######## muldiv_ctrl ########
Figure 1. I/O pins on the die edge (muldiv_ctrl).
(2 px per um) Pins as bars across the die edge, other pins in gray.
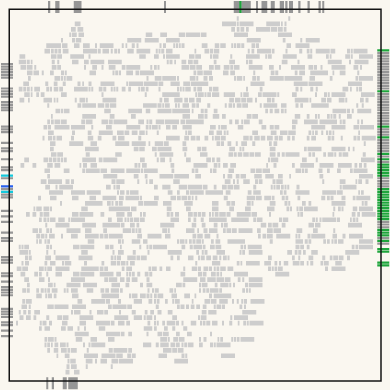
Figure 2. Sizing map (muldiv_ctrl).
(2 px per um)
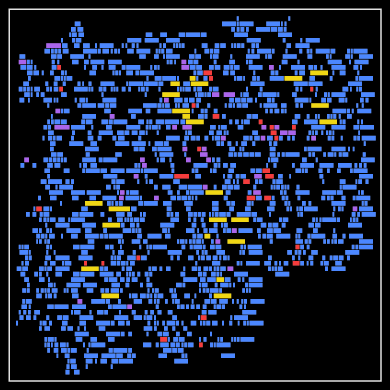
Figure 3. Cell placement (muldiv_ctrl).
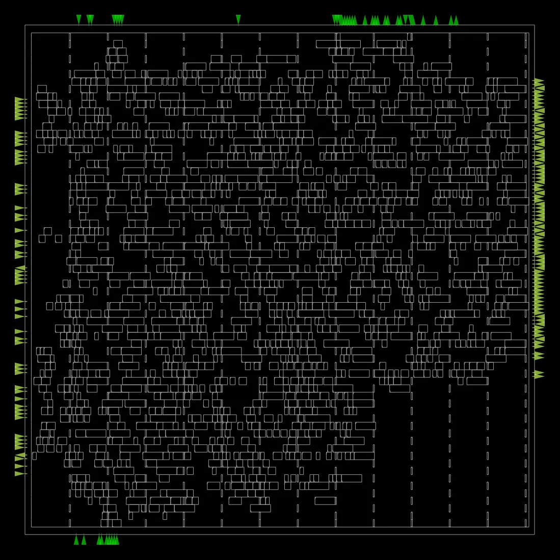
File: config.mk
export PLATFORM = sky130hd
export DESIGN_NAME = muldiv_ctrl
export DESIGN_NICKNAME = d
export VERILOG_FILES = /design/src/rtl/muldiv_pkg.sv /design/src/rtl/muldiv_step.sv /design/src/rtl/muldiv_ctrl.sv
export SDC_FILE = /design/constraint.sdc
export NUM_CORES = 1
export LEC_CHECK = 0
export ABC_CLOCK_PERIOD_IN_PS = 3800
export CORE_MARGIN = 2
export CORE_UTILIZATION = 35
export DETAILED_ROUTE_END_ITERATION = 10
export DONT_BUFFER_PORTS = 1
export PLACE_DENSITY = 0.49
export SLEW_MARGIN = 20
export SYNTH_ARGS = -nofsm -noshare
export SYNTH_HDL_FRONTEND = slang
export SYNTH_SLANG_ARGS = --single-unit
File: constraint.sdc
create_clock -name clk -period 3.8 [get_ports clk]
set_input_delay 0.76 -clock clk [delete_from_list [all_inputs] [get_ports clk]]
set_output_delay 0.76 -clock clk [all_outputs]
set_load 0.01 [all_outputs]
File: src/rtl/muldiv_pkg.sv
// Shared encodings, state type and iteration count for the multiply/divide sequencer.
package muldiv_pkg;

    localparam int MULDIV_ITERS = 32;

    localparam logic [1:0] OP_MULT  = 2'b00;
    localparam logic [1:0] OP_MULTU = 2'b01;
    localparam logic [1:0] OP_DIV   = 2'b10;
    localparam logic [1:0] OP_DIVU  = 2'b11;

    typedef enum logic [1:0] {
        ST_IDLE = 2'b00,
        ST_RUN  = 2'b01,
        ST_FIX  = 2'b10
    } muldiv_state_e;

endpackage

File: src/rtl/muldiv_step.sv
// One radix-2 iteration over a single shared adder: shift-add multiply or restoring divide.
// The divide path exists only when MULDIV_DIV_EN is defined.
module muldiv_step #(
    parameter int DATA_W = 32
) (
    input  logic [DATA_W-1:0] acc,
    input  logic [DATA_W-1:0] opw,
    input  logic [DATA_W-1:0] mcand,
`ifdef MULDIV_DIV_EN
    input  logic              div_mode,
`endif
    output logic [DATA_W-1:0] acc_nxt,
    output logic [DATA_W-1:0] opw_nxt
);

`ifdef MULDIV_DIV_EN
    // Two guard bits: one for the shifted-in remainder bit, one for the borrow.
    localparam int AW = DATA_W + 2;

    logic [AW-1:0] a_s;
    logic [AW-1:0] b_s;
    logic          cin_s;
    logic [AW-1:0] sum_s;

    // Adder operand selection: trial subtract of the divisor or gated multiplicand.
    always_comb begin
        a_s   = {AW{1'b0}};
        b_s   = {AW{1'b0}};
        cin_s = 1'b0;
        if (div_mode) begin
            a_s   = {1'b0, acc, opw[DATA_W-1]};
            b_s   = ~{2'b00, mcand};
            cin_s = 1'b1;
        end else begin
            a_s = {2'b00, acc};
            if (opw[0]) begin
                b_s = {2'b00, mcand};
            end else begin
                b_s = {AW{1'b0}};
            end
            cin_s = 1'b0;
        end
    end

    assign sum_s = a_s + b_s + {{(AW-1){1'b0}}, cin_s};

    // Next-state selection; a negative trial result restores the shifted remainder.
    always_comb begin
        acc_nxt = acc;
        opw_nxt = opw;
        if (div_mode) begin
            if (sum_s[AW-1]) begin
                acc_nxt = a_s[DATA_W-1:0];
                opw_nxt = {opw[DATA_W-2:0], 1'b0};
            end else begin
                acc_nxt = sum_s[DATA_W-1:0];
                opw_nxt = {opw[DATA_W-2:0], 1'b1};
            end
        end else begin
            acc_nxt = sum_s[DATA_W:1];
            opw_nxt = {sum_s[0], opw[DATA_W-1:1]};
        end
    end
`else
    localparam int AW = DATA_W + 1;

    logic [AW-1:0] b_s;
    logic [AW-1:0] sum_s;

    // Multiplicand gated by the current multiplier bit.
    always_comb begin
        if (opw[0]) begin
            b_s = {1'b0, mcand};
        end else begin
            b_s = {AW{1'b0}};
        end
    end

    assign sum_s   = {1'b0, acc} + b_s;
    assign acc_nxt = sum_s[DATA_W:1];
    assign opw_nxt = {sum_s[0], opw[DATA_W-1:1]};
`endif

endmodule

File: src/rtl/muldiv_ctrl.sv
// Iterative MULT/MULTU/DIV/DIVU sequencer owning the HI/LO pair; stalls hazards via busy.
// Define MULDIV_DIV_EN to build the divide datapath; otherwise divides commit 0/0 at once.
module muldiv_ctrl
    import muldiv_pkg::*;
#(
    parameter int DATA_W = MULDIV_ITERS
) (
    input  logic              clk,
    input  logic              rst_n,
    input  logic              start,
    input  logic [1:0]        op,
    input  logic [DATA_W-1:0] rs_val,
    input  logic [DATA_W-1:0] rt_val,
    input  logic              flush,
    input  logic              mthi,
    input  logic              mtlo,
    input  logic [DATA_W-1:0] wdata,
    output logic              busy,
    output logic              done,
    output logic              div_by_zero,
    output logic [DATA_W-1:0] hi,
    output logic [DATA_W-1:0] lo
);

    localparam int                  CNT_W    = $clog2(DATA_W);
    localparam logic [CNT_W-1:0]    CNT_INIT = CNT_W'(DATA_W - 1);
    localparam logic [CNT_W-1:0]    CNT_ZERO = {CNT_W{1'b0}};
    localparam logic [CNT_W-1:0]    CNT_ONE  = {{(CNT_W-1){1'b0}}, 1'b1};
    localparam logic [DATA_W-1:0]   ZERO_W   = {DATA_W{1'b0}};
    localparam logic [DATA_W-1:0]   ONE_W    = {{(DATA_W-1){1'b0}}, 1'b1};
    localparam logic [2*DATA_W-1:0] ONE_P    = {{(2*DATA_W-1){1'b0}}, 1'b1};

    function automatic logic [DATA_W-1:0] neg_w(input logic [DATA_W-1:0] x);
        return (~x) + ONE_W;
    endfunction

    function automatic logic [DATA_W-1:0] mag_w(input logic [DATA_W-1:0] x, input logic sgn);
        if (sgn && x[DATA_W-1]) begin
            return neg_w(x);
        end else begin
            return x;
        end
    endfunction

    muldiv_state_e       state_r;
    logic                is_div_r;
    logic [DATA_W-1:0]   acc_r;
    logic [DATA_W-1:0]   opw_r;
    logic [DATA_W-1:0]   mcand_r;
    logic [CNT_W-1:0]    cnt_r;
    logic                neg_lo_r;
    logic [DATA_W-1:0]   hi_r;
    logic [DATA_W-1:0]   lo_r;
    logic                busy_r;
    logic                done_r;
    logic                dbz_flag_r;
`ifdef MULDIV_DIV_EN
    logic                neg_hi_r;
    logic                dbz_r;
    logic [DATA_W-1:0]   dividend_r;
    logic                rt_zero_s;
`endif

    logic                launch_s;
    logic                sgn_op_s;
    logic                is_div_op_s;
    logic                skip_run_s;
    logic [DATA_W-1:0]   acc_nxt_s;
    logic [DATA_W-1:0]   opw_nxt_s;
    logic [2*DATA_W-1:0] prod_s;
    logic [2*DATA_W-1:0] prod_fix_s;
    logic [DATA_W-1:0]   hi_fix_s;
    logic [DATA_W-1:0]   lo_fix_s;
    logic                dbz_fix_s;

    assign sgn_op_s    = (op == OP_MULT) || (op == OP_DIV);
    assign is_div_op_s = (op == OP_DIV) || (op == OP_DIVU);
    // A committing FIX cycle also accepts the next op so back-to-back ops lose no cycle.
    assign launch_s    = start && !flush && ((state_r == ST_IDLE) || (state_r == ST_FIX));
`ifdef MULDIV_DIV_EN
    assign rt_zero_s   = (rt_val == ZERO_W);
    assign skip_run_s  = is_div_op_s && rt_zero_s;
`else
    assign skip_run_s  = is_div_op_s;
`endif

    muldiv_step #(
        .DATA_W (DATA_W)
    ) u_step (
        .acc      (acc_r),
        .opw      (opw_r),
        .mcand    (mcand_r),
`ifdef MULDIV_DIV_EN
        .div_mode (is_div_r),
`endif
        .acc_nxt  (acc_nxt_s),
        .opw_nxt  (opw_nxt_s)
    );

    // Sign correction and special-case results presented at commit.
    always_comb begin
        prod_s = {acc_r, opw_r};
        if (neg_lo_r) begin
            prod_fix_s = (~prod_s) + ONE_P;
        end else begin
            prod_fix_s = prod_s;
        end
        hi_fix_s  = prod_fix_s[2*DATA_W-1:DATA_W];
        lo_fix_s  = prod_fix_s[DATA_W-1:0];
        dbz_fix_s = 1'b0;
        if (is_div_r) begin
`ifdef MULDIV_DIV_EN
            if (dbz_r) begin
                hi_fix_s  = dividend_r;
                lo_fix_s  = {DATA_W{1'b1}};
                dbz_fix_s = 1'b1;
            end else begin
                if (neg_hi_r) begin
                    hi_fix_s = neg_w(acc_r);
                end else begin
                    hi_fix_s = acc_r;
                end
                if (neg_lo_r) begin
                    lo_fix_s = neg_w(opw_r);
                end else begin
                    lo_fix_s = opw_r;
                end
                dbz_fix_s = 1'b0;
            end
`else
            hi_fix_s  = ZERO_W;
            lo_fix_s  = ZERO_W;
            dbz_fix_s = 1'b0;
`endif
        end else begin
            hi_fix_s  = prod_fix_s[2*DATA_W-1:DATA_W];
            lo_fix_s  = prod_fix_s[DATA_W-1:0];
            dbz_fix_s = 1'b0;
        end
    end

    // Sequencer FSM with HI/LO ownership and registered status outputs.
    always_ff @(posedge clk) begin
        if (!rst_n) begin
            state_r    <= ST_IDLE;
            is_div_r   <= 1'b0;
            acc_r      <= ZERO_W;
            opw_r      <= ZERO_W;
            mcand_r    <= ZERO_W;
            cnt_r      <= CNT_ZERO;
            neg_lo_r   <= 1'b0;
            hi_r       <= ZERO_W;
            lo_r       <= ZERO_W;
            busy_r     <= 1'b0;
            done_r     <= 1'b0;
            dbz_flag_r <= 1'b0;
`ifdef MULDIV_DIV_EN
            neg_hi_r   <= 1'b0;
            dbz_r      <= 1'b0;
            dividend_r <= ZERO_W;
`endif
        end else begin
            done_r     <= 1'b0;
            dbz_flag_r <= 1'b0;
            case (state_r)
                ST_IDLE: begin
                    busy_r <= 1'b0;
                    if (!start) begin
                        if (mthi) begin
                            hi_r <= wdata;
                        end
                        if (mtlo) begin
                            lo_r <= wdata;
                        end
                    end
                end
                ST_RUN: begin
                    if (flush) begin
                        state_r <= ST_IDLE;
                        busy_r  <= 1'b0;
                    end else begin
                        acc_r <= acc_nxt_s;
                        opw_r <= opw_nxt_s;
                        if (cnt_r == CNT_ZERO) begin
                            state_r <= ST_FIX;
                        end else begin
                            cnt_r <= cnt_r - CNT_ONE;
                        end
                    end
                end
                ST_FIX: begin
                    state_r <= ST_IDLE;
                    busy_r  <= 1'b0;
                    if (!flush) begin
                        hi_r       <= hi_fix_s;
                        lo_r       <= lo_fix_s;
                        done_r     <= 1'b1;
                        dbz_flag_r <= dbz_fix_s;
                    end
                end
                default: begin
                    state_r <= ST_IDLE;
                    busy_r  <= 1'b0;
                end
            endcase

            if (launch_s) begin
                is_div_r <= is_div_op_s;
                acc_r    <= ZERO_W;
                opw_r    <= mag_w(rs_val, sgn_op_s);
                mcand_r  <= mag_w(rt_val, sgn_op_s);
                cnt_r    <= CNT_INIT;
                neg_lo_r <= sgn_op_s && (rs_val[DATA_W-1] ^ rt_val[DATA_W-1]);
                busy_r   <= 1'b1;
                state_r  <= skip_run_s ? ST_FIX : ST_RUN;
`ifdef MULDIV_DIV_EN
                neg_hi_r   <= sgn_op_s && rs_val[DATA_W-1];
                dbz_r      <= skip_run_s;
                dividend_r <= rs_val;
`endif
            end
        end
    end

    assign busy        = busy_r;
    assign done        = done_r;
    assign div_by_zero = dbz_flag_r;
    assign hi          = hi_r;
    assign lo          = lo_r;

endmodule

==> impl_metrics.ini <==
; flow metrics
[status]
outcome = complete, no violations

[global_routing]
grt_max_degree = 121
met2_usage_pct = 33.7
busiest_layer = met1
grtUsageMet3_pct = 5.52

[logic_synthesis]
yosys-stat-area_um2 = 11500
synth_seq_share_pct = 29.8
synthesis.area_um2 = 11500
edf_count = 0
syn_nets = 1637
synth-seq-cells = 171

[finish]
diodes = 0
nets = 1580

[timing]
setup_tns_ns = 0
fin_worst_skew_ns = 0.0136
finalCriticalPeriod_ns = 3.27

[clocking]
cts_tree = yes
cts_sinks = 171
insertion_delay_ns = 0.44
hold_buffers = 0

[worst_setup_path]
path_cells = buf_4 > and2_1 > fa_1 > a211oi_1 > o21a_1 > o2111ai_1 > a21oi_1 > o21ai_0 > a211oi_1 > o21ai_0 > o211a_1
cpPeakStageDelay_ns = 0.45

[place]
place_area_um2 = 11900

[flow_run]
cap_violations = 0

[die]
fp.dieH_um = 185
rows = 66

[power]
ir_drop_mv = 0.307
power.density_nw_per_um2 = 355

[hold_path]
hold_class = primary input to flop

[routing]
drt_wl_total_um = 39800
About Figure 1:
- `busy`: blue (pins 1; direction output; edge left)
- `op`: cyan (pins 2; direction input; edge left)
- `hi`: green (pins 32; direction output; edge 31 right, 1 top)
- all pins by edge: 76 right, 54 left, 32 top, 9 bottom

About Figure 2:
- x6 and larger: yellow (cells 23)
- x1 and smaller: blue (cells 1357)
- x2: red (cells 28)
- x3 and x4: purple (cells 41)

About Figure 3:
Layout Utilization: 38.3%
# Taps: 442
seq_cells: 171

worst paths after layout:
path / start / end / slack, ns / cells after the start
worst max-delay path: opw_r[0] / acc_r[31] / 0.53 / 11
worst min-delay path: flush / done / 0.45 / 1
worst max register to register: opw_r[0] / acc_r[31] / 0.53 / 11
worst min register to register: mcand_r[0] / mcand_r[0] / 0.47 / 2
layout make-up:
class                   count  area [um2]
well taps                 442         553
inverters                  20        75.1
fillers                  3417       20000
clock inverters            12         116
repair buffers             25         188
clock buffers              18         439
multi-input cells        1203        7630
flip-flops and latches    171        3420

######## hazard_forward_unit_flat ########
===== config.mk =====
export PLATFORM = sky130hd
export DESIGN_NAME = hazard_forward_unit_flat
export DESIGN_NICKNAME = d
export VERILOG_FILES = /design/src/rtl/hazard_forward_unit_pkg.sv /design/src/rtl/hazard_forward_unit_if.sv /design/src/rtl/hazard_forward_unit_fwd_sel_one.sv /design/src/rtl/hazard_forward_unit.sv /design/src/flat_wrapper.sv
export SDC_FILE = /design/constraint.sdc
export NUM_CORES = 1
export LEC_CHECK = 0
export ABC_AREA = 1
export CAP_MARGIN = 20
export CORE_MARGIN = 2
export CORE_UTILIZATION = 51
export DETAILED_ROUTE_END_ITERATION = 16
export PLACE_DENSITY = 0.86
export SYNTH_ARGS = -nofsm -noshare
export SYNTH_HDL_FRONTEND = slang
export SYNTH_SLANG_ARGS = --single-unit

===== constraint.sdc =====
create_clock -name clk -period 2.82 [get_ports clk]
set_input_delay 0.423 -clock clk [delete_from_list [all_inputs] [get_ports clk]]
set_output_delay 0.423 -clock clk [all_outputs]
set_load 0.03 [all_outputs]

===== src/rtl/hazard_forward_unit_pkg.sv =====
// Shared types for the forwarding/hazard unit: forwarding select encodings and FSM states.
// Optional build macro WB_BYPASS_EN enables the IR5 (write-back) forwarding source.
package hazard_pkg;
    localparam int REG_AW_DEF = 5;

    typedef enum logic [1:0] {
        FWD_RF  = 2'b00,
        FWD_IR4 = 2'b01,
        FWD_IR3 = 2'b10,
        FWD_IR5 = 2'b11
    } fwd_sel_t;

    typedef enum logic [1:0] {
        RUN,
        MEM_WAIT,
        TIMEOUT
    } hz_state_t;
endpackage


===== src/rtl/hazard_forward_unit_if.sv =====
// Pipeline-side bundle of the forwarding/hazard unit; master = pipeline, slave = unit.
// With WB_BYPASS_EN defined the IR5 write-back destination is carried as well.
interface hazard_forward_unit_if
    import hazard_pkg::*;
#(
    parameter int REG_AW  = REG_AW_DEF,
    parameter int NUM_SRC = 2,
    parameter int CNT_W   = 16
);
    logic [NUM_SRC*REG_AW-1:0] rs_IR2;
    logic [NUM_SRC-1:0]        rs_used_IR2;
    logic                      RegWrite_IR3;
    logic                      MemRead_IR3;
    logic [REG_AW-1:0]         instb_IR3;
    logic                      RegWrite_IR4;
    logic                      MemRead_IR4;
    logic [REG_AW-1:0]         instb_IR4;
`ifdef WB_BYPASS_EN
    logic                      RegWrite_IR5;
    logic [REG_AW-1:0]         instb_IR5;
`endif
    logic                      mem_ready;
    logic [2*NUM_SRC-1:0]      fwd_sel;
    logic                      stall_front;
    logic                      bubble_IR3;
    logic                      freeze_all;
    logic                      mem_timeout;
    logic [CNT_W-1:0]          stall_count;

    modport master (
        output rs_IR2, rs_used_IR2, RegWrite_IR3, MemRead_IR3, instb_IR3,
               RegWrite_IR4, MemRead_IR4, instb_IR4,
`ifdef WB_BYPASS_EN
               RegWrite_IR5, instb_IR5,
`endif
               mem_ready,
        input  fwd_sel, stall_front, bubble_IR3, freeze_all, mem_timeout, stall_count
    );

    modport slave (
        input  rs_IR2, rs_used_IR2, RegWrite_IR3, MemRead_IR3, instb_IR3,
               RegWrite_IR4, MemRead_IR4, instb_IR4,
`ifdef WB_BYPASS_EN
               RegWrite_IR5, instb_IR5,
`endif
               mem_ready,
        output fwd_sel, stall_front, bubble_IR3, freeze_all, mem_timeout, stall_count
    );
endinterface


===== src/rtl/hazard_forward_unit_fwd_sel_one.sv =====
// Single-operand forwarding priority comparator: IR3 > IR4 (> IR5 with WB_BYPASS_EN) > register file.
// x0 and unread operands never forward.
module fwd_sel_one
    import hazard_pkg::*;
#(
    parameter int REG_AW = REG_AW_DEF
) (
    input  logic [REG_AW-1:0] rs,
    input  logic              rs_used,
    input  logic              reg_write_ir3,
    input  logic [REG_AW-1:0] rd_ir3,
    input  logic              reg_write_ir4,
    input  logic [REG_AW-1:0] rd_ir4,
`ifdef WB_BYPASS_EN
    input  logic              reg_write_ir5,
    input  logic [REG_AW-1:0] rd_ir5,
`endif
    output fwd_sel_t          sel
);
    // rs != 0 together with rd == rs is the same as excluding rd == x0
    always_comb begin
        sel = FWD_RF;
        if (rs_used && (rs != '0)) begin
            if (reg_write_ir3 && (rd_ir3 == rs))
                sel = FWD_IR3;
            else if (reg_write_ir4 && (rd_ir4 == rs))
                sel = FWD_IR4;
`ifdef WB_BYPASS_EN
            else if (reg_write_ir5 && (rd_ir5 == rs))
                sel = FWD_IR5;
`endif
        end
    end
endmodule


===== src/rtl/hazard_forward_unit.sv =====
// Forwarding and hazard unit: per-operand forwarding selects, load-use bubble, and a pipeline
// freeze FSM for slow data-memory loads with watchdog and stall counter. Option: WB_BYPASS_EN.
module hazard_forward_unit
    import hazard_pkg::*;
#(
    parameter int REG_AW   = REG_AW_DEF,
    parameter int NUM_SRC  = 2,
    parameter int MAX_WAIT = 16,
    parameter int CNT_W    = 16
) (
    input logic                  clk,
    input logic                  reset,
    hazard_forward_unit_if.slave hz
);
    localparam int WAIT_W = (MAX_WAIT > 2) ? $clog2(MAX_WAIT) : 1;
    localparam logic [WAIT_W-1:0] WAIT_LAST = WAIT_W'(MAX_WAIT - 1);

    hz_state_t            state;
    logic [WAIT_W-1:0]    wait_cnt;
    logic [CNT_W-1:0]     stall_cnt;
    logic [2*NUM_SRC-1:0] fwd_raw;
    logic                 load_use;
    logic                 mem_miss;
    logic                 stall_raw;
    logic                 freeze_raw;

    for (genvar gi = 0; gi < NUM_SRC; gi++) begin : g_op
        fwd_sel_t sel;
        fwd_sel_one #(.REG_AW(REG_AW)) u_sel (
            .rs            (hz.rs_IR2[gi*REG_AW +: REG_AW]),
            .rs_used       (hz.rs_used_IR2[gi]),
            .reg_write_ir3 (hz.RegWrite_IR3),
            .rd_ir3        (hz.instb_IR3),
            .reg_write_ir4 (hz.RegWrite_IR4),
            .rd_ir4        (hz.instb_IR4),
`ifdef WB_BYPASS_EN
            .reg_write_ir5 (hz.RegWrite_IR5),
            .rd_ir5        (hz.instb_IR5),
`endif
            .sel           (sel)
        );
        assign fwd_raw[2*gi +: 2] = sel;
    end

    always_comb begin
        load_use = 1'b0;
        for (int i = 0; i < NUM_SRC; i++) begin
            if (hz.rs_used_IR2[i] && (hz.rs_IR2[i*REG_AW +: REG_AW] == hz.instb_IR3))
                load_use = 1'b1;
        end
        load_use = load_use & hz.MemRead_IR3 & hz.RegWrite_IR3 & (hz.instb_IR3 != '0);
    end

    assign mem_miss = hz.MemRead_IR4 & ~hz.mem_ready;

    // Mealy outputs: freeze must drop in the very cycle mem_ready arrives, and freeze beats the bubble
    always_comb begin
        stall_raw  = 1'b0;
        freeze_raw = 1'b0;
        case (state)
            RUN: begin
                if (mem_miss)
                    freeze_raw = 1'b1;
                else if (load_use)
                    stall_raw = 1'b1;
            end
            MEM_WAIT: freeze_raw = ~hz.mem_ready;
            TIMEOUT:  freeze_raw = 1'b1;
            default:  freeze_raw = 1'b0;
        endcase
    end

    always_ff @(posedge clk or posedge reset) begin
        if (reset) begin
            state     <= RUN;
            wait_cnt  <= '0;
            stall_cnt <= '0;
        end else begin
            if ((stall_raw | freeze_raw) && (stall_cnt != '1))
                stall_cnt <= stall_cnt + 1'b1;
            case (state)
                RUN: begin
                    if (mem_miss) begin
                        state    <= MEM_WAIT;
                        wait_cnt <= WAIT_W'(1);
                    end
                end
                MEM_WAIT: begin
                    if (hz.mem_ready) begin
                        state    <= RUN;
                        wait_cnt <= '0;
                    end else if (wait_cnt == WAIT_LAST) begin
                        state <= TIMEOUT;
                    end else begin
                        wait_cnt <= wait_cnt + 1'b1;
                    end
                end
                TIMEOUT: state <= TIMEOUT;
                default: state <= RUN;
            endcase
        end
    end

    // Outputs are held at zero for as long as reset is asserted
    assign hz.fwd_sel     = reset ? '0 : fwd_raw;
    assign hz.stall_front = stall_raw & ~reset;
    assign hz.bubble_IR3  = stall_raw & ~reset;
    assign hz.freeze_all  = freeze_raw & ~reset;
    assign hz.mem_timeout = (state == TIMEOUT) & ~reset;
    assign hz.stall_count = stall_cnt;
endmodule


===== src/flat_wrapper.sv =====
// flat-port wrapper written by rule: the top's interface ports become plain ports
module hazard_forward_unit_flat import hazard_pkg::*;
#(
    parameter int REG_AW   = REG_AW_DEF,
    parameter int NUM_SRC  = 2,
    parameter int MAX_WAIT = 16,
    parameter int CNT_W    = 16
)
  (clk, reset, hz_rs_IR2, hz_rs_used_IR2, hz_RegWrite_IR3, hz_MemRead_IR3, hz_instb_IR3, hz_RegWrite_IR4, hz_MemRead_IR4, hz_instb_IR4, hz_mem_ready, hz_fwd_sel, hz_stall_front, hz_bubble_IR3, hz_freeze_all, hz_mem_timeout, hz_stall_count);
  hazard_forward_unit_if #(.REG_AW(REG_AW), .NUM_SRC(NUM_SRC), .CNT_W(CNT_W)) hz_i ();
  input logic clk;
  input logic reset;
  input wire logic [$bits(hz_i.rs_IR2)-1:0] hz_rs_IR2;
  input wire logic [$bits(hz_i.rs_used_IR2)-1:0] hz_rs_used_IR2;
  input wire logic [$bits(hz_i.RegWrite_IR3)-1:0] hz_RegWrite_IR3;
  input wire logic [$bits(hz_i.MemRead_IR3)-1:0] hz_MemRead_IR3;
  input wire logic [$bits(hz_i.instb_IR3)-1:0] hz_instb_IR3;
  input wire logic [$bits(hz_i.RegWrite_IR4)-1:0] hz_RegWrite_IR4;
  input wire logic [$bits(hz_i.MemRead_IR4)-1:0] hz_MemRead_IR4;
  input wire logic [$bits(hz_i.instb_IR4)-1:0] hz_instb_IR4;
  input wire logic [$bits(hz_i.mem_ready)-1:0] hz_mem_ready;
  output wire logic [$bits(hz_i.fwd_sel)-1:0] hz_fwd_sel;
  output wire logic [$bits(hz_i.stall_front)-1:0] hz_stall_front;
  output wire logic [$bits(hz_i.bubble_IR3)-1:0] hz_bubble_IR3;
  output wire logic [$bits(hz_i.freeze_all)-1:0] hz_freeze_all;
  output wire logic [$bits(hz_i.mem_timeout)-1:0] hz_mem_timeout;
  output wire logic [$bits(hz_i.stall_count)-1:0] hz_stall_count;
  assign hz_i.rs_IR2 = hz_rs_IR2;
  assign hz_i.rs_used_IR2 = hz_rs_used_IR2;
  assign hz_i.RegWrite_IR3 = hz_RegWrite_IR3;
  assign hz_i.MemRead_IR3 = hz_MemRead_IR3;
  assign hz_i.instb_IR3 = hz_instb_IR3;
  assign hz_i.RegWrite_IR4 = hz_RegWrite_IR4;
  assign hz_i.MemRead_IR4 = hz_MemRead_IR4;
  assign hz_i.instb_IR4 = hz_instb_IR4;
  assign hz_i.mem_ready = hz_mem_ready;
  assign hz_fwd_sel = hz_i.fwd_sel;
  assign hz_stall_front = hz_i.stall_front;
  assign hz_bubble_IR3 = hz_i.bubble_IR3;
  assign hz_freeze_all = hz_i.freeze_all;
  assign hz_mem_timeout = hz_i.mem_timeout;
  assign hz_stall_count = hz_i.stall_count;
  hazard_forward_unit #(.REG_AW(REG_AW), .NUM_SRC(NUM_SRC), .MAX_WAIT(MAX_WAIT), .CNT_W(CNT_W)) u_core (.clk(clk), .reset(reset), .hz(hz_i));
endmodule

==> impl_metrics.ini <==
; flow metrics
[finish]
comb-cell-share_pct = 44.9
nets = 342
nClkBuffers = 3

[place]
gp_congestion = 0.917
placed_cells = 352

[status]
outcome = complete, no violations

[die]
fp.dieH_um = 62.5

[worst_setup_path]
crit_path_frequent_cell = nand2_1
crit_slowest_cell = clkdlybuf4s50_1
arrival_ns = 2.14

[global_routing]
track_usage_pct = 25.1
grt_max_degree = 23

[logic_synthesis]
syn_nets = 287
ys_warn_count = 0
ys_cells = 256
async_flop_share_pct = 100

[power]
combPwrFrac_pct = 36.8

[timing]
slew_violations = 0
period_used_pct = 90.9

[flow_run]
cap_violations = 0

[routing]
top_layer = met4
[kinds of logic (layout without fill, tap and decap cells)]
logic type / after synthesis / after routing
adders and majority gates: 2 / 2
xor gates and xnor gates: 21 / 21
and+or+nand+nor: 163 / 163
buffers and inverters: 31 / 85
DFF: 22 / 22
AOI/OAI and AO/OA: 17 / 17
[power groups by stage]
stage | clock network [mW] | registers (mW) | logic [mW]
after CTS | 0.248 | 0.413 | 0.385
after detailed placement | 0 | 0.418 | 0.380
after floorplan | 0 | 0.465 | 0.182
final | 0.244 | 0.414 | 0.384
after global placement | 0 | 0.418 | 0.374
after global routing | 0.257 | 0.422 | 0.421
Figure 4. I/O pins on the die edge (hazard_forward_unit_flat).
(8 px per um) Pins as bars across the die edge, other pins in gray.
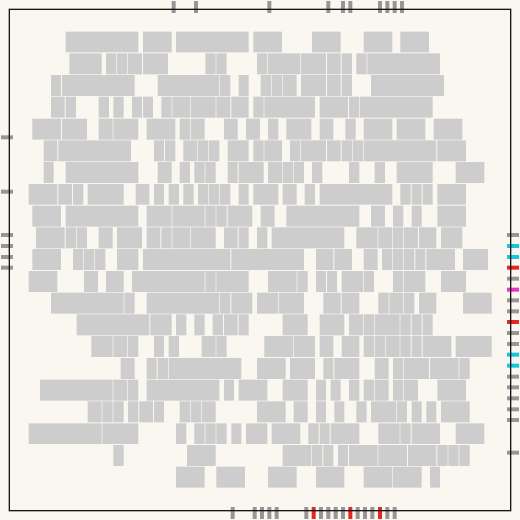
- `hz_instb_IR3`: red (pins 5; direction input; edge 3 bottom, 2 right)
- `hz_stall_front`: magenta (pins 1; direction output; edge right)
- `hz_fwd_sel`: cyan (pins 4; direction output; edge right)

Figure 5. I/O nets highlighted (hazard_forward_unit_flat).
(4 px per um)
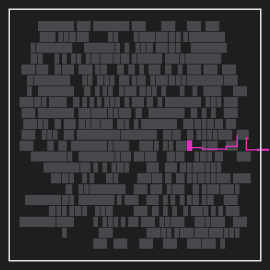
- `hz_stall_front`: magenta (bits 1; direction output; edge right; end cells 1; buffers 1; wire 22.5 um)

Figure 6. Cell placement (hazard_forward_unit_flat).
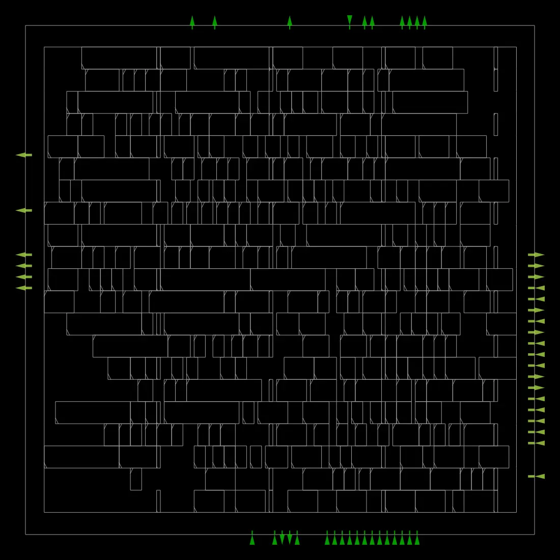
Core Region: 3310 um2
# Taps: 46
sequential cell area share: 23.3%


######## uart_parity_engine_flat ########
===== src/rtl/uart_parity_pkg.sv =====
// Shared definitions for the UART parity engine: mode encodings, RX state
// enum and the parity function used by both the TX and RX paths.
package uart_parity_pkg;

    localparam logic [1:0] PAR_EVEN  = 2'b00;
    localparam logic [1:0] PAR_ODD   = 2'b01;
    localparam logic [1:0] PAR_MARK  = 2'b10;
    localparam logic [1:0] PAR_SPACE = 2'b11;

    typedef enum logic [1:0] {
        IDLE = 2'd0,
        DATA = 2'd1,
        PAR  = 2'd2
    } rx_state_e;

    // acc is the XOR of all data bits of the word.
    function automatic logic par_expected(input logic acc, input logic [1:0] mode);
        case (mode)
            PAR_EVEN: return acc;
            PAR_ODD:  return ~acc;
            PAR_MARK: return 1'b1;
            default:  return 1'b0;
        endcase
    endfunction

endpackage


===== src/rtl/uart_parity_engine_if.sv =====
// Handshake/status bundle between the UART core and the parity engine.
interface uart_parity_engine_if #(
    parameter int DATA_WIDTH = 8,
    parameter int ERR_CNT_W  = 8
);
    logic                  par_en;
    logic [1:0]            par_mode;
    logic [DATA_WIDTH-1:0] tx_data;
    logic                  tx_valid;
    logic                  tx_free;
    logic                  tx_par_bit;
    logic                  rx_start;
    logic                  rx_bit_valid;
    logic                  rx_bit;
    logic                  rx_busy;
    logic                  rx_done;
    logic                  rx_par_err;
    logic                  err_sticky;
    logic                  err_clr;
    logic [ERR_CNT_W-1:0]  err_cnt;

    modport master (
        output par_en, par_mode, tx_data, tx_valid, tx_free,
               rx_start, rx_bit_valid, rx_bit, err_clr,
        input  tx_par_bit, rx_busy, rx_done, rx_par_err, err_sticky, err_cnt
    );

    modport slave (
        input  par_en, par_mode, tx_data, tx_valid, tx_free,
               rx_start, rx_bit_valid, rx_bit, err_clr,
        output tx_par_bit, rx_busy, rx_done, rx_par_err, err_sticky, err_cnt
    );
endinterface


===== src/rtl/uart_parity_rx_chk.sv =====
// Serial RX parity checker: frame FSM, running XOR of data bits, bit counter
// and the parity mode latched at the start bit.
module uart_parity_rx_chk
    import uart_parity_pkg::*;
#(
    parameter int DATA_WIDTH = 8
) (
    input  logic       clk,
    input  logic       rst,
    input  logic       par_en,
    input  logic [1:0] par_mode,
    input  logic       rx_start,
    input  logic       rx_bit_valid,
    input  logic       rx_bit,
    output logic       rx_busy,
    output logic       rx_done,
    output logic       rx_par_err,
    output logic       par_err_evt
);

    localparam int CNT_W = $clog2(DATA_WIDTH + 1);
    localparam logic [CNT_W-1:0] LAST_BIT = CNT_W'(DATA_WIDTH - 1);

    rx_state_e        state_q, state_d;
    logic             acc_q, acc_d;
    logic [CNT_W-1:0] cnt_q, cnt_d;
    logic             en_q, en_d;
    logic [1:0]       mode_q, mode_d;
    logic             done_q, done_d;
    logic             err_q, err_d;
    logic             last_bit;

    assign last_bit = (cnt_q == LAST_BIT);

    always_ff @(posedge clk or negedge rst) begin
        if (!rst) begin
            state_q <= IDLE;
            acc_q   <= 1'b0;
            cnt_q   <= '0;
            en_q    <= 1'b0;
            mode_q  <= PAR_EVEN;
            done_q  <= 1'b0;
            err_q   <= 1'b0;
        end else begin
            state_q <= state_d;
            acc_q   <= acc_d;
            cnt_q   <= cnt_d;
            en_q    <= en_d;
            mode_q  <= mode_d;
            done_q  <= done_d;
            err_q   <= err_d;
        end
    end

    // A start bit restarts the frame from any state and swallows a coincident bit.
    always_comb begin
        state_d = state_q;
        if (rx_start) begin
            state_d = DATA;
        end else if (rx_bit_valid) begin
            case (state_q)
                DATA:    if (last_bit) state_d = en_q ? PAR : IDLE;
                PAR:     state_d = IDLE;
                default: state_d = state_q;
            endcase
        end
    end

    always_comb begin
        acc_d  = acc_q;
        cnt_d  = cnt_q;
        en_d   = en_q;
        mode_d = mode_q;
        done_d = 1'b0;
        err_d  = 1'b0;
        if (rx_start) begin
            acc_d  = 1'b0;
            cnt_d  = '0;
            en_d   = par_en;
            mode_d = par_mode;
        end else if (rx_bit_valid) begin
            case (state_q)
                DATA: begin
                    acc_d = acc_q ^ rx_bit;
                    cnt_d = cnt_q + CNT_W'(1);
                    if (last_bit && !en_q) done_d = 1'b1;
                end
                PAR: begin
                    done_d = 1'b1;
                    err_d  = (rx_bit != par_expected(acc_q, mode_q));
                end
                default: ;
            endcase
        end
    end

    assign rx_busy     = (state_q != IDLE);
    assign rx_done     = done_q;
    assign rx_par_err  = err_q;
    assign par_err_evt = err_d;

endmodule


===== src/rtl/uart_parity_engine.sv =====
// UART parity engine top: TX parity register, RX checker and the error
// sticky flag / saturating counter read by the register file.
module uart_parity_engine
    import uart_parity_pkg::*;
#(
    parameter int DATA_WIDTH = 8,
    parameter int ERR_CNT_W  = 8
) (
    input  logic                 clk,
    input  logic                 rst,
    uart_parity_engine_if.slave  bus
);

    localparam logic [ERR_CNT_W-1:0] CNT_MAX = '1;

    logic                 tx_par_q, tx_par_d;
    logic                 sticky_q, sticky_d;
    logic [ERR_CNT_W-1:0] err_cnt_q, err_cnt_d;
    logic                 par_err_evt;

    uart_parity_rx_chk #(
        .DATA_WIDTH (DATA_WIDTH)
    ) u_rx_chk (
        .clk          (clk),
        .rst          (rst),
        .par_en       (bus.par_en),
        .par_mode     (bus.par_mode),
        .rx_start     (bus.rx_start),
        .rx_bit_valid (bus.rx_bit_valid),
        .rx_bit       (bus.rx_bit),
        .rx_busy      (bus.rx_busy),
        .rx_done      (bus.rx_done),
        .rx_par_err   (bus.rx_par_err),
        .par_err_evt  (par_err_evt)
    );

    always_ff @(posedge clk or negedge rst) begin
        if (!rst) begin
            tx_par_q  <= 1'b0;
            sticky_q  <= 1'b0;
            err_cnt_q <= '0;
        end else begin
            tx_par_q  <= tx_par_d;
            sticky_q  <= sticky_d;
            err_cnt_q <= err_cnt_d;
        end
    end

    always_comb begin
        tx_par_d = tx_par_q;
        if (bus.tx_valid && bus.tx_free) begin
            tx_par_d = bus.par_en ? par_expected(^bus.tx_data, bus.par_mode) : 1'b0;
        end
    end

    // Clear is applied first so a coincident error still counts as one.
    always_comb begin
        sticky_d  = sticky_q;
        err_cnt_d = err_cnt_q;
        if (bus.err_clr) begin
            sticky_d  = 1'b0;
            err_cnt_d = '0;
        end
        if (par_err_evt) begin
            sticky_d = 1'b1;
            if (err_cnt_d != CNT_MAX) err_cnt_d = err_cnt_d + ERR_CNT_W'(1);
        end
    end

    assign bus.tx_par_bit = tx_par_q;
    assign bus.err_sticky = sticky_q;
    assign bus.err_cnt    = err_cnt_q;

endmodule


===== src/flat_wrapper.sv =====
// flat-port wrapper written by rule: the top's interface ports become plain ports
module uart_parity_engine_flat import uart_parity_pkg::*;
#(
    parameter int DATA_WIDTH = 8,
    parameter int ERR_CNT_W  = 8
)
  (clk, rst, bus_par_en, bus_par_mode, bus_tx_data, bus_tx_valid, bus_tx_free, bus_rx_start, bus_rx_bit_valid, bus_rx_bit, bus_err_clr, bus_tx_par_bit, bus_rx_busy, bus_rx_done, bus_rx_par_err, bus_err_sticky, bus_err_cnt);
  uart_parity_engine_if #(.DATA_WIDTH(DATA_WIDTH), .ERR_CNT_W(ERR_CNT_W)) bus_i ();
  input  logic clk;
  input  logic rst;
  input wire logic [$bits(bus_i.par_en)-1:0] bus_par_en;
  input wire logic [$bits(bus_i.par_mode)-1:0] bus_par_mode;
  input wire logic [$bits(bus_i.tx_data)-1:0] bus_tx_data;
  input wire logic [$bits(bus_i.tx_valid)-1:0] bus_tx_valid;
  input wire logic [$bits(bus_i.tx_free)-1:0] bus_tx_free;
  input wire logic [$bits(bus_i.rx_start)-1:0] bus_rx_start;
  input wire logic [$bits(bus_i.rx_bit_valid)-1:0] bus_rx_bit_valid;
  input wire logic [$bits(bus_i.rx_bit)-1:0] bus_rx_bit;
  input wire logic [$bits(bus_i.err_clr)-1:0] bus_err_clr;
  output wire logic [$bits(bus_i.tx_par_bit)-1:0] bus_tx_par_bit;
  output wire logic [$bits(bus_i.rx_busy)-1:0] bus_rx_busy;
  output wire logic [$bits(bus_i.rx_done)-1:0] bus_rx_done;
  output wire logic [$bits(bus_i.rx_par_err)-1:0] bus_rx_par_err;
  output wire logic [$bits(bus_i.err_sticky)-1:0] bus_err_sticky;
  output wire logic [$bits(bus_i.err_cnt)-1:0] bus_err_cnt;
  assign bus_i.par_en = bus_par_en;
  assign bus_i.par_mode = bus_par_mode;
  assign bus_i.tx_data = bus_tx_data;
  assign bus_i.tx_valid = bus_tx_valid;
  assign bus_i.tx_free = bus_tx_free;
  assign bus_i.rx_start = bus_rx_start;
  assign bus_i.rx_bit_valid = bus_rx_bit_valid;
  assign bus_i.rx_bit = bus_rx_bit;
  assign bus_i.err_clr = bus_err_clr;
  assign bus_tx_par_bit = bus_i.tx_par_bit;
  assign bus_rx_busy = bus_i.rx_busy;
  assign bus_rx_done = bus_i.rx_done;
  assign bus_rx_par_err = bus_i.rx_par_err;
  assign bus_err_sticky = bus_i.err_sticky;
  assign bus_err_cnt = bus_i.err_cnt;
  uart_parity_engine #(.DATA_WIDTH(DATA_WIDTH), .ERR_CNT_W(ERR_CNT_W)) u_core (.clk(clk), .rst(rst), .bus(bus_i));
endmodule

===== config.mk =====
export PLATFORM = sky130hd
export DESIGN_NAME = uart_parity_engine_flat
export DESIGN_NICKNAME = d
export VERILOG_FILES = /design/src/rtl/uart_parity_pkg.sv /design/src/rtl/uart_parity_engine_if.sv /design/src/rtl/uart_parity_rx_chk.sv /design/src/rtl/uart_parity_engine.sv /design/src/flat_wrapper.sv
export SDC_FILE = /design/constraint.sdc
export NUM_CORES = 1
export LEC_CHECK = 0
export CAP_MARGIN = 20
export CELL_PAD_IN_SITES_DETAIL_PLACEMENT = 0
export CELL_PAD_IN_SITES_GLOBAL_PLACEMENT = 1
export CORE_AREA = 2 2 84 54
export DETAILED_ROUTE_END_ITERATION = 6
export DIE_AREA = 0 0 86 56
export MAX_ROUTING_LAYER = met4
export PLACE_DENSITY = 0.72
export SYNTH_ARGS = -nofsm -noshare
export SYNTH_HDL_FRONTEND = slang
export SYNTH_SLANG_ARGS = --single-unit

===== constraint.sdc =====
create_clock -name clk -period 1.6 [get_ports clk]
set_input_delay 0.16 -clock clk [delete_from_list [all_inputs] [get_ports clk]]
set_output_delay 0.16 -clock clk [all_outputs]
set_load 0.02 [all_outputs]

Figure 7. Gate-type map (uart_parity_engine_flat).
(6 px per um)
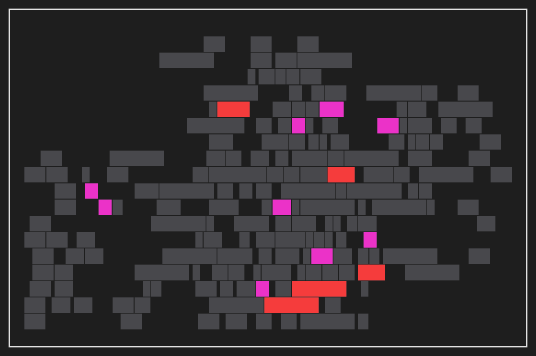
- fa/ha/maj cells: red (cells 5)
- and/or cells: magenta (cells 9; most used or3_1)

Figure 8. Sizing map (uart_parity_engine_flat).
(6 px per um)
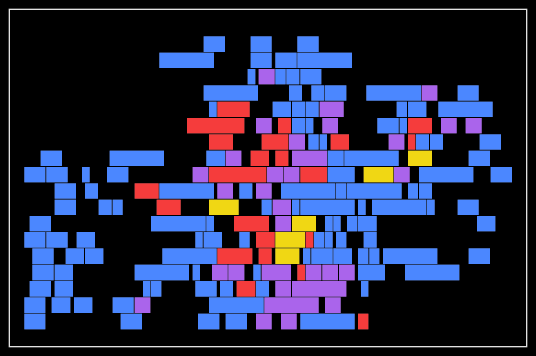
- x3 and x4: purple (cells 32)
- x1 and smaller: blue (cells 119)
- x6 and larger: yellow (cells 6)
- x2: red (cells 22)

==> impl_metrics.ini <==
; flow metrics
[timing]
rsz0062_at_grt = yes
fin_ws_ns = -0.0199
finalSetupViolCount = 1

[finish]
area_growth_pct = 62.8
fin_area_um2 = 1900

[global_routing]
met2_usage_pct = 19.8

[routing]
first_pass_iters = 4
wl_met1_um = 1430
via_per_inst = 4.73

[logic_synthesis]
synth_seq_share_pct = 47.1
most_common_cell = dfrtp_1
top_cells_by_count = dfrtp_1, nand2_1, xnor2_1
edf_count = 0
synthesis.area_um2 = 1170

[worst_setup_path]
arrival_ns = 1.82
crit_slowest_cell = or4_4
crit_path_end_kind = flop
cp_top_family = simple AND/OR/NAND/NOR gates

[status]
outcome = finished, violations left
violations = setup timing

[clocking]
cts_buffers = 3
clkTransAtPathRegs_ns = 0.08

[die]
core_um2 = 3990

[power]
power.density_nw_per_um2 = 602
-- layout make-up --
type	instances	area [um2]	area share [%]
inverter	6	22.5	1.18
multi-input combinational	87	688	36.1
timing repair buffer	60	533	28.0
sequential	22	553	29.0
tap	50	62.6	3.29
clock buffer	4	45.0	2.37
-- timing repair --
action                                 4_1_cts  5_1_grt
endpoints found under the hold margin        0        0
gates resized                                7       22
setup buffers                                0        4
setup endpoints to repair                   10       11
pin swaps                                    1        9

######## seq_restoring_divider ########
$ cat src/rtl/seq_restoring_divider.sv
// -----------------------------------------------------------------------------
// seq_restoring_divider
//   Unsigned restoring divider. One (WIDTH+1)-bit ripple-borrow subtraction per
//   clock, one quotient bit per iteration, WIDTH iterations per division.
//   A zero divisor skips the iterations and reports div_by_zero at once.
//
// Ports
//   i_clk          rising-edge clock
//   i_rst_n        asynchronous active-low reset
//   i_start        division request, accepted only while idle
//   i_dividend     unsigned dividend, sampled on an accepted start
//   i_divisor      unsigned divisor, sampled on an accepted start
//   o_busy         high while iterating and during the done cycle
//   o_done         one-cycle pulse, results valid from this cycle on
//   o_quotient     registered quotient (all ones on divide-by-zero)
//   o_remainder    registered remainder (dividend on divide-by-zero)
//   o_div_by_zero  registered, set with done when the divisor was zero
// -----------------------------------------------------------------------------
module seq_restoring_divider #(
   parameter int unsigned WIDTH = 32
) (
   input  logic             i_clk,
   input  logic             i_rst_n,
   input  logic             i_start,
   input  logic [WIDTH-1:0] i_dividend,
   input  logic [WIDTH-1:0] i_divisor,
   output logic             o_busy,
   output logic             o_done,
   output logic [WIDTH-1:0] o_quotient,
   output logic [WIDTH-1:0] o_remainder,
   output logic             o_div_by_zero
);

   localparam int unsigned CntW = $clog2(WIDTH) + 1;

   typedef enum logic [1:0] {
      StIdle,
      StRun,
      StDone
   } state_e;

   state_e           r_state;
   logic [WIDTH:0]   r_rem;
   logic [WIDTH-1:0] r_q;
   logic [WIDTH-1:0] r_dvs;
   logic [CntW-1:0]  r_cnt;
   logic             r_busy;
   logic             r_done;
   logic [WIDTH-1:0] r_quot;
   logic [WIDTH-1:0] r_remd;
   logic             r_dbz;

   logic [WIDTH:0]   w_shifted;
   logic [WIDTH:0]   w_subtr;
   logic [WIDTH:0]   w_diff;
   logic             w_bchain;
   logic             w_bout;
   logic [WIDTH:0]   w_rem_next;
   logic [WIDTH-1:0] w_q_next;
   logic             w_unused_rem_msb;

   // The partial remainder stays below the divisor, so its MSB never feeds the shift.
   assign w_unused_rem_msb = r_rem[WIDTH];

   assign w_shifted = {r_rem[WIDTH-1:0], r_q[WIDTH-1]};
   assign w_subtr   = {1'b0, r_dvs};

   // Ripple-borrow full-subtractor chain, borrow-in tied low.
   always_comb begin
      w_diff   = '0;
      w_bchain = 1'b0;
      for (int unsigned i = 0; i <= WIDTH; i++) begin
         w_diff[i] = w_shifted[i] ^ w_subtr[i] ^ w_bchain;
         w_bchain  = (~w_shifted[i] & w_subtr[i]) |
                     (~(w_shifted[i] ^ w_subtr[i]) & w_bchain);
      end
      w_bout = w_bchain;
   end

   // Borrow out means the trial subtraction went negative: restore and shift in 0.
   assign w_rem_next = w_bout ? w_shifted : w_diff;
   assign w_q_next   = {r_q[WIDTH-2:0], ~w_bout};

   always_ff @(posedge i_clk or negedge i_rst_n) begin
      if (!i_rst_n) begin
         r_state <= StIdle;
         r_rem   <= '0;
         r_q     <= '0;
         r_dvs   <= '0;
         r_cnt   <= '0;
         r_busy  <= 1'b0;
         r_done  <= 1'b0;
         r_quot  <= '0;
         r_remd  <= '0;
         r_dbz   <= 1'b0;
      end else begin
         r_done <= 1'b0;
         unique case (r_state)
            StIdle: begin
               if (i_start) begin
                  r_q    <= i_dividend;
                  r_dvs  <= i_divisor;
                  r_rem  <= '0;
                  r_cnt  <= CntW'(WIDTH);
                  r_busy <= 1'b1;
                  if (i_divisor == '0) begin
                     r_state <= StDone;
                     r_done  <= 1'b1;
                     r_quot  <= '1;
                     r_remd  <= i_dividend;
                     r_dbz   <= 1'b1;
                  end else begin
                     r_state <= StRun;
                  end
               end
            end
            StRun: begin
               r_rem <= w_rem_next;
               r_q   <= w_q_next;
               r_cnt <= r_cnt - 1'b1;
               // Last iteration: results go straight to the output registers.
               if (r_cnt == CntW'(1)) begin
                  r_state <= StDone;
                  r_done  <= 1'b1;
                  r_quot  <= w_q_next;
                  r_remd  <= w_rem_next[WIDTH-1:0];
                  r_dbz   <= 1'b0;
               end
            end
            StDone: begin
               r_state <= StIdle;
               r_busy  <= 1'b0;
            end
            default: begin
               r_state <= StIdle;
               r_busy  <= 1'b0;
            end
         endcase
      end
   end

   assign o_busy        = r_busy;
   assign o_done        = r_done;
   assign o_quotient    = r_quot;
   assign o_remainder   = r_remd;
   assign o_div_by_zero = r_dbz;

endmodule

$ cat config.mk
export PLATFORM = sky130hd
export DESIGN_NAME = seq_restoring_divider
export DESIGN_NICKNAME = d
export VERILOG_FILES = /design/src/rtl/seq_restoring_divider.sv
export SDC_FILE = /design/constraint.sdc
export NUM_CORES = 1
export LEC_CHECK = 0
export CORE_ASPECT_RATIO = 0.9
export CORE_MARGIN = 5
export CORE_UTILIZATION = 36
export CTS_CLUSTER_SIZE = 28
export DETAILED_ROUTE_END_ITERATION = 10
export HOLD_SLACK_MARGIN = 0.12
export SYNTH_ARGS = -nofsm -noshare
export SYNTH_HDL_FRONTEND = slang
export SYNTH_SLANG_ARGS = --single-unit
$ cat constraint.sdc
create_clock -name i_clk -period 31 [get_ports i_clk]
set_clock_uncertainty 0.1 [all_clocks]
set_input_delay 3.1 -clock i_clk [delete_from_list [all_inputs] [get_ports i_clk]]
set_output_delay 3.1 -clock i_clk [all_outputs]
set_load 0.01 [all_outputs]
Figure 9. Cell placement (seq_restoring_divider).
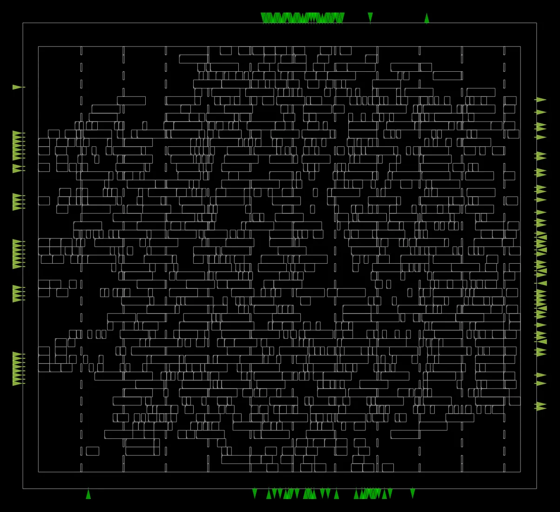
seq_cells: 171
fillers: 2092
sequential cell area share: 42.0%

Figure 10. I/O pins on the die edge (seq_restoring_divider).
(3 px per um) Pins as bars across the die edge, other pins in gray.
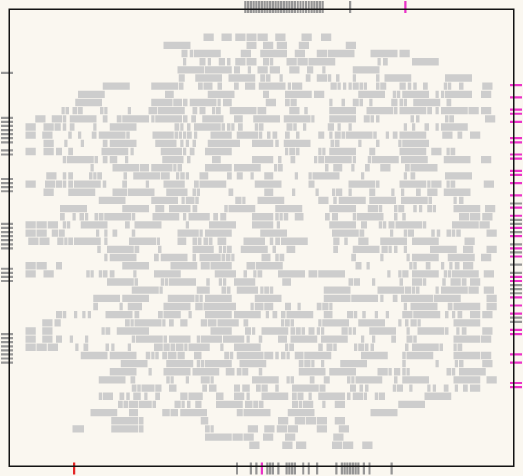
- `i_rst_n`: red (pins 1; direction input; edge bottom)
- `o_quotient`: magenta (pins 32; direction output; edge 30 right, 1 bottom, 1 top)
- all pins by edge: 43 right, 33 left, 31 top, 27 bottom

Figure 11. Sizing map (seq_restoring_divider).
(3 px per um)
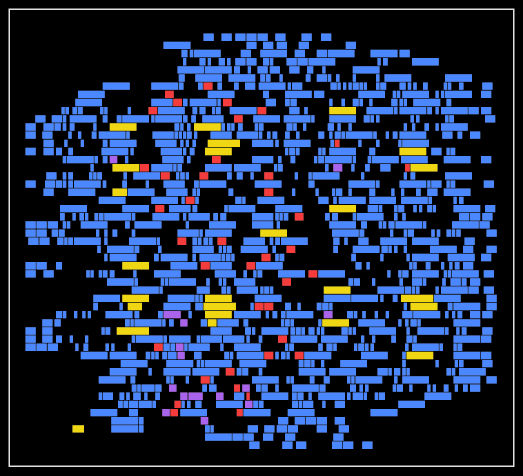
- x6 and larger: yellow (cells 25)
- x1 and smaller: blue (cells 898)
- x3 and x4: purple (cells 15)
- x2: red (cells 39)

==> impl_metrics.ini <==
; flow metrics
[clocking]
hold_buffers = 0
cts.htree.levels = 4
cts_buffers = 17

[worst_setup_path]
crit_path_end = o_remainder[5]
worstSetupPathType = flop to flop
reg2reg_slack_ns = 17.19
cpPeakStageDelay_ns = 0.42
reg2reg_from = r_q[31]

[flow_run]
tool_warnings = 29

[global_routing]
grt_pass1_wl_um = 36300

[power]
seqPwrFrac_pct = 33.9

[status]
outcome = complete, no violations

[die]
core_um2 = 21800
fp_util_pct = 36.9

[place]
placed_cells = 1236

[timing]
fmax_ghz = 0.0724

[finish]
lay_top_cells = nand2_1, dfrtp_1, clkdlybuf4s50_1

[logic_synthesis]
synth.area.top_cells = dfrtp_1, nand2_1, fa_1
-- cell type report --
cell class | count | area, um2 | area share [%]
flip-flops and latches | 171 | 4280 | 42.0
clock inverters | 10 | 164 | 1.61
multi-input cells | 592 | 3350 | 32.9
inverters | 39 | 146 | 1.44
well taps | 291 | 364 | 3.58
clock buffers | 22 | 464 | 4.56
repair buffers | 143 | 1410 | 13.8
diodes | 1 | 2.50 | 0.0246
-- routing by layer --
metal  GRT usage (%)  part of all wire [%]  up-vias
met5               0                     0        -
met4            4.91                   1.5        0
met3            3.92                   4.7       19
met2            23.9                    42      162
met1            27.9                    52     3245
li1                -                     -     3098

######## note_seq ########
==> src/rtl/note_seq.sv <==
`default_nettype none
// ============================================================================
// Module   : note_seq
// Brief    : Step sequencer for a monophonic synth. It plays a pattern of
//            oscillator periods and drives the trig and gate inputs of the ADSR.
// Revision : 1.0  initial release
// ============================================================================
module note_seq #(
    parameter  int STEPS = 8,
    parameter  int TW    = 16,
    localparam int SW    = $clog2(STEPS)
) (
    input  logic          clk,
    input  logic          rst_n,
    input  logic          run,
    input  logic          mute,
    input  logic [TW-1:0] tempo_div,
    input  logic [TW-1:0] gate_len,
    input  logic [SW-1:0] last_step,
    input  logic          wr_en,
    input  logic [SW-1:0] wr_addr,
    input  logic [12:0]   wr_data,
    output logic [11:0]   osc_count,
    output logic          trig,
    output logic          gate,
    output logic [SW-1:0] step,
    output logic          playing
);

    typedef enum logic [1:0] {
        S_IDLE = 2'd0,
        S_PLAY = 2'd1,
        S_HOLD = 2'd2
    } state_t;

    localparam logic [12:0]   c_rest_slot = 13'h1000;
    localparam logic [TW-1:0] c_tick_one  = TW'(1);
    localparam logic [SW-1:0] c_step_one  = SW'(1);

    state_t        r_state, w_state_nxt;
    logic [TW-1:0] r_tick, w_tick_nxt;
    logic [SW-1:0] r_step, w_step_nxt, w_step_adv, w_start_idx;
    logic [11:0]   r_osc, w_osc_nxt;
    logic          r_trig, w_trig_nxt;
    logic          r_gate, w_gate_nxt;
    logic          r_rest, w_rest_nxt;
    logic          r_playing;
    logic          w_start;
    logic [12:0]   w_start_slot;
    logic [12:0]   r_slots [STEPS];

    always_comb begin
        w_state_nxt = r_state;
        w_tick_nxt  = r_tick;
        w_step_nxt  = r_step;
        w_trig_nxt  = 1'b0;
        w_gate_nxt  = 1'b0;
        w_start     = 1'b0;
        w_start_idx = '0;
        w_step_adv  = (r_step >= last_step) ? '0 : r_step + c_step_one;

        case (r_state)
            S_IDLE: begin
                if (run && !mute) begin
                    w_state_nxt = S_PLAY;
                    w_tick_nxt  = '0;
                    w_step_nxt  = '0;
                    w_start     = 1'b1;
                end
            end
            S_PLAY, S_HOLD: begin
                if (!run) begin
                    w_state_nxt = S_IDLE;
                    w_tick_nxt  = '0;
                    w_step_nxt  = '0;
                end else if (mute) begin
                    w_state_nxt = S_HOLD;
                end else begin
                    // Leaving HOLD counts as an ordinary tick, so a muted
                    // step still lasts exactly tempo_div+1 playing cycles.
                    w_state_nxt = S_PLAY;
                    if (r_tick == tempo_div) begin
                        w_tick_nxt  = '0;
                        w_step_nxt  = w_step_adv;
                        w_start     = 1'b1;
                        w_start_idx = w_step_adv;
                    end else begin
                        w_tick_nxt = r_tick + c_tick_one;
                        w_gate_nxt = !r_rest && (w_tick_nxt < gate_len);
                    end
                end
            end
            default: begin
                w_state_nxt = S_IDLE;
                w_tick_nxt  = '0;
                w_step_nxt  = '0;
            end
        endcase

        // Slot is read from the current array, so a same-edge write is not seen.
        w_start_slot = r_slots[w_start_idx];
        w_rest_nxt   = r_rest;
        w_osc_nxt    = r_osc;
        if (w_start) begin
            w_rest_nxt = w_start_slot[12];
            if (!w_start_slot[12]) begin
                w_osc_nxt = w_start_slot[11:0];
            end
            w_trig_nxt = !w_start_slot[12] && (gate_len != '0);
            w_gate_nxt = w_trig_nxt;
        end
    end

    always_ff @(posedge clk) begin
        if (!rst_n) begin
            r_state   <= S_IDLE;
            r_tick    <= '0;
            r_step    <= '0;
            r_osc     <= '0;
            r_trig    <= 1'b0;
            r_gate    <= 1'b0;
            r_rest    <= 1'b1;
            r_playing <= 1'b0;
            for (int i = 0; i < STEPS; i++) begin
                r_slots[i] <= c_rest_slot;
            end
        end else begin
            r_state   <= w_state_nxt;
            r_tick    <= w_tick_nxt;
            r_step    <= w_step_nxt;
            r_osc     <= w_osc_nxt;
            r_trig    <= w_trig_nxt;
            r_gate    <= w_gate_nxt;
            r_rest    <= w_rest_nxt;
            r_playing <= (w_state_nxt != S_IDLE);
            if (wr_en) begin
                r_slots[wr_addr] <= wr_data;
            end
        end
    end

    assign osc_count = r_osc;
    assign trig      = r_trig;
    assign gate      = r_gate;
    assign step      = r_step;
    assign playing   = r_playing;

endmodule
`default_nettype wire

==> config.mk <==
export PLATFORM = sky130hd
export DESIGN_NAME = note_seq
export DESIGN_NICKNAME = d
export VERILOG_FILES = /design/src/rtl/note_seq.sv
export SDC_FILE = /design/constraint.sdc
export NUM_CORES = 1
export LEC_CHECK = 0
export CORE_UTILIZATION = 40
export CTS_CLUSTER_DIAMETER = 80
export DETAILED_ROUTE_END_ITERATION = 8
export SYNTH_ARGS = -nofsm -noshare
export SYNTH_HDL_FRONTEND = slang
export SYNTH_SLANG_ARGS = --single-unit
==> constraint.sdc <==
create_clock -name clk -period 4.2 [get_ports clk]
set_input_delay 0.42 -clock clk [delete_from_list [all_inputs] [get_ports clk]]
set_output_delay 0.42 -clock clk [all_outputs]
set_load 0.01 [all_outputs]
Figure 12. Sizing map (note_seq).
(3 px per um)
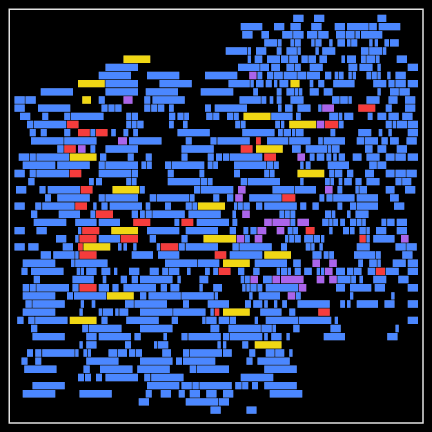
- x1 and smaller: blue (cells 682)
- x2: red (cells 30)
- x3 and x4: purple (cells 29)
- x6 and larger: yellow (cells 20)

Figure 13. I/O nets highlighted (note_seq).
(2 px per um)
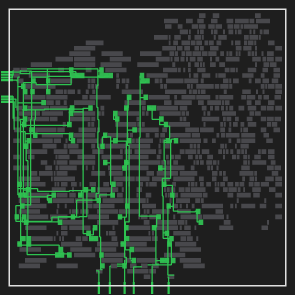
- `wr_data`: green (bits 13; direction input; edge 7 left, 6 bottom; end cells 104; buffers 13; wire 1710 um)

## registers in the layout (all words and copies together), names as in the netlist
signal and flops:
gate 1, osc_count 12, playing 1, r_rest 1
r_slots 104, r_state 2, r_tick 16, step 3
trig 1
## path summary, 6_finish.rpt
check | start | to | slack [ns]
worst max register to register | step[0] | osc_count[11] | 0.55
worst min-delay path | osc_count[7] | osc_count[7] | 0.47
worst max-delay path | step[0] | osc_count[11] | 0.55
worst min register to register | osc_count[7] | osc_count[7] | 0.47
==> impl_metrics.ini <==
; flow metrics
[status]
outcome = complete, no violations

[routing]
wl_met1_um = 8820
drt_iter0_markers = 362
dr_wl_met2_um = 9220
wl_per_cell_um = 19.3

[die]
fp.dieH_um = 137
rows = 49

[flow_run]
cap_violations = 0

[power]
clock_power_mw = 1.40
ir_drop_mv = 0.310
sequentialPower_mw = 1.59

[worst_setup_path]
rr_worst_depth = 11
path_cells = inv_1 > ha_1 > or3b_2 > a21oi_1 > nand2_1 > nor3_4 > buf_4 > buf_4 > mux2_2 > o21ai_0 > o32ai_1

[timing]
slew_violations = 0

[clocking]
cts_sinks = 141
clockBufferDepth = 2

[logic_synthesis]
synth.area.top_cells = edfxtp_1, dfxtp_1, and2_1
syn_avg_cell_area_um2 = 10.8
mux_area_share_pct = 2.13

[finish]
dominant_cells = sequential cells
multiInputGateArea_um2 = 3150

[global_routing]
grt_use_met1_pct = 28.0
grt_pass1_wl_um = 29300

[place]
hpwl_um = 13000

######## uart_transmitter ########
Figure 14. Gate-type map (uart_transmitter).
(4 px per um)
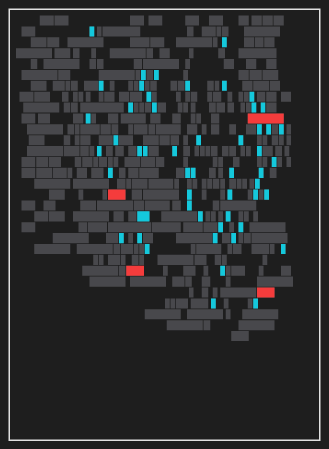
**src/rtl/uart_transmitter.sv**
```systemverilog
// uart_transmitter: 11-bit frame serialiser (start, 8 data LSB first,
// parity, stop) paced by a 16x oversampling baud tick. CLK_HZ documents the
// clock the fixed divider table is computed for.
module uart_transmitter #(
    parameter int PARITY_EVEN = 1,
    parameter int CLK_HZ      = 50_000_000
) (
    input  logic       clk,
    input  logic       reset,
    input  logic [7:0] Tx_DATA,
    input  logic [2:0] baud_select,
    input  logic       Tx_EN,
    input  logic       Tx_WR,
    output logic       TxD,
    output logic       Tx_BUSY
);

    typedef enum logic [2:0] {
        S_IDLE,
        S_START,
        S_DATA,
        S_PARITY,
        S_STOP
    } state_t;

    state_t      state;
    state_t      state_nxt;
    logic [7:0]  data_q;
    logic [2:0]  baud_q;
    logic        par_q;
    logic [13:0] div_cnt;
    logic [13:0] div_val;
    logic [3:0]  tick_cnt;
    logic [2:0]  idx;
    logic [2:0]  idx_nxt;
    logic        tick;
    logic        bit_done;
    logic        accept;
    logic        txd_nxt;

    if (CLK_HZ <= 0) begin : g_clk_hz_check
        $error("uart_transmitter: CLK_HZ must be positive");
    end

    // Divider period for the latched rate, in clocks per 16x tick.
    always_comb begin
        div_val = 14'd27;
        case (baud_q)
            3'b000:  div_val = 14'd10417;
            3'b001:  div_val = 14'd2604;
            3'b010:  div_val = 14'd651;
            3'b011:  div_val = 14'd326;
            3'b100:  div_val = 14'd163;
            3'b101:  div_val = 14'd81;
            3'b110:  div_val = 14'd54;
            default: div_val = 14'd27;
        endcase
    end

    assign tick     = (div_cnt == div_val - 14'd1);
    assign bit_done = tick && (tick_cnt == 4'd15);
    assign accept   = (state == S_IDLE) && Tx_WR && Tx_EN;

    // Next state, next bit index and the value TxD takes after the edge.
    always_comb begin
        state_nxt = state;
        idx_nxt   = idx;
        txd_nxt   = 1'b1;
        if (state != S_IDLE && !Tx_EN) begin
            state_nxt = S_IDLE;
        end else begin
            case (state)
                S_IDLE:   if (accept) state_nxt = S_START;
                S_START:  if (bit_done) begin
                              state_nxt = S_DATA;
                              idx_nxt   = 3'd0;
                          end
                S_DATA:   if (bit_done) begin
                              if (idx == 3'd7) state_nxt = S_PARITY;
                              else             idx_nxt   = idx + 3'd1;
                          end
                S_PARITY: if (bit_done) state_nxt = S_STOP;
                S_STOP:   if (bit_done) state_nxt = S_IDLE;
                default:  state_nxt = S_IDLE;
            endcase
        end
        // TxD is registered from the post-edge state so the line changes on
        // the very edge that enters each bit.
        case (state_nxt)
            S_START:  txd_nxt = 1'b0;
            S_DATA:   txd_nxt = data_q[idx_nxt];
            S_PARITY: txd_nxt = par_q;
            default:  txd_nxt = 1'b1;
        endcase
    end

    // State register and registered line outputs.
    always_ff @(posedge clk or negedge reset) begin
        if (!reset) begin
            state   <= S_IDLE;
            TxD     <= 1'b1;
            Tx_BUSY <= 1'b0;
        end else begin
            state   <= state_nxt;
            TxD     <= txd_nxt;
            Tx_BUSY <= (state_nxt != S_IDLE);
        end
    end

    // Write latching, baud divider, tick counter and data index.
    always_ff @(posedge clk or negedge reset) begin
        if (!reset) begin
            data_q   <= '0;
            baud_q   <= '0;
            par_q    <= 1'b0;
            div_cnt  <= '0;
            tick_cnt <= '0;
            idx      <= '0;
        end else if (accept) begin
            data_q   <= Tx_DATA;
            baud_q   <= baud_select;
            par_q    <= (PARITY_EVEN != 0) ? ^Tx_DATA : ~^Tx_DATA;
            div_cnt  <= '0;
            tick_cnt <= '0;
            idx      <= '0;
        end else if (state_nxt == S_IDLE) begin
            div_cnt  <= '0;
            tick_cnt <= '0;
            idx      <= '0;
        end else begin
            div_cnt  <= tick ? 14'd0 : div_cnt + 14'd1;
            if (tick) tick_cnt <= tick_cnt + 4'd1;
            idx      <= idx_nxt;
        end
    end

endmodule

```
**config.mk**
```make
export PLATFORM = sky130hd
export DESIGN_NAME = uart_transmitter
export DESIGN_NICKNAME = d
export VERILOG_FILES = /design/src/rtl/uart_transmitter.sv
export SDC_FILE = /design/constraint.sdc
export NUM_CORES = 1
export LEC_CHECK = 0
export ABC_AREA = 1
export CAP_MARGIN = 15
export CORE_ASPECT_RATIO = 1.4
export CORE_UTILIZATION = 30
export DETAILED_ROUTE_END_ITERATION = 10
export SETUP_SLACK_MARGIN = 0.02
export SYNTH_ARGS = -nofsm -noshare
export SYNTH_HDL_FRONTEND = slang
export SYNTH_SLANG_ARGS = --single-unit
```
**constraint.sdc**
```tcl
create_clock -name clk -period 2.6 [get_ports clk]
set_clock_uncertainty 0.1 [all_clocks]
set_input_delay 0.26 -clock clk [delete_from_list [all_inputs] [get_ports clk]]
set_output_delay 0.26 -clock clk [all_outputs]
set_load 0.005 [all_outputs]
```
==> impl_metrics.ini <==
; flow metrics
[power]
swShare_pct = 38.7

[finish]
multiInputGateArea_um2 = 1360
non_clock_buffer_area_share_pct = 14.9
final_cells = 487

[global_routing]
met2_usage_pct = 28.8
grt_remaining_overflow = 0

[routing]
wl_met1_um = 2250
drt_wl_total_um = 5660

[die]
die_w_um = 77.3

[worst_setup_path]
worstSetupPathType = flop to flop
arrival_ns = 2.84
cpPeakStageDelay_ns = 0.43

[status]
outcome = finished, violations left
violations = setup timing

[logic_synthesis]
synthAdderAreaFrac_pct = 2.10
synthXorXnorAreaFrac_pct = 4.79
simple_gate_share_pct = 36.1

[timing]
fin_ws_ns = -0.152
finalSetupViolCount = 23
Notes on Figure 14 above:
- fa/ha/maj cells: red (cells 4; most used ha_1)
- inv cells: cyan (cells 52; most used inv_1)

## state kept, by name (all words and copies together) (netlist names)
signal    flops
TxD           1
Tx_BUSY       1
baud_q        3
data_q        8
div_cnt      14
idx           3
par_q         1
state         3
tick_cnt      4
## final timing paths
path / startpoint / to / slack (ns) / cells past startpoint
worst max-delay path: baud_q[0] / div_cnt[4] / -0.15 / 19
worst min-delay path: par_q / par_q / 0.40 / 2
worst max register to register: baud_q[0] / div_cnt[4] / -0.15 / 19
worst min register to register: par_q / par_q / 0.40 / 2
max in group asynchronous: reset / baud_q[2] / 1.32 / 2
min in group asynchronous: reset / div_cnt[9] / 0.50 / 2

######## l2_cache_control ########
Figure 15. I/O nets highlighted (l2_cache_control).
(4 px per um)
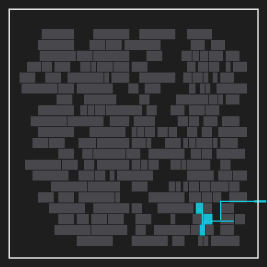
### src/rtl/l2_cache_control.sv
// l2_cache_control: L2 sequencing FSM (compare, writeback, fill) with per-set tree PLRU victim choice
module l2_cache_control #(
    parameter int SETS  = 8,
    parameter int IDX_W = 3
) (
    input  logic             clk,
    input  logic             reset_n,
    input  logic             mem_read,
    input  logic             mem_write,
    input  logic [IDX_W-1:0] set_index,
    input  logic [3:0]       way_hit,
    input  logic [3:0]       way_valid,
    input  logic [3:0]       way_dirty,
    input  logic             pmem_resp,
    output logic             mem_resp,
    output logic [1:0]       way_sel,
    output logic             way_write_en,
    output logic             data_src_sel,
    output logic             set_dirty,
    output logic             load_tag,
    output logic             pmem_read,
    output logic             pmem_write,
    output logic             pmem_addr_sel
);
    typedef enum logic [1:0] {IDLE, CMP, WB, FILL} state_t;

    state_t     state, state_next;
    logic [2:0] plru [SETS];
    logic [2:0] plru_cur, plru_upd;
    logic [1:0] victim, hit_way, inv_way, lru_way, miss_way;
    logic       req, hit;

    assign req      = mem_read | mem_write;
    assign hit      = |way_hit;
    assign plru_cur = plru[set_index];

    // PLRU bits are stored as {b0, b1, b2}; pick hit/victim ways and the post-hit PLRU value
    always_comb begin
        hit_way  = way_hit[0] ? 2'd0 : way_hit[1] ? 2'd1 : way_hit[2] ? 2'd2 : 2'd3;
        inv_way  = !way_valid[0] ? 2'd0 : !way_valid[1] ? 2'd1 : !way_valid[2] ? 2'd2 : 2'd3;
        lru_way  = plru_cur[2] ? (plru_cur[0] ? 2'd3 : 2'd2) : (plru_cur[1] ? 2'd1 : 2'd0);
        miss_way = (&way_valid) ? lru_way : inv_way;
        plru_upd = hit_way[1] ? {1'b0, plru_cur[1], ~hit_way[0]} : {1'b1, ~hit_way[0], plru_cur[0]};
    end

    // next-state and output decode; IDLE leaves every output low
    always_comb begin
        state_next    = state;
        mem_resp      = 1'b0;
        way_sel       = 2'd0;
        way_write_en  = 1'b0;
        data_src_sel  = 1'b0;
        set_dirty     = 1'b0;
        load_tag      = 1'b0;
        pmem_read     = 1'b0;
        pmem_write    = 1'b0;
        pmem_addr_sel = 1'b0;
        case (state)
            IDLE: state_next = req ? CMP : IDLE;
            CMP: begin
                if (!req) begin
                    state_next = IDLE;
                end else if (hit) begin
                    way_sel      = hit_way;
                    mem_resp     = 1'b1;
                    way_write_en = mem_write;
                    set_dirty    = mem_write;
                    state_next   = IDLE;
                end else begin
                    way_sel    = miss_way;
                    state_next = (way_valid[miss_way] && way_dirty[miss_way]) ? WB : FILL;
                end
            end
            WB: begin
                way_sel       = victim;
                pmem_write    = 1'b1;
                pmem_addr_sel = 1'b1;
                state_next    = pmem_resp ? FILL : WB;
            end
            FILL: begin
                way_sel      = victim;
                pmem_read    = 1'b1;
                way_write_en = pmem_resp;
                data_src_sel = pmem_resp;
                load_tag     = pmem_resp;
                state_next   = pmem_resp ? CMP : FILL;
            end
            default: state_next = IDLE;
        endcase
    end

    // state, victim capture on a miss, PLRU update on a hit
    always_ff @(posedge clk or negedge reset_n) begin
        if (!reset_n) begin
            state  <= IDLE;
            victim <= 2'd0;
            for (int i = 0; i < SETS; i++) plru[i] <= 3'b000;
        end else begin
            state <= state_next;
            if (state == CMP && req && !hit) victim <= miss_way;
            if (state == CMP && req && hit) plru[set_index] <= plru_upd;
        end
    end
endmodule

### config.mk
export PLATFORM = sky130hd
export DESIGN_NAME = l2_cache_control
export DESIGN_NICKNAME = d
export VERILOG_FILES = /design/src/rtl/l2_cache_control.sv
export SDC_FILE = /design/constraint.sdc
export NUM_CORES = 1
export LEC_CHECK = 0
export CAP_MARGIN = 30
export CORE_MARGIN = 2
export CORE_UTILIZATION = 46
export CTS_BUF_LIST = sky130_fd_sc_hd__clkbuf_16
export DETAILED_ROUTE_END_ITERATION = 7
export PLACE_DENSITY = 0.73
export REMOVE_ABC_BUFFERS = 1
export SLEW_MARGIN = 20
export SYNTH_ARGS = -nofsm -noshare
export SYNTH_HDL_FRONTEND = slang
export SYNTH_SLANG_ARGS = --single-unit
export TNS_END_PERCENT = 30
### constraint.sdc
create_clock -name clk -period 2.13 [get_ports clk]
set_input_delay 0.3195 -clock clk [delete_from_list [all_inputs] [get_ports clk]]
set_output_delay 0.3195 -clock clk [all_outputs]
set_load 0.05 [all_outputs]
==> impl_metrics.ini <==
; flow metrics
[worst_setup_path]
cpPeakStageDelay_ns = 0.50
crit_path_start_kind = flop
crit_slowest_cell = mux4_2

[status]
violations = setup timing
outcome = finished, violations left

[power]
seqPwrFrac_pct = 40.1
switchingPower_mw = 0.786

[finish]
diodes = 0
lay_top_count = dfrtp_1

[logic_synthesis]
async_flop_share_pct = 100
flop_cell = dfrtp_1
ys_warn_count = 0
aoi_share_pct = 5.62

[clocking]
cts_buffers = 3
cts_sinks = 28

[global_routing]
grt_pass1_wl_um = 6270
grt_remaining_overflow = 0
grtUsageMet3_pct = 2.69

[timing]
period_used_pct = 119
worst_slew_pin_slew_ns = 0.802
fin_ws_ns = -0.415
finalSetupViolCount = 3

[die]
fp_util_pct = 49.5

[place]
port-buffer-count = 29
## Picture notes: Figure 15
- `pmem_resp`: cyan (bits 1; direction input; edge right; end cells 3; buffers 1; wire 27.7 um)

sequential cells by signal, indices dropped and copies added (netlist names):
name / flops
plru: 24
victim: 2
state: 2
cell type report:
class                   count  area (um2)
multi-input cells          89         838
fillers                   243         922
inverters                   2        7.51
repair buffers             53         504
clock buffers               3        75.1
flip-flops and latches     28         701
well taps                  44        55.1
metrics by stage:
stage          utilization [%]  setup TNS [ns]
2_1_floorplan                -          -10.46
3_3_place_gp              65.4           -8.98
3_5_place_dp              65.4          -10.13
4_1_cts                   69.6          -0.857
5_1_grt                   70.3           -1.48
6_report                  70.3          -0.842

######## regfile_wb_arbiter ########
Figure 16. Sizing map (regfile_wb_arbiter).
(2 px per um)
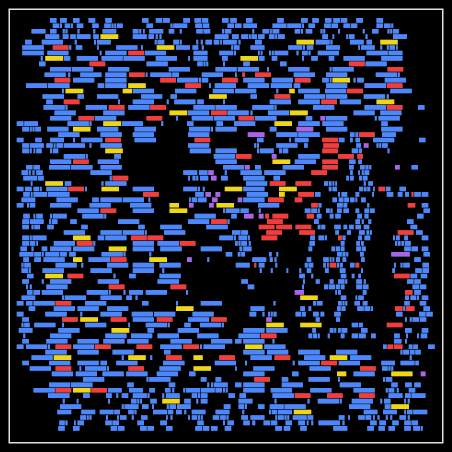
<file path="config.mk">
export PLATFORM = sky130hd
export DESIGN_NAME = regfile_wb_arbiter
export DESIGN_NICKNAME = d
export VERILOG_FILES = /design/src/rtl/regfile_wb_arbiter.sv
export SDC_FILE = /design/constraint.sdc
export NUM_CORES = 1
export LEC_CHECK = 0
export CORE_MARGIN = 3
export CORE_UTILIZATION = 35
export DETAILED_ROUTE_END_ITERATION = 8
export PLACE_DENSITY_LB_ADDON = 0.08
export SLEW_MARGIN = 20
export SYNTH_ARGS = -nofsm -noshare
export SYNTH_HDL_FRONTEND = slang
export SYNTH_SLANG_ARGS = --single-unit
</file>
<file path="constraint.sdc">
create_clock -name clk -period 6.8 [get_ports clk]
set_input_delay 1.02 -clock clk [delete_from_list [all_inputs] [get_ports clk]]
set_output_delay 1.02 -clock clk [all_outputs]
set_load 0.05 [all_outputs]
</file>
<file path="src/rtl/regfile_wb_arbiter.sv">
// Register-file write-port arbiter: merges the in-order WB stage with buffered
// long-latency results, exporting a pending-destination mask for hazard detection.
module regfile_wb_arbiter #(
   parameter int WORD_LEN      = 32,
   parameter int REG_IDX_WIDTH = 5,
   parameter int ADDR_SIZE     = 32,
   parameter int FIFO_DEPTH    = 4
) (
   input  logic                          clk,
   input  logic                          rstn,
   input  logic                          pipe_we,
   input  logic [REG_IDX_WIDTH-1:0]      pipe_rd,
   input  logic [WORD_LEN-1:0]           pipe_data,
   input  logic [ADDR_SIZE-1:0]          pipe_pc,
   output logic                          pipe_stall,
   input  logic                          lu_valid,
   output logic                          lu_ready,
   input  logic [REG_IDX_WIDTH-1:0]      lu_rd,
   input  logic [WORD_LEN-1:0]           lu_data,
   input  logic [ADDR_SIZE-1:0]          lu_pc,
   output logic                          rf_we,
   output logic [REG_IDX_WIDTH-1:0]      rf_waddr,
   output logic [WORD_LEN-1:0]           rf_wdata,
   output logic [ADDR_SIZE-1:0]          rf_pc,
   output logic [(2**REG_IDX_WIDTH)-1:0] pending_mask,
   output logic                          protocol_err
);

   localparam int PTR_W    = $clog2(FIFO_DEPTH);
   localparam int CNT_W    = PTR_W + 1;
   localparam int NUM_REGS = 2**REG_IDX_WIDTH;

   logic [REG_IDX_WIDTH-1:0] rdMem_q   [FIFO_DEPTH];
   logic [WORD_LEN-1:0]      dataMem_q [FIFO_DEPTH];
   logic [ADDR_SIZE-1:0]     pcMem_q   [FIFO_DEPTH];

   logic [CNT_W-1:0]         count_q, count_d;
   logic [PTR_W-1:0]         wrPtr_q, wrPtr_d;
   logic [PTR_W-1:0]         rdPtr_q, rdPtr_d;
   logic                     rfWe_q, rfWe_d;
   logic [REG_IDX_WIDTH-1:0] rfWaddr_q, rfWaddr_d;
   logic [WORD_LEN-1:0]      rfWdata_q, rfWdata_d;
   logic [ADDR_SIZE-1:0]     rfPc_q, rfPc_d;
   logic                     protoErr_q, protoErr_d;

   logic                     fifoFull;
   logic                     push;
   logic                     pipeSel;
   logic                     popSel;
   logic [NUM_REGS-1:0]      pendingMask;
   logic [PTR_W-1:0]         slot;

   assign fifoFull   = (count_q == CNT_W'(FIFO_DEPTH));
   assign lu_ready   = !fifoFull;
   assign pipe_stall = fifoFull;

   // Results with rd==0 are acknowledged but dropped, since x0 is never written.
   assign push    = lu_valid && lu_ready && (lu_rd != '0);
   assign pipeSel = pipe_we && (pipe_rd != '0) && !pipe_stall;
   assign popSel  = !pipeSel && (count_q != '0);

   always_comb begin
      pendingMask = '0;
      slot        = '0;
      for (int i = 0; i < FIFO_DEPTH; i++) begin
         slot = rdPtr_q + PTR_W'(i);
         if (CNT_W'(i) < count_q) begin
            pendingMask[rdMem_q[slot]] = 1'b1;
         end
      end
      pendingMask[0] = 1'b0;
   end

   assign pending_mask = pendingMask;

   always_comb begin
      count_d    = count_q;
      wrPtr_d    = wrPtr_q;
      rdPtr_d    = rdPtr_q;
      rfWe_d     = 1'b0;
      rfWaddr_d  = rfWaddr_q;
      rfWdata_d  = rfWdata_q;
      rfPc_d     = rfPc_q;
      protoErr_d = protoErr_q;

      if (pipeSel) begin
         rfWe_d    = 1'b1;
         rfWaddr_d = pipe_rd;
         rfWdata_d = pipe_data;
         rfPc_d    = pipe_pc;
         // A queued older write to the same register would later clobber this one.
         if (pendingMask[pipe_rd]) begin
            protoErr_d = 1'b1;
         end
      end else if (popSel) begin
         rfWe_d    = 1'b1;
         rfWaddr_d = rdMem_q[rdPtr_q];
         rfWdata_d = dataMem_q[rdPtr_q];
         rfPc_d    = pcMem_q[rdPtr_q];
         rdPtr_d   = rdPtr_q + PTR_W'(1);
      end

      if (push) begin
         wrPtr_d = wrPtr_q + PTR_W'(1);
      end

      if (push && !popSel) begin
         count_d = count_q + CNT_W'(1);
      end else if (!push && popSel) begin
         count_d = count_q - CNT_W'(1);
      end
   end

   always_ff @(posedge clk) begin
      if (!rstn) begin
         count_q    <= '0;
         wrPtr_q    <= '0;
         rdPtr_q    <= '0;
         rfWe_q     <= 1'b0;
         rfWaddr_q  <= '0;
         rfWdata_q  <= '0;
         rfPc_q     <= '0;
         protoErr_q <= 1'b0;
      end else begin
         count_q    <= count_d;
         wrPtr_q    <= wrPtr_d;
         rdPtr_q    <= rdPtr_d;
         rfWe_q     <= rfWe_d;
         rfWaddr_q  <= rfWaddr_d;
         rfWdata_q  <= rfWdata_d;
         rfPc_q     <= rfPc_d;
         protoErr_q <= protoErr_d;
      end
   end

   // Storage needs no reset: validity is tracked entirely by count and pointers.
   always_ff @(posedge clk) begin
      if (push) begin
         rdMem_q[wrPtr_q]   <= lu_rd;
         dataMem_q[wrPtr_q] <= lu_data;
         pcMem_q[wrPtr_q]   <= lu_pc;
      end
   end

   assign rf_we        = rfWe_q;
   assign rf_waddr     = rfWaddr_q;
   assign rf_wdata     = rfWdata_q;
   assign rf_pc        = rfPc_q;
   assign protocol_err = protoErr_q;

endmodule

</file>
==> impl_metrics.ini <==
; flow metrics
[status]
outcome = complete, no violations

[finish]
nets = 1452
flops = 356
final_cells = 1920

[power]
swShare_pct = 38.3
power_leakage_nw = 6.41
clock_power_mw = 2.11
sequentialPower_mw = 2.99
maxPowerGroup = combinational cells

[clocking]
cts.htree.levels = 2
cts_root_buf = clkbuf_16

[logic_synthesis]
synthXorXnorAreaFrac_pct = 0.284
syn_avg_cell_area_um2 = 14.4
simple_gate_share_pct = 11.1

[hold_path]
whs_endpoint = rf_pc[12]

[worst_setup_path]
reg2reg_slack_ns = 3.30
crit_path_start_kind = flop
reg2reg_from = rdPtr_q[0]
rr_worst_depth = 8

[routing]
vias = 10200
drt_iter0_markers = 561

[timing]
worst_hold_slack_ns = 0.477

[die]
fp.dieH_um = 216
taps = 585
About Figure 16:
- x6 and larger: yellow (cells 51)
- x3 and x4: purple (cells 22)
- x2: red (cells 105)
- x1 and smaller: blue (cells 1157)

-- layer usage --
layer  vias to the layer above  wire, um  global-route usage [%]
met2                       302     21300                    31.6
met1                      5155     18700                    24.2
met5                         -        13                       0
met4                         2      1250                    5.98
li1                       4693         -                       -
met3                        82      2350                    3.87
-- worst max-delay path: cells and delay by family (launching register included) --
kind	cells	cell delay, ns
flip-flops	1	0.92
AND-OR/OR-AND	2	0.39
AND/OR/NAND/NOR	1	0.71
multiplexers	1	0.70
buffers and inverters	1	0.87

######## pipe_stage_reg_flat ########
Figure 17. Gate-type map (pipe_stage_reg_flat).
(4 px per um)
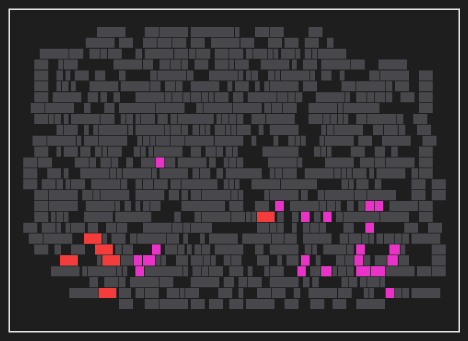
File: config.mk
export PLATFORM = sky130hd
export DESIGN_NAME = pipe_stage_reg_flat
export DESIGN_NICKNAME = d
export VERILOG_FILES = /design/src/rtl/cpu_types_pkg.sv /design/src/rtl/pipe_stage_reg_if.sv /design/src/rtl/pipe_stage_reg_sat_counter.sv /design/src/rtl/pipe_stage_reg.sv /design/src/flat_wrapper.sv
export SDC_FILE = /design/constraint.sdc
export NUM_CORES = 1
export LEC_CHECK = 0
export CORE_ASPECT_RATIO = 0.7
export CORE_MARGIN = 3
export CORE_UTILIZATION = 50
export CTS_CLUSTER_DIAMETER = 150
export CTS_CLUSTER_SIZE = 12
export DETAILED_ROUTE_END_ITERATION = 10
export GPL_TIMING_DRIVEN = 0
export PLACE_DENSITY = 0.82
export SYNTH_ARGS = -nofsm -noshare
export SYNTH_HDL_FRONTEND = slang
export SYNTH_SLANG_ARGS = --single-unit
File: constraint.sdc
create_clock -name CLK -period 2.45 [get_ports CLK]
set_input_delay 0.245 -clock CLK [delete_from_list [all_inputs] [get_ports CLK]]
set_output_delay 0.245 -clock CLK [all_outputs]
set_load 0.02 [all_outputs]
File: src/rtl/cpu_types_pkg.sv
// Shared pipeline types: elastic-stage occupancy states and the packed per-stage payloads
// carried through pipe_stage_reg.
package cpu_types_pkg;

  typedef enum logic [1:0] {
    EMPTY = 2'd0,
    ONE   = 2'd1,
    TWO   = 2'd2
  } pipe_state_t;

  localparam int unsigned STAGE_WIDTH = 32;

  typedef struct packed {
    logic [15:0] pc;
    logic [15:0] instr;
  } ifid_t;

  typedef struct packed {
    logic [3:0]  opcode;
    logic [3:0]  rd;
    logic [11:0] rs1_val;
    logic [11:0] imm;
  } idex_t;

  typedef struct packed {
    logic [3:0]  rd;
    logic        mem_we;
    logic        mem_re;
    logic        wb_en;
    logic [15:0] alu_result;
    logic [8:0]  store_data;
  } exmem_t;

  typedef struct packed {
    logic [3:0]  rd;
    logic        wb_en;
    logic [26:0] wb_data;
  } memwb_t;

  function automatic logic [1:0] occ_of(pipe_state_t s);
    case (s)
      ONE:     return 2'd1;
      TWO:     return 2'd2;
      default: return 2'd0;
    endcase
  endfunction

endpackage

File: src/rtl/pipe_stage_reg_if.sv
// Handshake bundle of one elastic pipeline stage; master is upstream/downstream, slave is the stage.
interface pipe_stage_reg_if #(
  parameter int unsigned WIDTH = 32,
  parameter int unsigned CNTW  = 16
) ();
  logic             in_valid;
  logic             in_ready;
  logic [WIDTH-1:0] in_data;
  logic             in_halt;
  logic             flush;
  logic             out_valid;
  logic             out_ready;
  logic [WIDTH-1:0] out_data;
  logic             out_halt;
  logic             halted;
  logic [1:0]       occupancy;
  logic [CNTW-1:0]  stall_cnt;

  modport master (
    output in_valid, in_data, in_halt, flush, out_ready,
    input  in_ready, out_valid, out_data, out_halt, halted, occupancy, stall_cnt
  );

  modport slave (
    input  in_valid, in_data, in_halt, flush, out_ready,
    output in_ready, out_valid, out_data, out_halt, halted, occupancy, stall_cnt
  );
endinterface

File: src/rtl/pipe_stage_reg_sat_counter.sv
// Saturating up-counter with synchronous clear; holds at all-ones instead of wrapping.
module sat_counter #(
  parameter int unsigned W = 16
) (
  input  logic         clk,
  input  logic         clr,
  input  logic         inc,
  output logic [W-1:0] count
);

  always_ff @(posedge clk) begin
    if (clr) begin
      count <= '0;
    end else if (inc && (count != '1)) begin
      count <= count + 1'b1;
    end
  end

endmodule

File: src/rtl/pipe_stage_reg.sv
// Generic elastic pipeline-stage register: valid/ready payload with optional 2-entry skid,
// flush, sticky halt capture and a saturating stall counter.
module pipe_stage_reg
  import cpu_types_pkg::*;
#(
  parameter int unsigned WIDTH = 32,
  parameter int unsigned SKID  = 1,
  parameter int unsigned CNTW  = 16
) (
  input  logic              CLK,
  input  logic              RST,
  pipe_stage_reg_if.slave   bus
);

  pipe_state_t      state_q, state_d;
  logic [WIDTH-1:0] main_data_q, main_data_d, skid_data_q, skid_data_d;
  logic             main_halt_q, main_halt_d, skid_halt_q, skid_halt_d;
  logic             main_valid_q, main_valid_d, skid_valid_q, skid_valid_d;
  logic             halt_blocked_q, halt_blocked_d;
  logic             halted_q, halted_d;
  logic             in_ready;
  logic             in_xfer, out_xfer;

  assign in_xfer  = bus.in_valid && in_ready;
  assign out_xfer = main_valid_q && bus.out_ready;

  assign bus.in_ready  = in_ready;
  assign bus.out_valid = main_valid_q;
  assign bus.out_data  = main_data_q;
  assign bus.out_halt  = main_halt_q;
  assign bus.halted    = halted_q;
  assign bus.occupancy = occ_of(state_q);

  // Skid mode registers ready from the next state, so out_ready never reaches in_ready.
  if (SKID != 0) begin : g_skid
    logic rdy_q;
    always_ff @(posedge CLK) begin
      if (RST) rdy_q <= 1'b1;
      else     rdy_q <= (state_d != TWO) && !halt_blocked_d && !halted_d;
    end
    assign in_ready = rdy_q && !RST;
  end else begin : g_single
    assign in_ready = (!main_valid_q || bus.out_ready) && !halt_blocked_q && !RST;
  end

  always_comb begin
    state_d        = state_q;
    main_data_d    = main_data_q;
    main_halt_d    = main_halt_q;
    main_valid_d   = main_valid_q;
    skid_data_d    = skid_data_q;
    skid_halt_d    = skid_halt_q;
    skid_valid_d   = skid_valid_q;
    halt_blocked_d = halt_blocked_q;
    halted_d       = halted_q;

    if (out_xfer && main_halt_q) halted_d = 1'b1;
    if (in_xfer && bus.in_halt)  halt_blocked_d = 1'b1;

    if (bus.flush) begin
      state_d      = EMPTY;
      main_valid_d = 1'b0;
      main_halt_d  = 1'b0;
      skid_valid_d = 1'b0;
      skid_halt_d  = 1'b0;
      // The block is lifted only if the halt entry is discarded rather than already delivered.
      if (!halted_d) halt_blocked_d = 1'b0;
    end else begin
      case (state_q)
        EMPTY: begin
          if (in_xfer) begin
            state_d      = ONE;
            main_data_d  = bus.in_data;
            main_halt_d  = bus.in_halt;
            main_valid_d = 1'b1;
          end
        end
        ONE: begin
          if (in_xfer && out_xfer) begin
            main_data_d = bus.in_data;
            main_halt_d = bus.in_halt;
          end else if (in_xfer) begin
            state_d      = TWO;
            skid_data_d  = bus.in_data;
            skid_halt_d  = bus.in_halt;
            skid_valid_d = 1'b1;
          end else if (out_xfer) begin
            state_d      = EMPTY;
            main_valid_d = 1'b0;
            main_halt_d  = 1'b0;
          end
        end
        TWO: begin
          if (out_xfer) begin
            state_d      = ONE;
            main_data_d  = skid_data_q;
            main_halt_d  = skid_halt_q;
            skid_valid_d = 1'b0;
            skid_halt_d  = 1'b0;
          end
        end
        default: begin
          state_d      = EMPTY;
          main_valid_d = 1'b0;
          skid_valid_d = 1'b0;
        end
      endcase
    end
  end

  always_ff @(posedge CLK) begin
    if (RST) begin
      state_q        <= EMPTY;
      main_data_q    <= '0;
      main_halt_q    <= 1'b0;
      main_valid_q   <= 1'b0;
      skid_data_q    <= '0;
      skid_halt_q    <= 1'b0;
      skid_valid_q   <= 1'b0;
      halt_blocked_q <= 1'b0;
      halted_q       <= 1'b0;
    end else begin
      state_q        <= state_d;
      main_data_q    <= main_data_d;
      main_halt_q    <= main_halt_d;
      main_valid_q   <= main_valid_d;
      skid_data_q    <= skid_data_d;
      skid_halt_q    <= skid_halt_d;
      skid_valid_q   <= skid_valid_d;
      halt_blocked_q <= halt_blocked_d;
      halted_q       <= halted_d;
    end
  end

  sat_counter #(.W(CNTW)) u_stall_cnt (
    .clk   (CLK),
    .clr   (RST),
    .inc   (main_valid_q && !bus.out_ready),
    .count (bus.stall_cnt)
  );

endmodule

File: src/flat_wrapper.sv
// flat-port wrapper written by rule: the top's interface ports become plain ports
module pipe_stage_reg_flat import cpu_types_pkg::*;
#(
  parameter int unsigned WIDTH = 32,
  parameter int unsigned SKID  = 1,
  parameter int unsigned CNTW  = 16
)
  (CLK, RST, bus_in_valid, bus_in_data, bus_in_halt, bus_flush, bus_out_ready, bus_in_ready, bus_out_valid, bus_out_data, bus_out_halt, bus_halted, bus_occupancy, bus_stall_cnt);
  pipe_stage_reg_if #(.WIDTH(WIDTH), .CNTW(CNTW)) bus_i ();
  input  logic CLK;
  input  logic RST;
  input wire logic [$bits(bus_i.in_valid)-1:0] bus_in_valid;
  input wire logic [$bits(bus_i.in_data)-1:0] bus_in_data;
  input wire logic [$bits(bus_i.in_halt)-1:0] bus_in_halt;
  input wire logic [$bits(bus_i.flush)-1:0] bus_flush;
  input wire logic [$bits(bus_i.out_ready)-1:0] bus_out_ready;
  output wire logic [$bits(bus_i.in_ready)-1:0] bus_in_ready;
  output wire logic [$bits(bus_i.out_valid)-1:0] bus_out_valid;
  output wire logic [$bits(bus_i.out_data)-1:0] bus_out_data;
  output wire logic [$bits(bus_i.out_halt)-1:0] bus_out_halt;
  output wire logic [$bits(bus_i.halted)-1:0] bus_halted;
  output wire logic [$bits(bus_i.occupancy)-1:0] bus_occupancy;
  output wire logic [$bits(bus_i.stall_cnt)-1:0] bus_stall_cnt;
  assign bus_i.in_valid = bus_in_valid;
  assign bus_i.in_data = bus_in_data;
  assign bus_i.in_halt = bus_in_halt;
  assign bus_i.flush = bus_flush;
  assign bus_i.out_ready = bus_out_ready;
  assign bus_in_ready = bus_i.in_ready;
  assign bus_out_valid = bus_i.out_valid;
  assign bus_out_data = bus_i.out_data;
  assign bus_out_halt = bus_i.out_halt;
  assign bus_halted = bus_i.halted;
  assign bus_occupancy = bus_i.occupancy;
  assign bus_stall_cnt = bus_i.stall_cnt;
  pipe_stage_reg #(.WIDTH(WIDTH), .SKID(SKID), .CNTW(CNTW)) u_core (.CLK(CLK), .RST(RST), .bus(bus_i));
endmodule
==> impl_metrics.ini <==
; flow metrics
[status]
outcome = complete, no violations

[power]
powerComb_mw = 0.400

[timing]
period_used_pct = 90.2
fin_worst_skew_ns = 0.00692
finalSetupViolCount = 0
worst_slew_pin_slew_ns = 0.674
rsz0062_at_grt = no

[worst_setup_path]
crit_start = u_core.state_q[1]
cp_top_family = buffers and inverters
crit_path_end_kind = flop
reg2reg_slack_ns = 0.24

[die]
core_um2 = 7480

[hold_path]
whs_endpoint = u_core.bus.out_valid
min_path_cells = 2

[finish]
fin_util_pct = 70.4
fin_area_um2 = 5270
area_growth_pct = 33.7

[logic_synthesis]
synth.largest_area_cell = dfxtp_1
async_flop_share_pct = 0

[clocking]
ctsResizeCount = 0
hold_buffers = 0
insertion_delay_ns = 0.33

[routing]
vias = 3757
About Figure 17:
- and/or cells: magenta (cells 21; most used or3_1)
- fa/ha/maj cells: red (cells 6; most used ha_1; where lower left)

area by class of cell:
type / count / area share, %
buffer: 35 / 3.28
clock buffer: 11 / 4.42
clock inverter: 5 / 1.54
inverter: 9 / 0.641
multi-input combinational: 314 / 37.4
sequential: 88 / 33.4
tap: 98 / 2.33
timing repair buffer: 89 / 16.9
cell families after synthesis:
group	share of synthesized area (%)
AOI/OAI and AO/OA	22.9
muxes	8.64
adders and majority gates	1.90
DFF	44.7
xor gates and xnor gates	0.445
and+or+nand+nor	16.2
buffers and inverters	5.24

######## reg_bank_rw ########
Figure 18. Sizing map (reg_bank_rw).
(6 px per um)
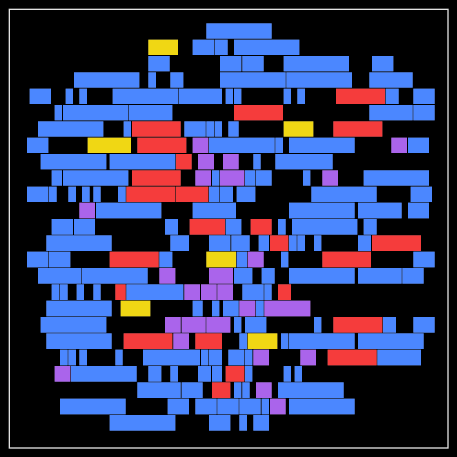
Figure 19. I/O nets highlighted (reg_bank_rw).
(4 px per um)
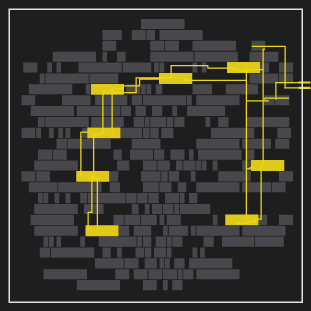
--- src/rtl/reg_bank_rw.sv ---
// Addressed bank of DEPTH x WIDTH registers with load/increment on one port and a
// registered, validated read-out port; q returns pre-edge contents (read-before-write).
module reg_bank_rw #(
  parameter int              WIDTH   = 8,
  parameter int              DEPTH   = 4,
  parameter logic [WIDTH-1:0] RST_VAL = '0,
  localparam int             AW      = (DEPTH > 2) ? $clog2(DEPTH) : 1
) (
  input  logic             clk,
  input  logic             rst,
  input  logic [WIDTH-1:0] d,
  input  logic             re,
  input  logic             inc,
  input  logic [AW-1:0]    re_addr,
  input  logic             we,
  input  logic [AW-1:0]    we_addr,
  output logic [WIDTH-1:0] q,
  output logic             q_vld,
  output logic             zero
);

  logic [WIDTH-1:0] mem_reg [DEPTH];
  logic [WIDTH-1:0] cur_val;
  logic [WIDTH-1:0] rd_val;
  logic [WIDTH-1:0] wr_next;
  logic [DEPTH-1:0] hit;
  logic [WIDTH-1:0] q_reg;
  logic             q_vld_reg;
  logic             zero_reg;

  // Address decode by scan: an out-of-range address matches nothing, so a
  // read yields 0 and a load/increment touches no register.
  always_comb begin
    cur_val = '0;
    rd_val  = '0;
    for (int i = 0; i < DEPTH; i++) begin
      if (re_addr == AW'(i)) cur_val = mem_reg[i];
      if (we_addr == AW'(i)) rd_val  = mem_reg[i];
    end
    wr_next = !re ? d : cur_val + WIDTH'(1);
  end

  genvar gi;
  generate
    for (gi = 0; gi < DEPTH; gi++) begin : g_reg
      assign hit[gi] = (re_addr == AW'(gi)) && (!re || !inc);

      always_ff @(posedge clk) begin
        if (rst) begin
          mem_reg[gi] <= RST_VAL;
        end else if (hit[gi]) begin
          mem_reg[gi] <= wr_next;
        end
      end
    end
  endgenerate

  always_ff @(posedge clk) begin
    if (rst) begin
      q_reg     <= '0;
      q_vld_reg <= 1'b0;
      zero_reg  <= (RST_VAL == '0);
    end else begin
      q_reg     <= !we ? rd_val : '0;
      q_vld_reg <= !we;
      if (|hit) zero_reg <= (wr_next == '0);
    end
  end

  assign q     = q_reg;
  assign q_vld = q_vld_reg;
  assign zero  = zero_reg;

endmodule

--- config.mk ---
export PLATFORM = sky130hd
export DESIGN_NAME = reg_bank_rw
export DESIGN_NICKNAME = d
export VERILOG_FILES = /design/src/rtl/reg_bank_rw.sv
export SDC_FILE = /design/constraint.sdc
export NUM_CORES = 1
export LEC_CHECK = 0
export CORE_MARGIN = 2
export CORE_UTILIZATION = 45
export CTS_CLUSTER_DIAMETER = 40
export DETAILED_ROUTE_END_ITERATION = 8
export PLACE_DENSITY = 0.65
export SKIP_CTS_REPAIR_TIMING = 1
export SYNTH_ARGS = -nofsm -noshare
export SYNTH_HDL_FRONTEND = slang
export SYNTH_SLANG_ARGS = --single-unit
--- constraint.sdc ---
create_clock -name clk -period 2.64 [get_ports clk]
set_input_delay 0.528 -clock clk [delete_from_list [all_inputs] [get_ports clk]]
set_output_delay 0.528 -clock clk [all_outputs]
set_load 0.01 [all_outputs]
==> impl_metrics.ini <==
; flow metrics
[timing]
worst_hold_slack_ns = 0.584
relSlewSlack_pct = 57.1
setup_tns_ns = 0

[power]
power.density_nw_per_um2 = 542

[place]
place_area_um2 = 2580

[worst_setup_path]
crit_slowest_cell = mux4_2
cpPeakStageDelay_ns = 0.56

[die]
die_w_um = 72.9

[status]
outcome = complete, no violations

[finish]
dominant_cells = sequential cells
seq_share_pct = 43.2

[global_routing]
antenna_found_initial = 0

[routing]
dr_wl_met3_um = 226

[clocking]
cts_sinks = 42

[logic_synthesis]
ys_cells = 162
About Figure 18:
- x6 and larger: yellow (cells 6)
- x3 and x4: purple (cells 25)
- x2: red (cells 23)
- x1 and smaller: blue (cells 155)

About Figure 19:
- `we_addr`: yellow (bits 2; direction input; edge right; end cells 8; buffers 3; wire 291 um)

-- cell usage after synthesis, drive strengths merged, types with 2 or more instances --
cell type	number	area, um2
a21oi	2	10.0
and4	2	22.5
and2	9	56.3
xor2	2	17.5
nand2	8	30.0
nor3	2	10.0
clkbuf	4	15.0
mux4	16	372
or3	2	17.5
nor2	39	146
and3	3	25.0
o21ai	2	10.0
dfxtp	10	200
edfxtp	32	961
buf	3	20.0
inv	2	7.51
mux2i	3	30.0
a21o	5	40.0
nand3	2	10.0

######## cfg_bitstream_loader ########
Figure 20. Sizing map (cfg_bitstream_loader).
(4 px per um)
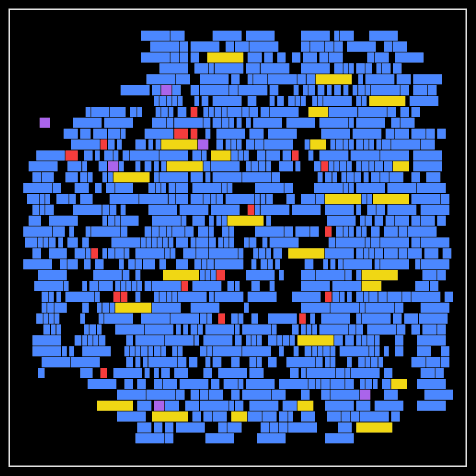
Figure 21. Gate-type map (cfg_bitstream_loader).
(4 px per um)
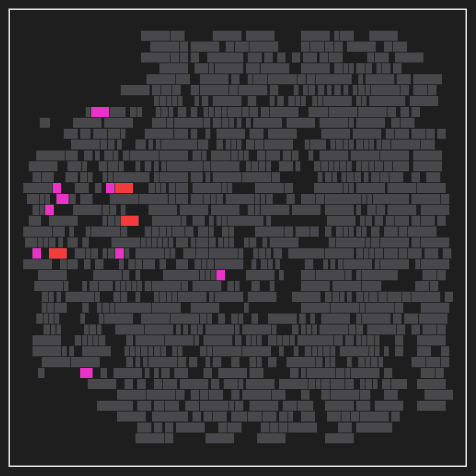
### src/rtl/smu_pkg.sv
// Shared loader types and defaults: FSM state encoding, default sync word and CRC-8 polynomial.
// No logic, so no latency or backpressure.
package smu_pkg;
    localparam int CRC_W = 8;
    localparam logic [15:0] DEF_SYNC_WORD = 16'hA5C3;
    localparam logic [CRC_W-1:0] DEF_CRC_POLY = 8'h07;

    typedef enum logic [2:0] {
        HUNT,
        LOAD,
        CHECK,
        DONE,
        ERROR
    } loaderState_t;
endpackage

### src/rtl/crc8_serial.sv
// Bit-serial, non-reflected CRC-8 with zero init; the state updates on the edge that samples the bit.
// No backpressure: the bit is absorbed whenever enable is high, and clear wins over enable.
module crc8_serial
    import smu_pkg::*;
#(
    parameter logic [CRC_W-1:0] POLY = DEF_CRC_POLY
) (
    input  logic             clk,
    input  logic             rst,
    input  logic             enable,
    input  logic             bitIn,
    input  logic             clear,
    output logic [CRC_W-1:0] crc
);

    always_ff @(posedge clk) begin
        if (rst || clear) begin
            crc <= '0;
        end else if (enable) begin
            crc <= {crc[CRC_W-2:0], 1'b0} ^ ((crc[CRC_W-1] ^ bitIn) ? POLY : '0);
        end
    end

endmodule

### src/rtl/cfg_bitstream_loader.sv
// Hunts for a sync word, shifts in a CFG_SIZE payload plus CRC-8, and commits it atomically; the result flags rise 1 cycle after the last CRC bit.
// No backpressure: StreamValid low simply freezes all state for as long as it stays low.
module cfg_bitstream_loader
    import smu_pkg::*;
#(
    parameter int               CFG_SIZE  = 64,
    parameter logic [15:0]      SYNC_WORD = DEF_SYNC_WORD,
    parameter logic [CRC_W-1:0] CRC_POLY  = DEF_CRC_POLY
) (
    input  logic                          clk,
    input  logic                          rst,
    input  logic                          SerialIn,
    input  logic                          StreamValid,
    output logic [CFG_SIZE-1:0]           ParallelOut,
    output logic                          CfgDone,
    output logic                          CfgError,
    output logic [$clog2(CFG_SIZE+1)-1:0] BitCount
);

    localparam int CNT_W = $clog2(CFG_SIZE + 1);

    loaderState_t        state;
    logic [15:0]         window;
    logic [CFG_SIZE-1:0] shadow;
    logic [CRC_W-1:0]    rxCrc;
    logic [2:0]          rxCnt;
    logic [CRC_W-1:0]    calcCrc;

    logic [15:0]      nextWindow;
    logic [CRC_W-1:0] nextRxCrc;

    assign nextWindow = {window[14:0], SerialIn};
    assign nextRxCrc  = {rxCrc[CRC_W-2:0], SerialIn};

    // Held cleared throughout HUNT so every frame starts its CRC from zero.
    crc8_serial #(.POLY(CRC_POLY)) uCrc (
        .clk    (clk),
        .rst    (rst),
        .enable (StreamValid && (state == LOAD)),
        .bitIn  (SerialIn),
        .clear  (state == HUNT),
        .crc    (calcCrc)
    );

    always_ff @(posedge clk) begin
        if (rst) begin
            state       <= HUNT;
            window      <= '0;
            shadow      <= '0;
            rxCrc       <= '0;
            rxCnt       <= '0;
            BitCount    <= '0;
            ParallelOut <= '0;
            CfgDone     <= 1'b0;
            CfgError    <= 1'b0;
        end else if (StreamValid) begin
            case (state)
                HUNT: begin
                    window <= nextWindow;
                    if (nextWindow == SYNC_WORD) begin
                        state    <= LOAD;
                        BitCount <= '0;
                    end
                end
                LOAD: begin
                    shadow   <= {shadow[CFG_SIZE-2:0], SerialIn};
                    BitCount <= BitCount + CNT_W'(1);
                    if (BitCount == CNT_W'(CFG_SIZE - 1)) begin
                        state <= CHECK;
                        rxCnt <= '0;
                    end
                end
                CHECK: begin
                    rxCrc <= nextRxCrc;
                    rxCnt <= rxCnt + 3'd1;
                    if (rxCnt == 3'd7) begin
                        if (nextRxCrc == calcCrc) begin
                            ParallelOut <= shadow;
                            CfgDone     <= 1'b1;
                            state       <= DONE;
                        end else begin
                            CfgError <= 1'b1;
                            state    <= ERROR;
                        end
                    end
                end
                DONE, ERROR: ;
                default: state <= HUNT;
            endcase
        end
    end

endmodule

### config.mk
export PLATFORM = sky130hd
export DESIGN_NAME = cfg_bitstream_loader
export DESIGN_NICKNAME = d
export VERILOG_FILES = /design/src/rtl/smu_pkg.sv /design/src/rtl/crc8_serial.sv /design/src/rtl/cfg_bitstream_loader.sv
export SDC_FILE = /design/constraint.sdc
export NUM_CORES = 1
export LEC_CHECK = 0
export CORE_MARGIN = 3
export CORE_UTILIZATION = 60
export DETAILED_ROUTE_END_ITERATION = 10
export DONT_BUFFER_PORTS = 1
export GPL_ROUTABILITY_DRIVEN = 1
export GPL_TIMING_DRIVEN = 0
export PLACE_DENSITY = 0.84
export SLEW_MARGIN = 20
export SYNTH_ARGS = -nofsm -noshare
export SYNTH_HDL_FRONTEND = slang
export SYNTH_SLANG_ARGS = --single-unit
### constraint.sdc
create_clock -name clk -period 2.92 [get_ports clk]
set_input_delay 0.438 -clock clk [delete_from_list [all_inputs] [get_ports clk]]
set_output_delay 0.438 -clock clk [all_outputs]
set_load 0.05 [all_outputs]
==> impl_metrics.ini <==
; flow metrics
[status]
outcome = complete, no violations

[die]
boundaryPins = 77

[clocking]
cts_root_buf = clkbuf_16
insertion_delay_ns = 0.42

[power]
power.density_nw_per_um2 = 582
clkPwrFrac_pct = 44.9

[global_routing]
grt_remaining_overflow = 0

[finish]
fin_util_pct = 69.0

[routing]
drt_wl_total_um = 14400
dr_wl_met2_um = 7140
dr_wl_met3_um = 830

[timing]
hold_violations = 0
relSlewSlack_pct = 53.6

[logic_synthesis]
mux_area_share_pct = 9.17
synthXorXnorAreaFrac_pct = 2.01
syn_avg_cell_area_um2 = 8.78

[place]
hpwl_um = 10100

[worst_setup_path]
arrival_ns = 2.49
crit_cells = 5
cp_top_family = buffers and inverters
Notes on Figure 20 above:
- x3 and x4: purple (cells 6)
- x1 and smaller: blue (cells 777)
- x2: red (cells 18)
- x6 and larger: yellow (cells 25)

Notes on Figure 21 above:
- and/or cells: magenta (cells 9; most used and2_1; where middle left)
- fa/ha/maj cells: red (cells 3; most used ha_1)

==> worst paths after layout <==
check             startpoint    endpoint  slack [ns]
setup / recovery         rst   window[3]        0.71
hold / removal      SerialIn    rxCrc[0]        0.15
setup reg to reg    state[2]  shadow[59]        0.85
hold reg to reg     rxCnt[2]    rxCnt[2]        0.46
==> final cells by class <==
cell class	instances	area share [%]
Tap cell	140	2.28
Clock inverter	6	0.489
Clock buffer	25	6.32
Inverter	2	0.0977
Sequential cell	173	45.1
Buffer	58	3.67
Multi-Input combinational cell	562	42.1

######## imem_loader ########
Figure 22. Gate-type map (imem_loader).
(6 px per um)
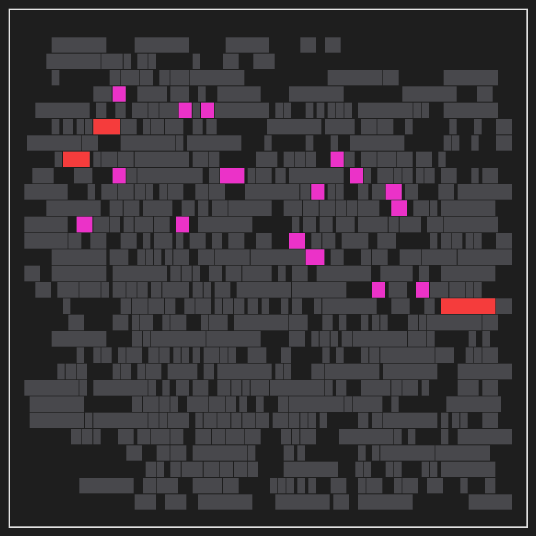
Figure 23. Sizing map (imem_loader).
(6 px per um)
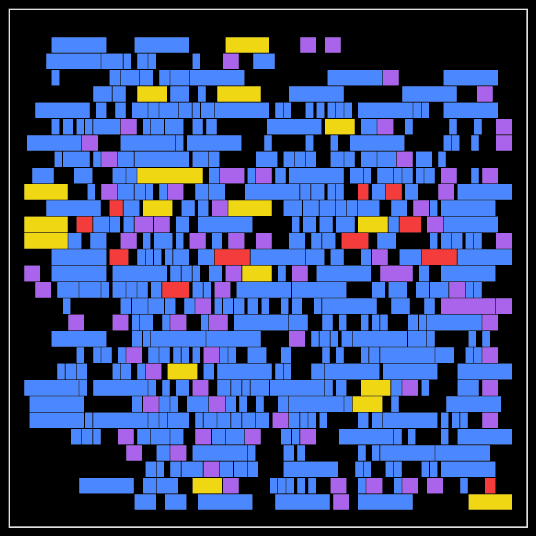
### src/rtl/rvscc_pkg.sv
// Shared types and constants for the boot-time instruction memory loader.
package rvscc_pkg;

    localparam int BYTE_WIDTH = 8;

    typedef enum logic [2:0] {
        IDLE,
        LEN_HI,
        LEN_LO,
        PAYLOAD,
        CHECK,
        DONE,
        ERROR
    } loader_state_t;

    typedef enum logic [1:0] {
        ERR_NONE    = 2'd0,
        ERR_LEN     = 2'd1,
        ERR_TIMEOUT = 2'd2,
        ERR_CSUM    = 2'd3
    } loader_err_t;

endpackage

### src/rtl/imem_loader_timeout.sv
// Idle-cycle counter: counts while enabled, saturates at LIMIT and flags expiry.
module imem_loader_timeout #(
    parameter int LIMIT = 1000
) (
    input  logic clk,
    input  logic rst_n,
    input  logic clear,
    input  logic enable,
    output logic expired
);
    localparam int TW = $clog2(LIMIT + 1);

    logic [TW-1:0] count;

    assign expired = (count == TW'(LIMIT));

    // Clear has priority; hold at LIMIT so expiry stays asserted until cleared.
    always_ff @(posedge clk or negedge rst_n) begin
        if (!rst_n)
            count <= '0;
        else if (clear)
            count <= '0;
        else if (enable && !expired)
            count <= count + TW'(1);
    end

endmodule

### src/rtl/imem_loader.sv
// Receives a framed program image byte stream, writes the payload to
// instruction memory from address 0 and releases the core once verified.
module imem_loader #(
    parameter int ADDR_WIDTH     = 8,
    parameter int BYTE_WIDTH     = rvscc_pkg::BYTE_WIDTH,
    parameter int MAX_BYTES      = 256,
    parameter int TIMEOUT_CYCLES = 1000
) (
    input  logic                  clk,
    input  logic                  rst_n,
    input  logic                  start,
    input  logic [BYTE_WIDTH-1:0] in_data,
    input  logic                  in_valid,
    output logic                  in_ready,
    output logic                  mem_we,
    output logic [ADDR_WIDTH-1:0] mem_addr,
    output logic [BYTE_WIDTH-1:0] mem_wdata,
    output logic                  busy,
    output logic                  cpu_hold,
    output logic                  done,
    output logic                  error,
    output logic [1:0]            err_code
);
    import rvscc_pkg::*;

    localparam int LW = 2 * BYTE_WIDTH;          // header length field width
    localparam int CW = $clog2(MAX_BYTES + 1);   // payload counter width
    localparam logic [LW-1:0] MAX_L = LW'(MAX_BYTES);

    loader_state_t         state, state_next;
    loader_err_t           err_next;
    logic                  xfer, arm, counting, expired;
    logic [BYTE_WIDTH-1:0] len_hi, csum;
    logic [LW-1:0]         len_full;
    logic [CW-1:0]         len, cnt, cnt_inc;

    assign in_ready = (state inside {LEN_HI, LEN_LO, PAYLOAD, CHECK});
    assign busy     = in_ready;
    assign done     = (state == DONE);
    assign error    = (state == ERROR);
    assign cpu_hold = (state != DONE);

    assign xfer     = in_valid && in_ready;
    assign arm      = start && !busy;
    assign counting = (state inside {LEN_LO, PAYLOAD, CHECK});
    assign len_full = {len_hi, in_data};
    assign cnt_inc  = cnt + CW'(1);

    // LEN_HI is excluded from counting, so the host may wait forever before the first byte.
    imem_loader_timeout #(.LIMIT(TIMEOUT_CYCLES)) u_timeout (
        .clk     (clk),
        .rst_n   (rst_n),
        .clear   (xfer || !counting),
        .enable  (counting && !xfer),
        .expired (expired)
    );

    // State register.
    always_ff @(posedge clk or negedge rst_n) begin
        if (!rst_n)
            state <= IDLE;
        else
            state <= state_next;
    end

    // Next-state and abort cause; an accepted byte wins over a same-cycle expiry.
    always_comb begin
        state_next = state;
        err_next   = ERR_NONE;
        case (state)
            IDLE, DONE, ERROR: if (start) state_next = LEN_HI;
            LEN_HI:            if (xfer) state_next = LEN_LO;
            LEN_LO: begin
                if (xfer) begin
                    if (len_full > MAX_L || len_full[1:0] != 2'b00) begin
                        state_next = ERROR;
                        err_next   = ERR_LEN;
                    end else if (len_full == '0) begin
                        state_next = CHECK;
                    end else begin
                        state_next = PAYLOAD;
                    end
                end else if (expired) begin
                    state_next = ERROR;
                    err_next   = ERR_TIMEOUT;
                end
            end
            PAYLOAD: begin
                if (xfer) begin
                    if (cnt_inc == len) state_next = CHECK;
                end else if (expired) begin
                    state_next = ERROR;
                    err_next   = ERR_TIMEOUT;
                end
            end
            CHECK: begin
                if (xfer) begin
                    if (in_data == csum) begin
                        state_next = DONE;
                    end else begin
                        state_next = ERROR;
                        err_next   = ERR_CSUM;
                    end
                end else if (expired) begin
                    state_next = ERROR;
                    err_next   = ERR_TIMEOUT;
                end
            end
            default: state_next = IDLE;
        endcase
    end

    // Header capture, running checksum, payload counter, write port and error code.
    always_ff @(posedge clk or negedge rst_n) begin
        if (!rst_n) begin
            len_hi    <= '0;
            len       <= '0;
            cnt       <= '0;
            csum      <= '0;
            mem_we    <= 1'b0;
            mem_addr  <= '0;
            mem_wdata <= '0;
            err_code  <= ERR_NONE;
        end else begin
            mem_we <= 1'b0;
            if (arm) begin
                len_hi   <= '0;
                len      <= '0;
                cnt      <= '0;
                csum     <= '0;
                err_code <= ERR_NONE;
            end
            if (xfer) begin
                case (state)
                    LEN_HI: begin
                        len_hi <= in_data;
                        csum   <= csum ^ in_data;
                    end
                    LEN_LO: begin
                        // Truncation only matters for lengths that abort anyway.
                        len  <= CW'(len_full);
                        cnt  <= '0;
                        csum <= csum ^ in_data;
                    end
                    PAYLOAD: begin
                        mem_we    <= 1'b1;
                        mem_addr  <= ADDR_WIDTH'(cnt);
                        mem_wdata <= in_data;
                        cnt       <= cnt_inc;
                        csum      <= csum ^ in_data;
                    end
                    default: ;
                endcase
            end
            if (state_next == ERROR && state != ERROR)
                err_code <= err_next;
        end
    end

endmodule
### config.mk
export PLATFORM = sky130hd
export DESIGN_NAME = imem_loader
export DESIGN_NICKNAME = d
export VERILOG_FILES = /design/src/rtl/rvscc_pkg.sv /design/src/rtl/imem_loader_timeout.sv /design/src/rtl/imem_loader.sv
export SDC_FILE = /design/constraint.sdc
export NUM_CORES = 1
export LEC_CHECK = 0
export ABC_AREA = 0
export CAP_MARGIN = 25
export CORE_MARGIN = 2
export CORE_UTILIZATION = 51
export CTS_CLUSTER_DIAMETER = 30
export CTS_CLUSTER_SIZE = 20
export DETAILED_ROUTE_END_ITERATION = 10
export MAX_ROUTING_LAYER = met4
export PLACE_DENSITY = 0.76
export SYNTH_ARGS = -nofsm -noshare
export SYNTH_HDL_FRONTEND = slang
export SYNTH_SLANG_ARGS = --single-unit
### constraint.sdc
create_clock -name clk -period 2.4 [get_ports clk]
set_input_delay 0.48 -clock clk [delete_from_list [all_inputs] [get_ports clk]]
set_output_delay 0.48 -clock clk [all_outputs]
set_load 0.1 [all_outputs]
==> impl_metrics.ini <==
; flow metrics
[status]
outcome = complete, no violations

[logic_synthesis]
most_common_cell = nand2_1
edf_count = 0
mux_area_share_pct = 1.02
synth-seq-cells = 66
syn_avg_cell_area_um2 = 8.46

[timing]
fmax_ghz = 0.420
worst_hold_slack_ns = 0.122

[power]
combPwrFrac_pct = 50.1
clkPwrFrac_pct = 18.2

[place]
gp_congestion = 0.894
place_ws_ns = -0.153

[routing]
wl_per_cell_um = 14.5

[clocking]
cts_tree = yes

[finish]
largest_register_ffs = 10
seq_share_pct = 37.6
nClkBuffers = 12

[die]
taps = 77
core_um2 = 6420
fp.dieH_um = 86.1

[worst_setup_path]
crit_path_end = err_code[1]

[global_routing]
grt_remaining_overflow = 0
Notes on Figure 22 above:
- fa/ha/maj cells: red (cells 3; most used ha_1)
- and/or cells: magenta (cells 16; most used and3_1)

Notes on Figure 23 above:
- x1 and smaller: blue (cells 384)
- x6 and larger: yellow (cells 17)
- x3 and x4: purple (cells 70)
- x2: red (cells 11)

-- power groups by stage --
stage                     registers (mW)  logic (mW)  clock network, mW
final                               1.60        2.53              0.921
after detailed placement            1.61        2.49                  0
after global placement              1.60        2.44                  0
after floorplan                     2.19        1.17                  0
after CTS                           1.60        2.52              0.933
after global routing                1.63        2.71              0.970
-- per-stage QoR --
stage	util (%)	cell area (um2)	setup TNS (ns)	power, mW
after floorplan	-	3480	-0.355	3.36
after global placement	65.0	4170	-0.360	4.04
after global routing	68.5	4400	-0.0797	5.32
after detailed placement	65.0	4170	-0.308	4.10
after CTS	68.1	4380	0	5.05
final	68.5	4400	0	5.05


==> notes/layouts.md <==
Pictures saved along the way, in no particular order.

Sizing map.
(a)
(4 px per um)
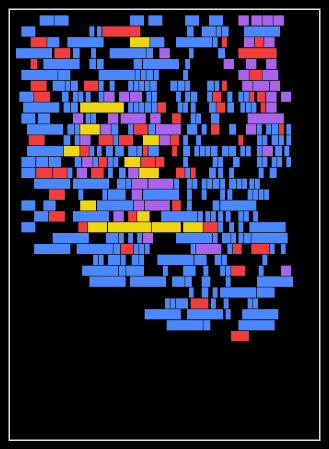
(b)
(8 px per um)
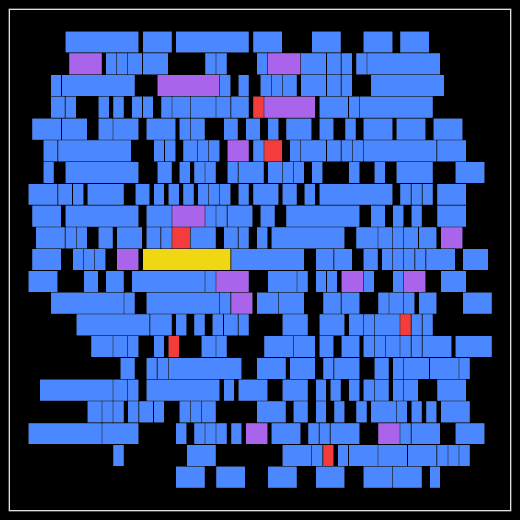
(c)
(8 px per um)
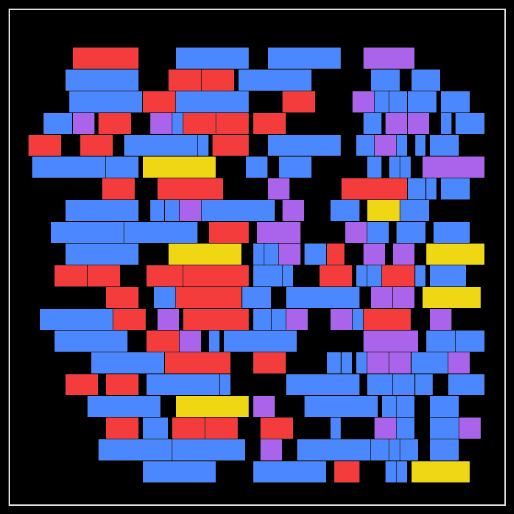
(d)
(4 px per um)
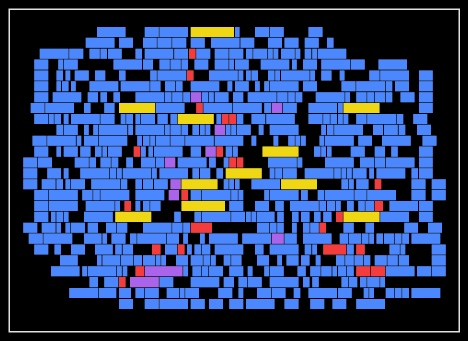
For hazard_forward_unit_flat, see (b).
For uart_transmitter, see (a).
For pipe_stage_reg_flat, see (d).
For l2_cache_control, see (c).

Key to (a):
- x1 and smaller: blue (cells 280)
- x3 and x4: purple (cells 44)
- x2: red (cells 50)
- x6 and larger: yellow (cells 13)


==> gallery <==
Gate-type map.
picture 1
(2 px per um)
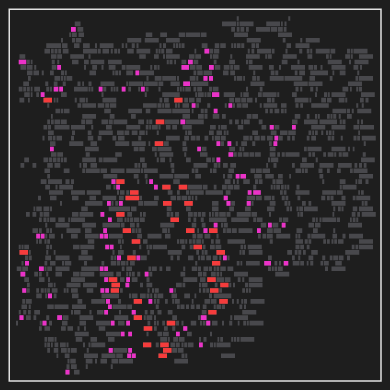
picture 2
(8 px per um)
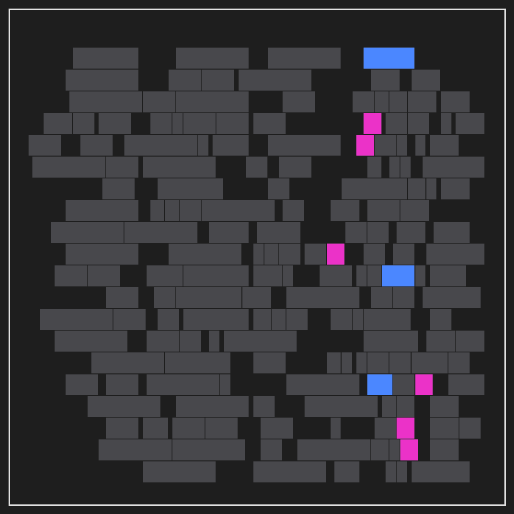
picture 3
(8 px per um)
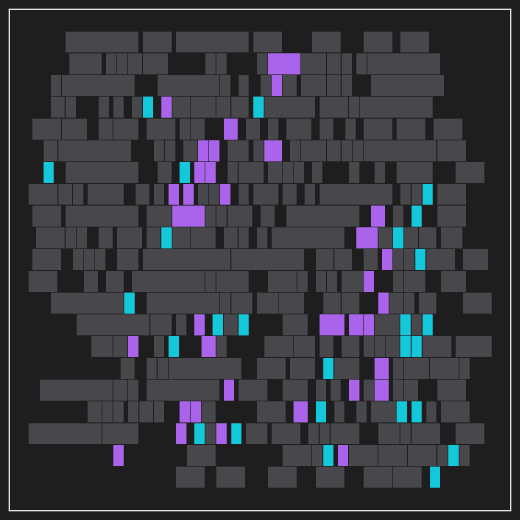
picture 4
(3 px per um)
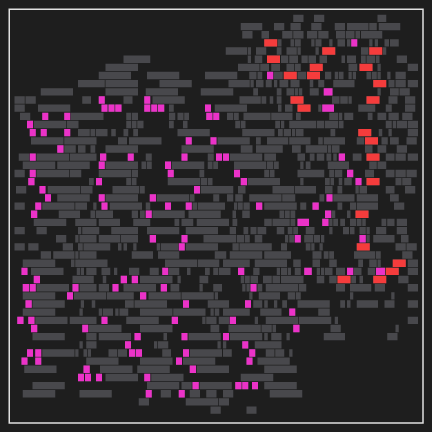
picture 5
(2 px per um)
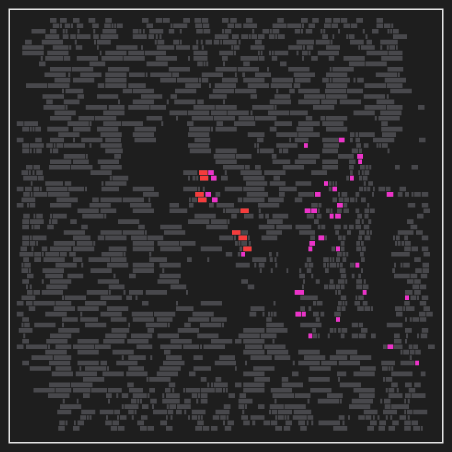
picture 6
(6 px per um)
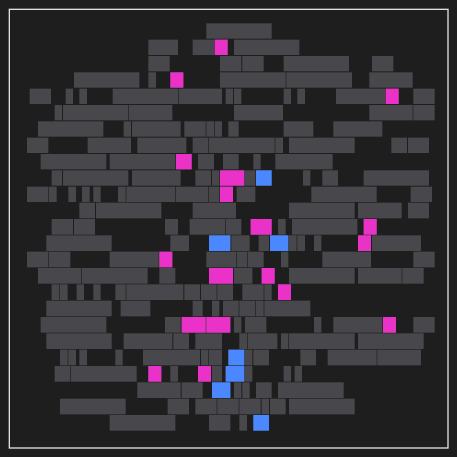
picture 3: hazard_forward_unit_flat
picture 4: note_seq
picture 2: l2_cache_control
picture 5: regfile_wb_arbiter
picture 1: muldiv_ctrl
picture 6: reg_bank_rw

Power and IR drop assume default switching activity.
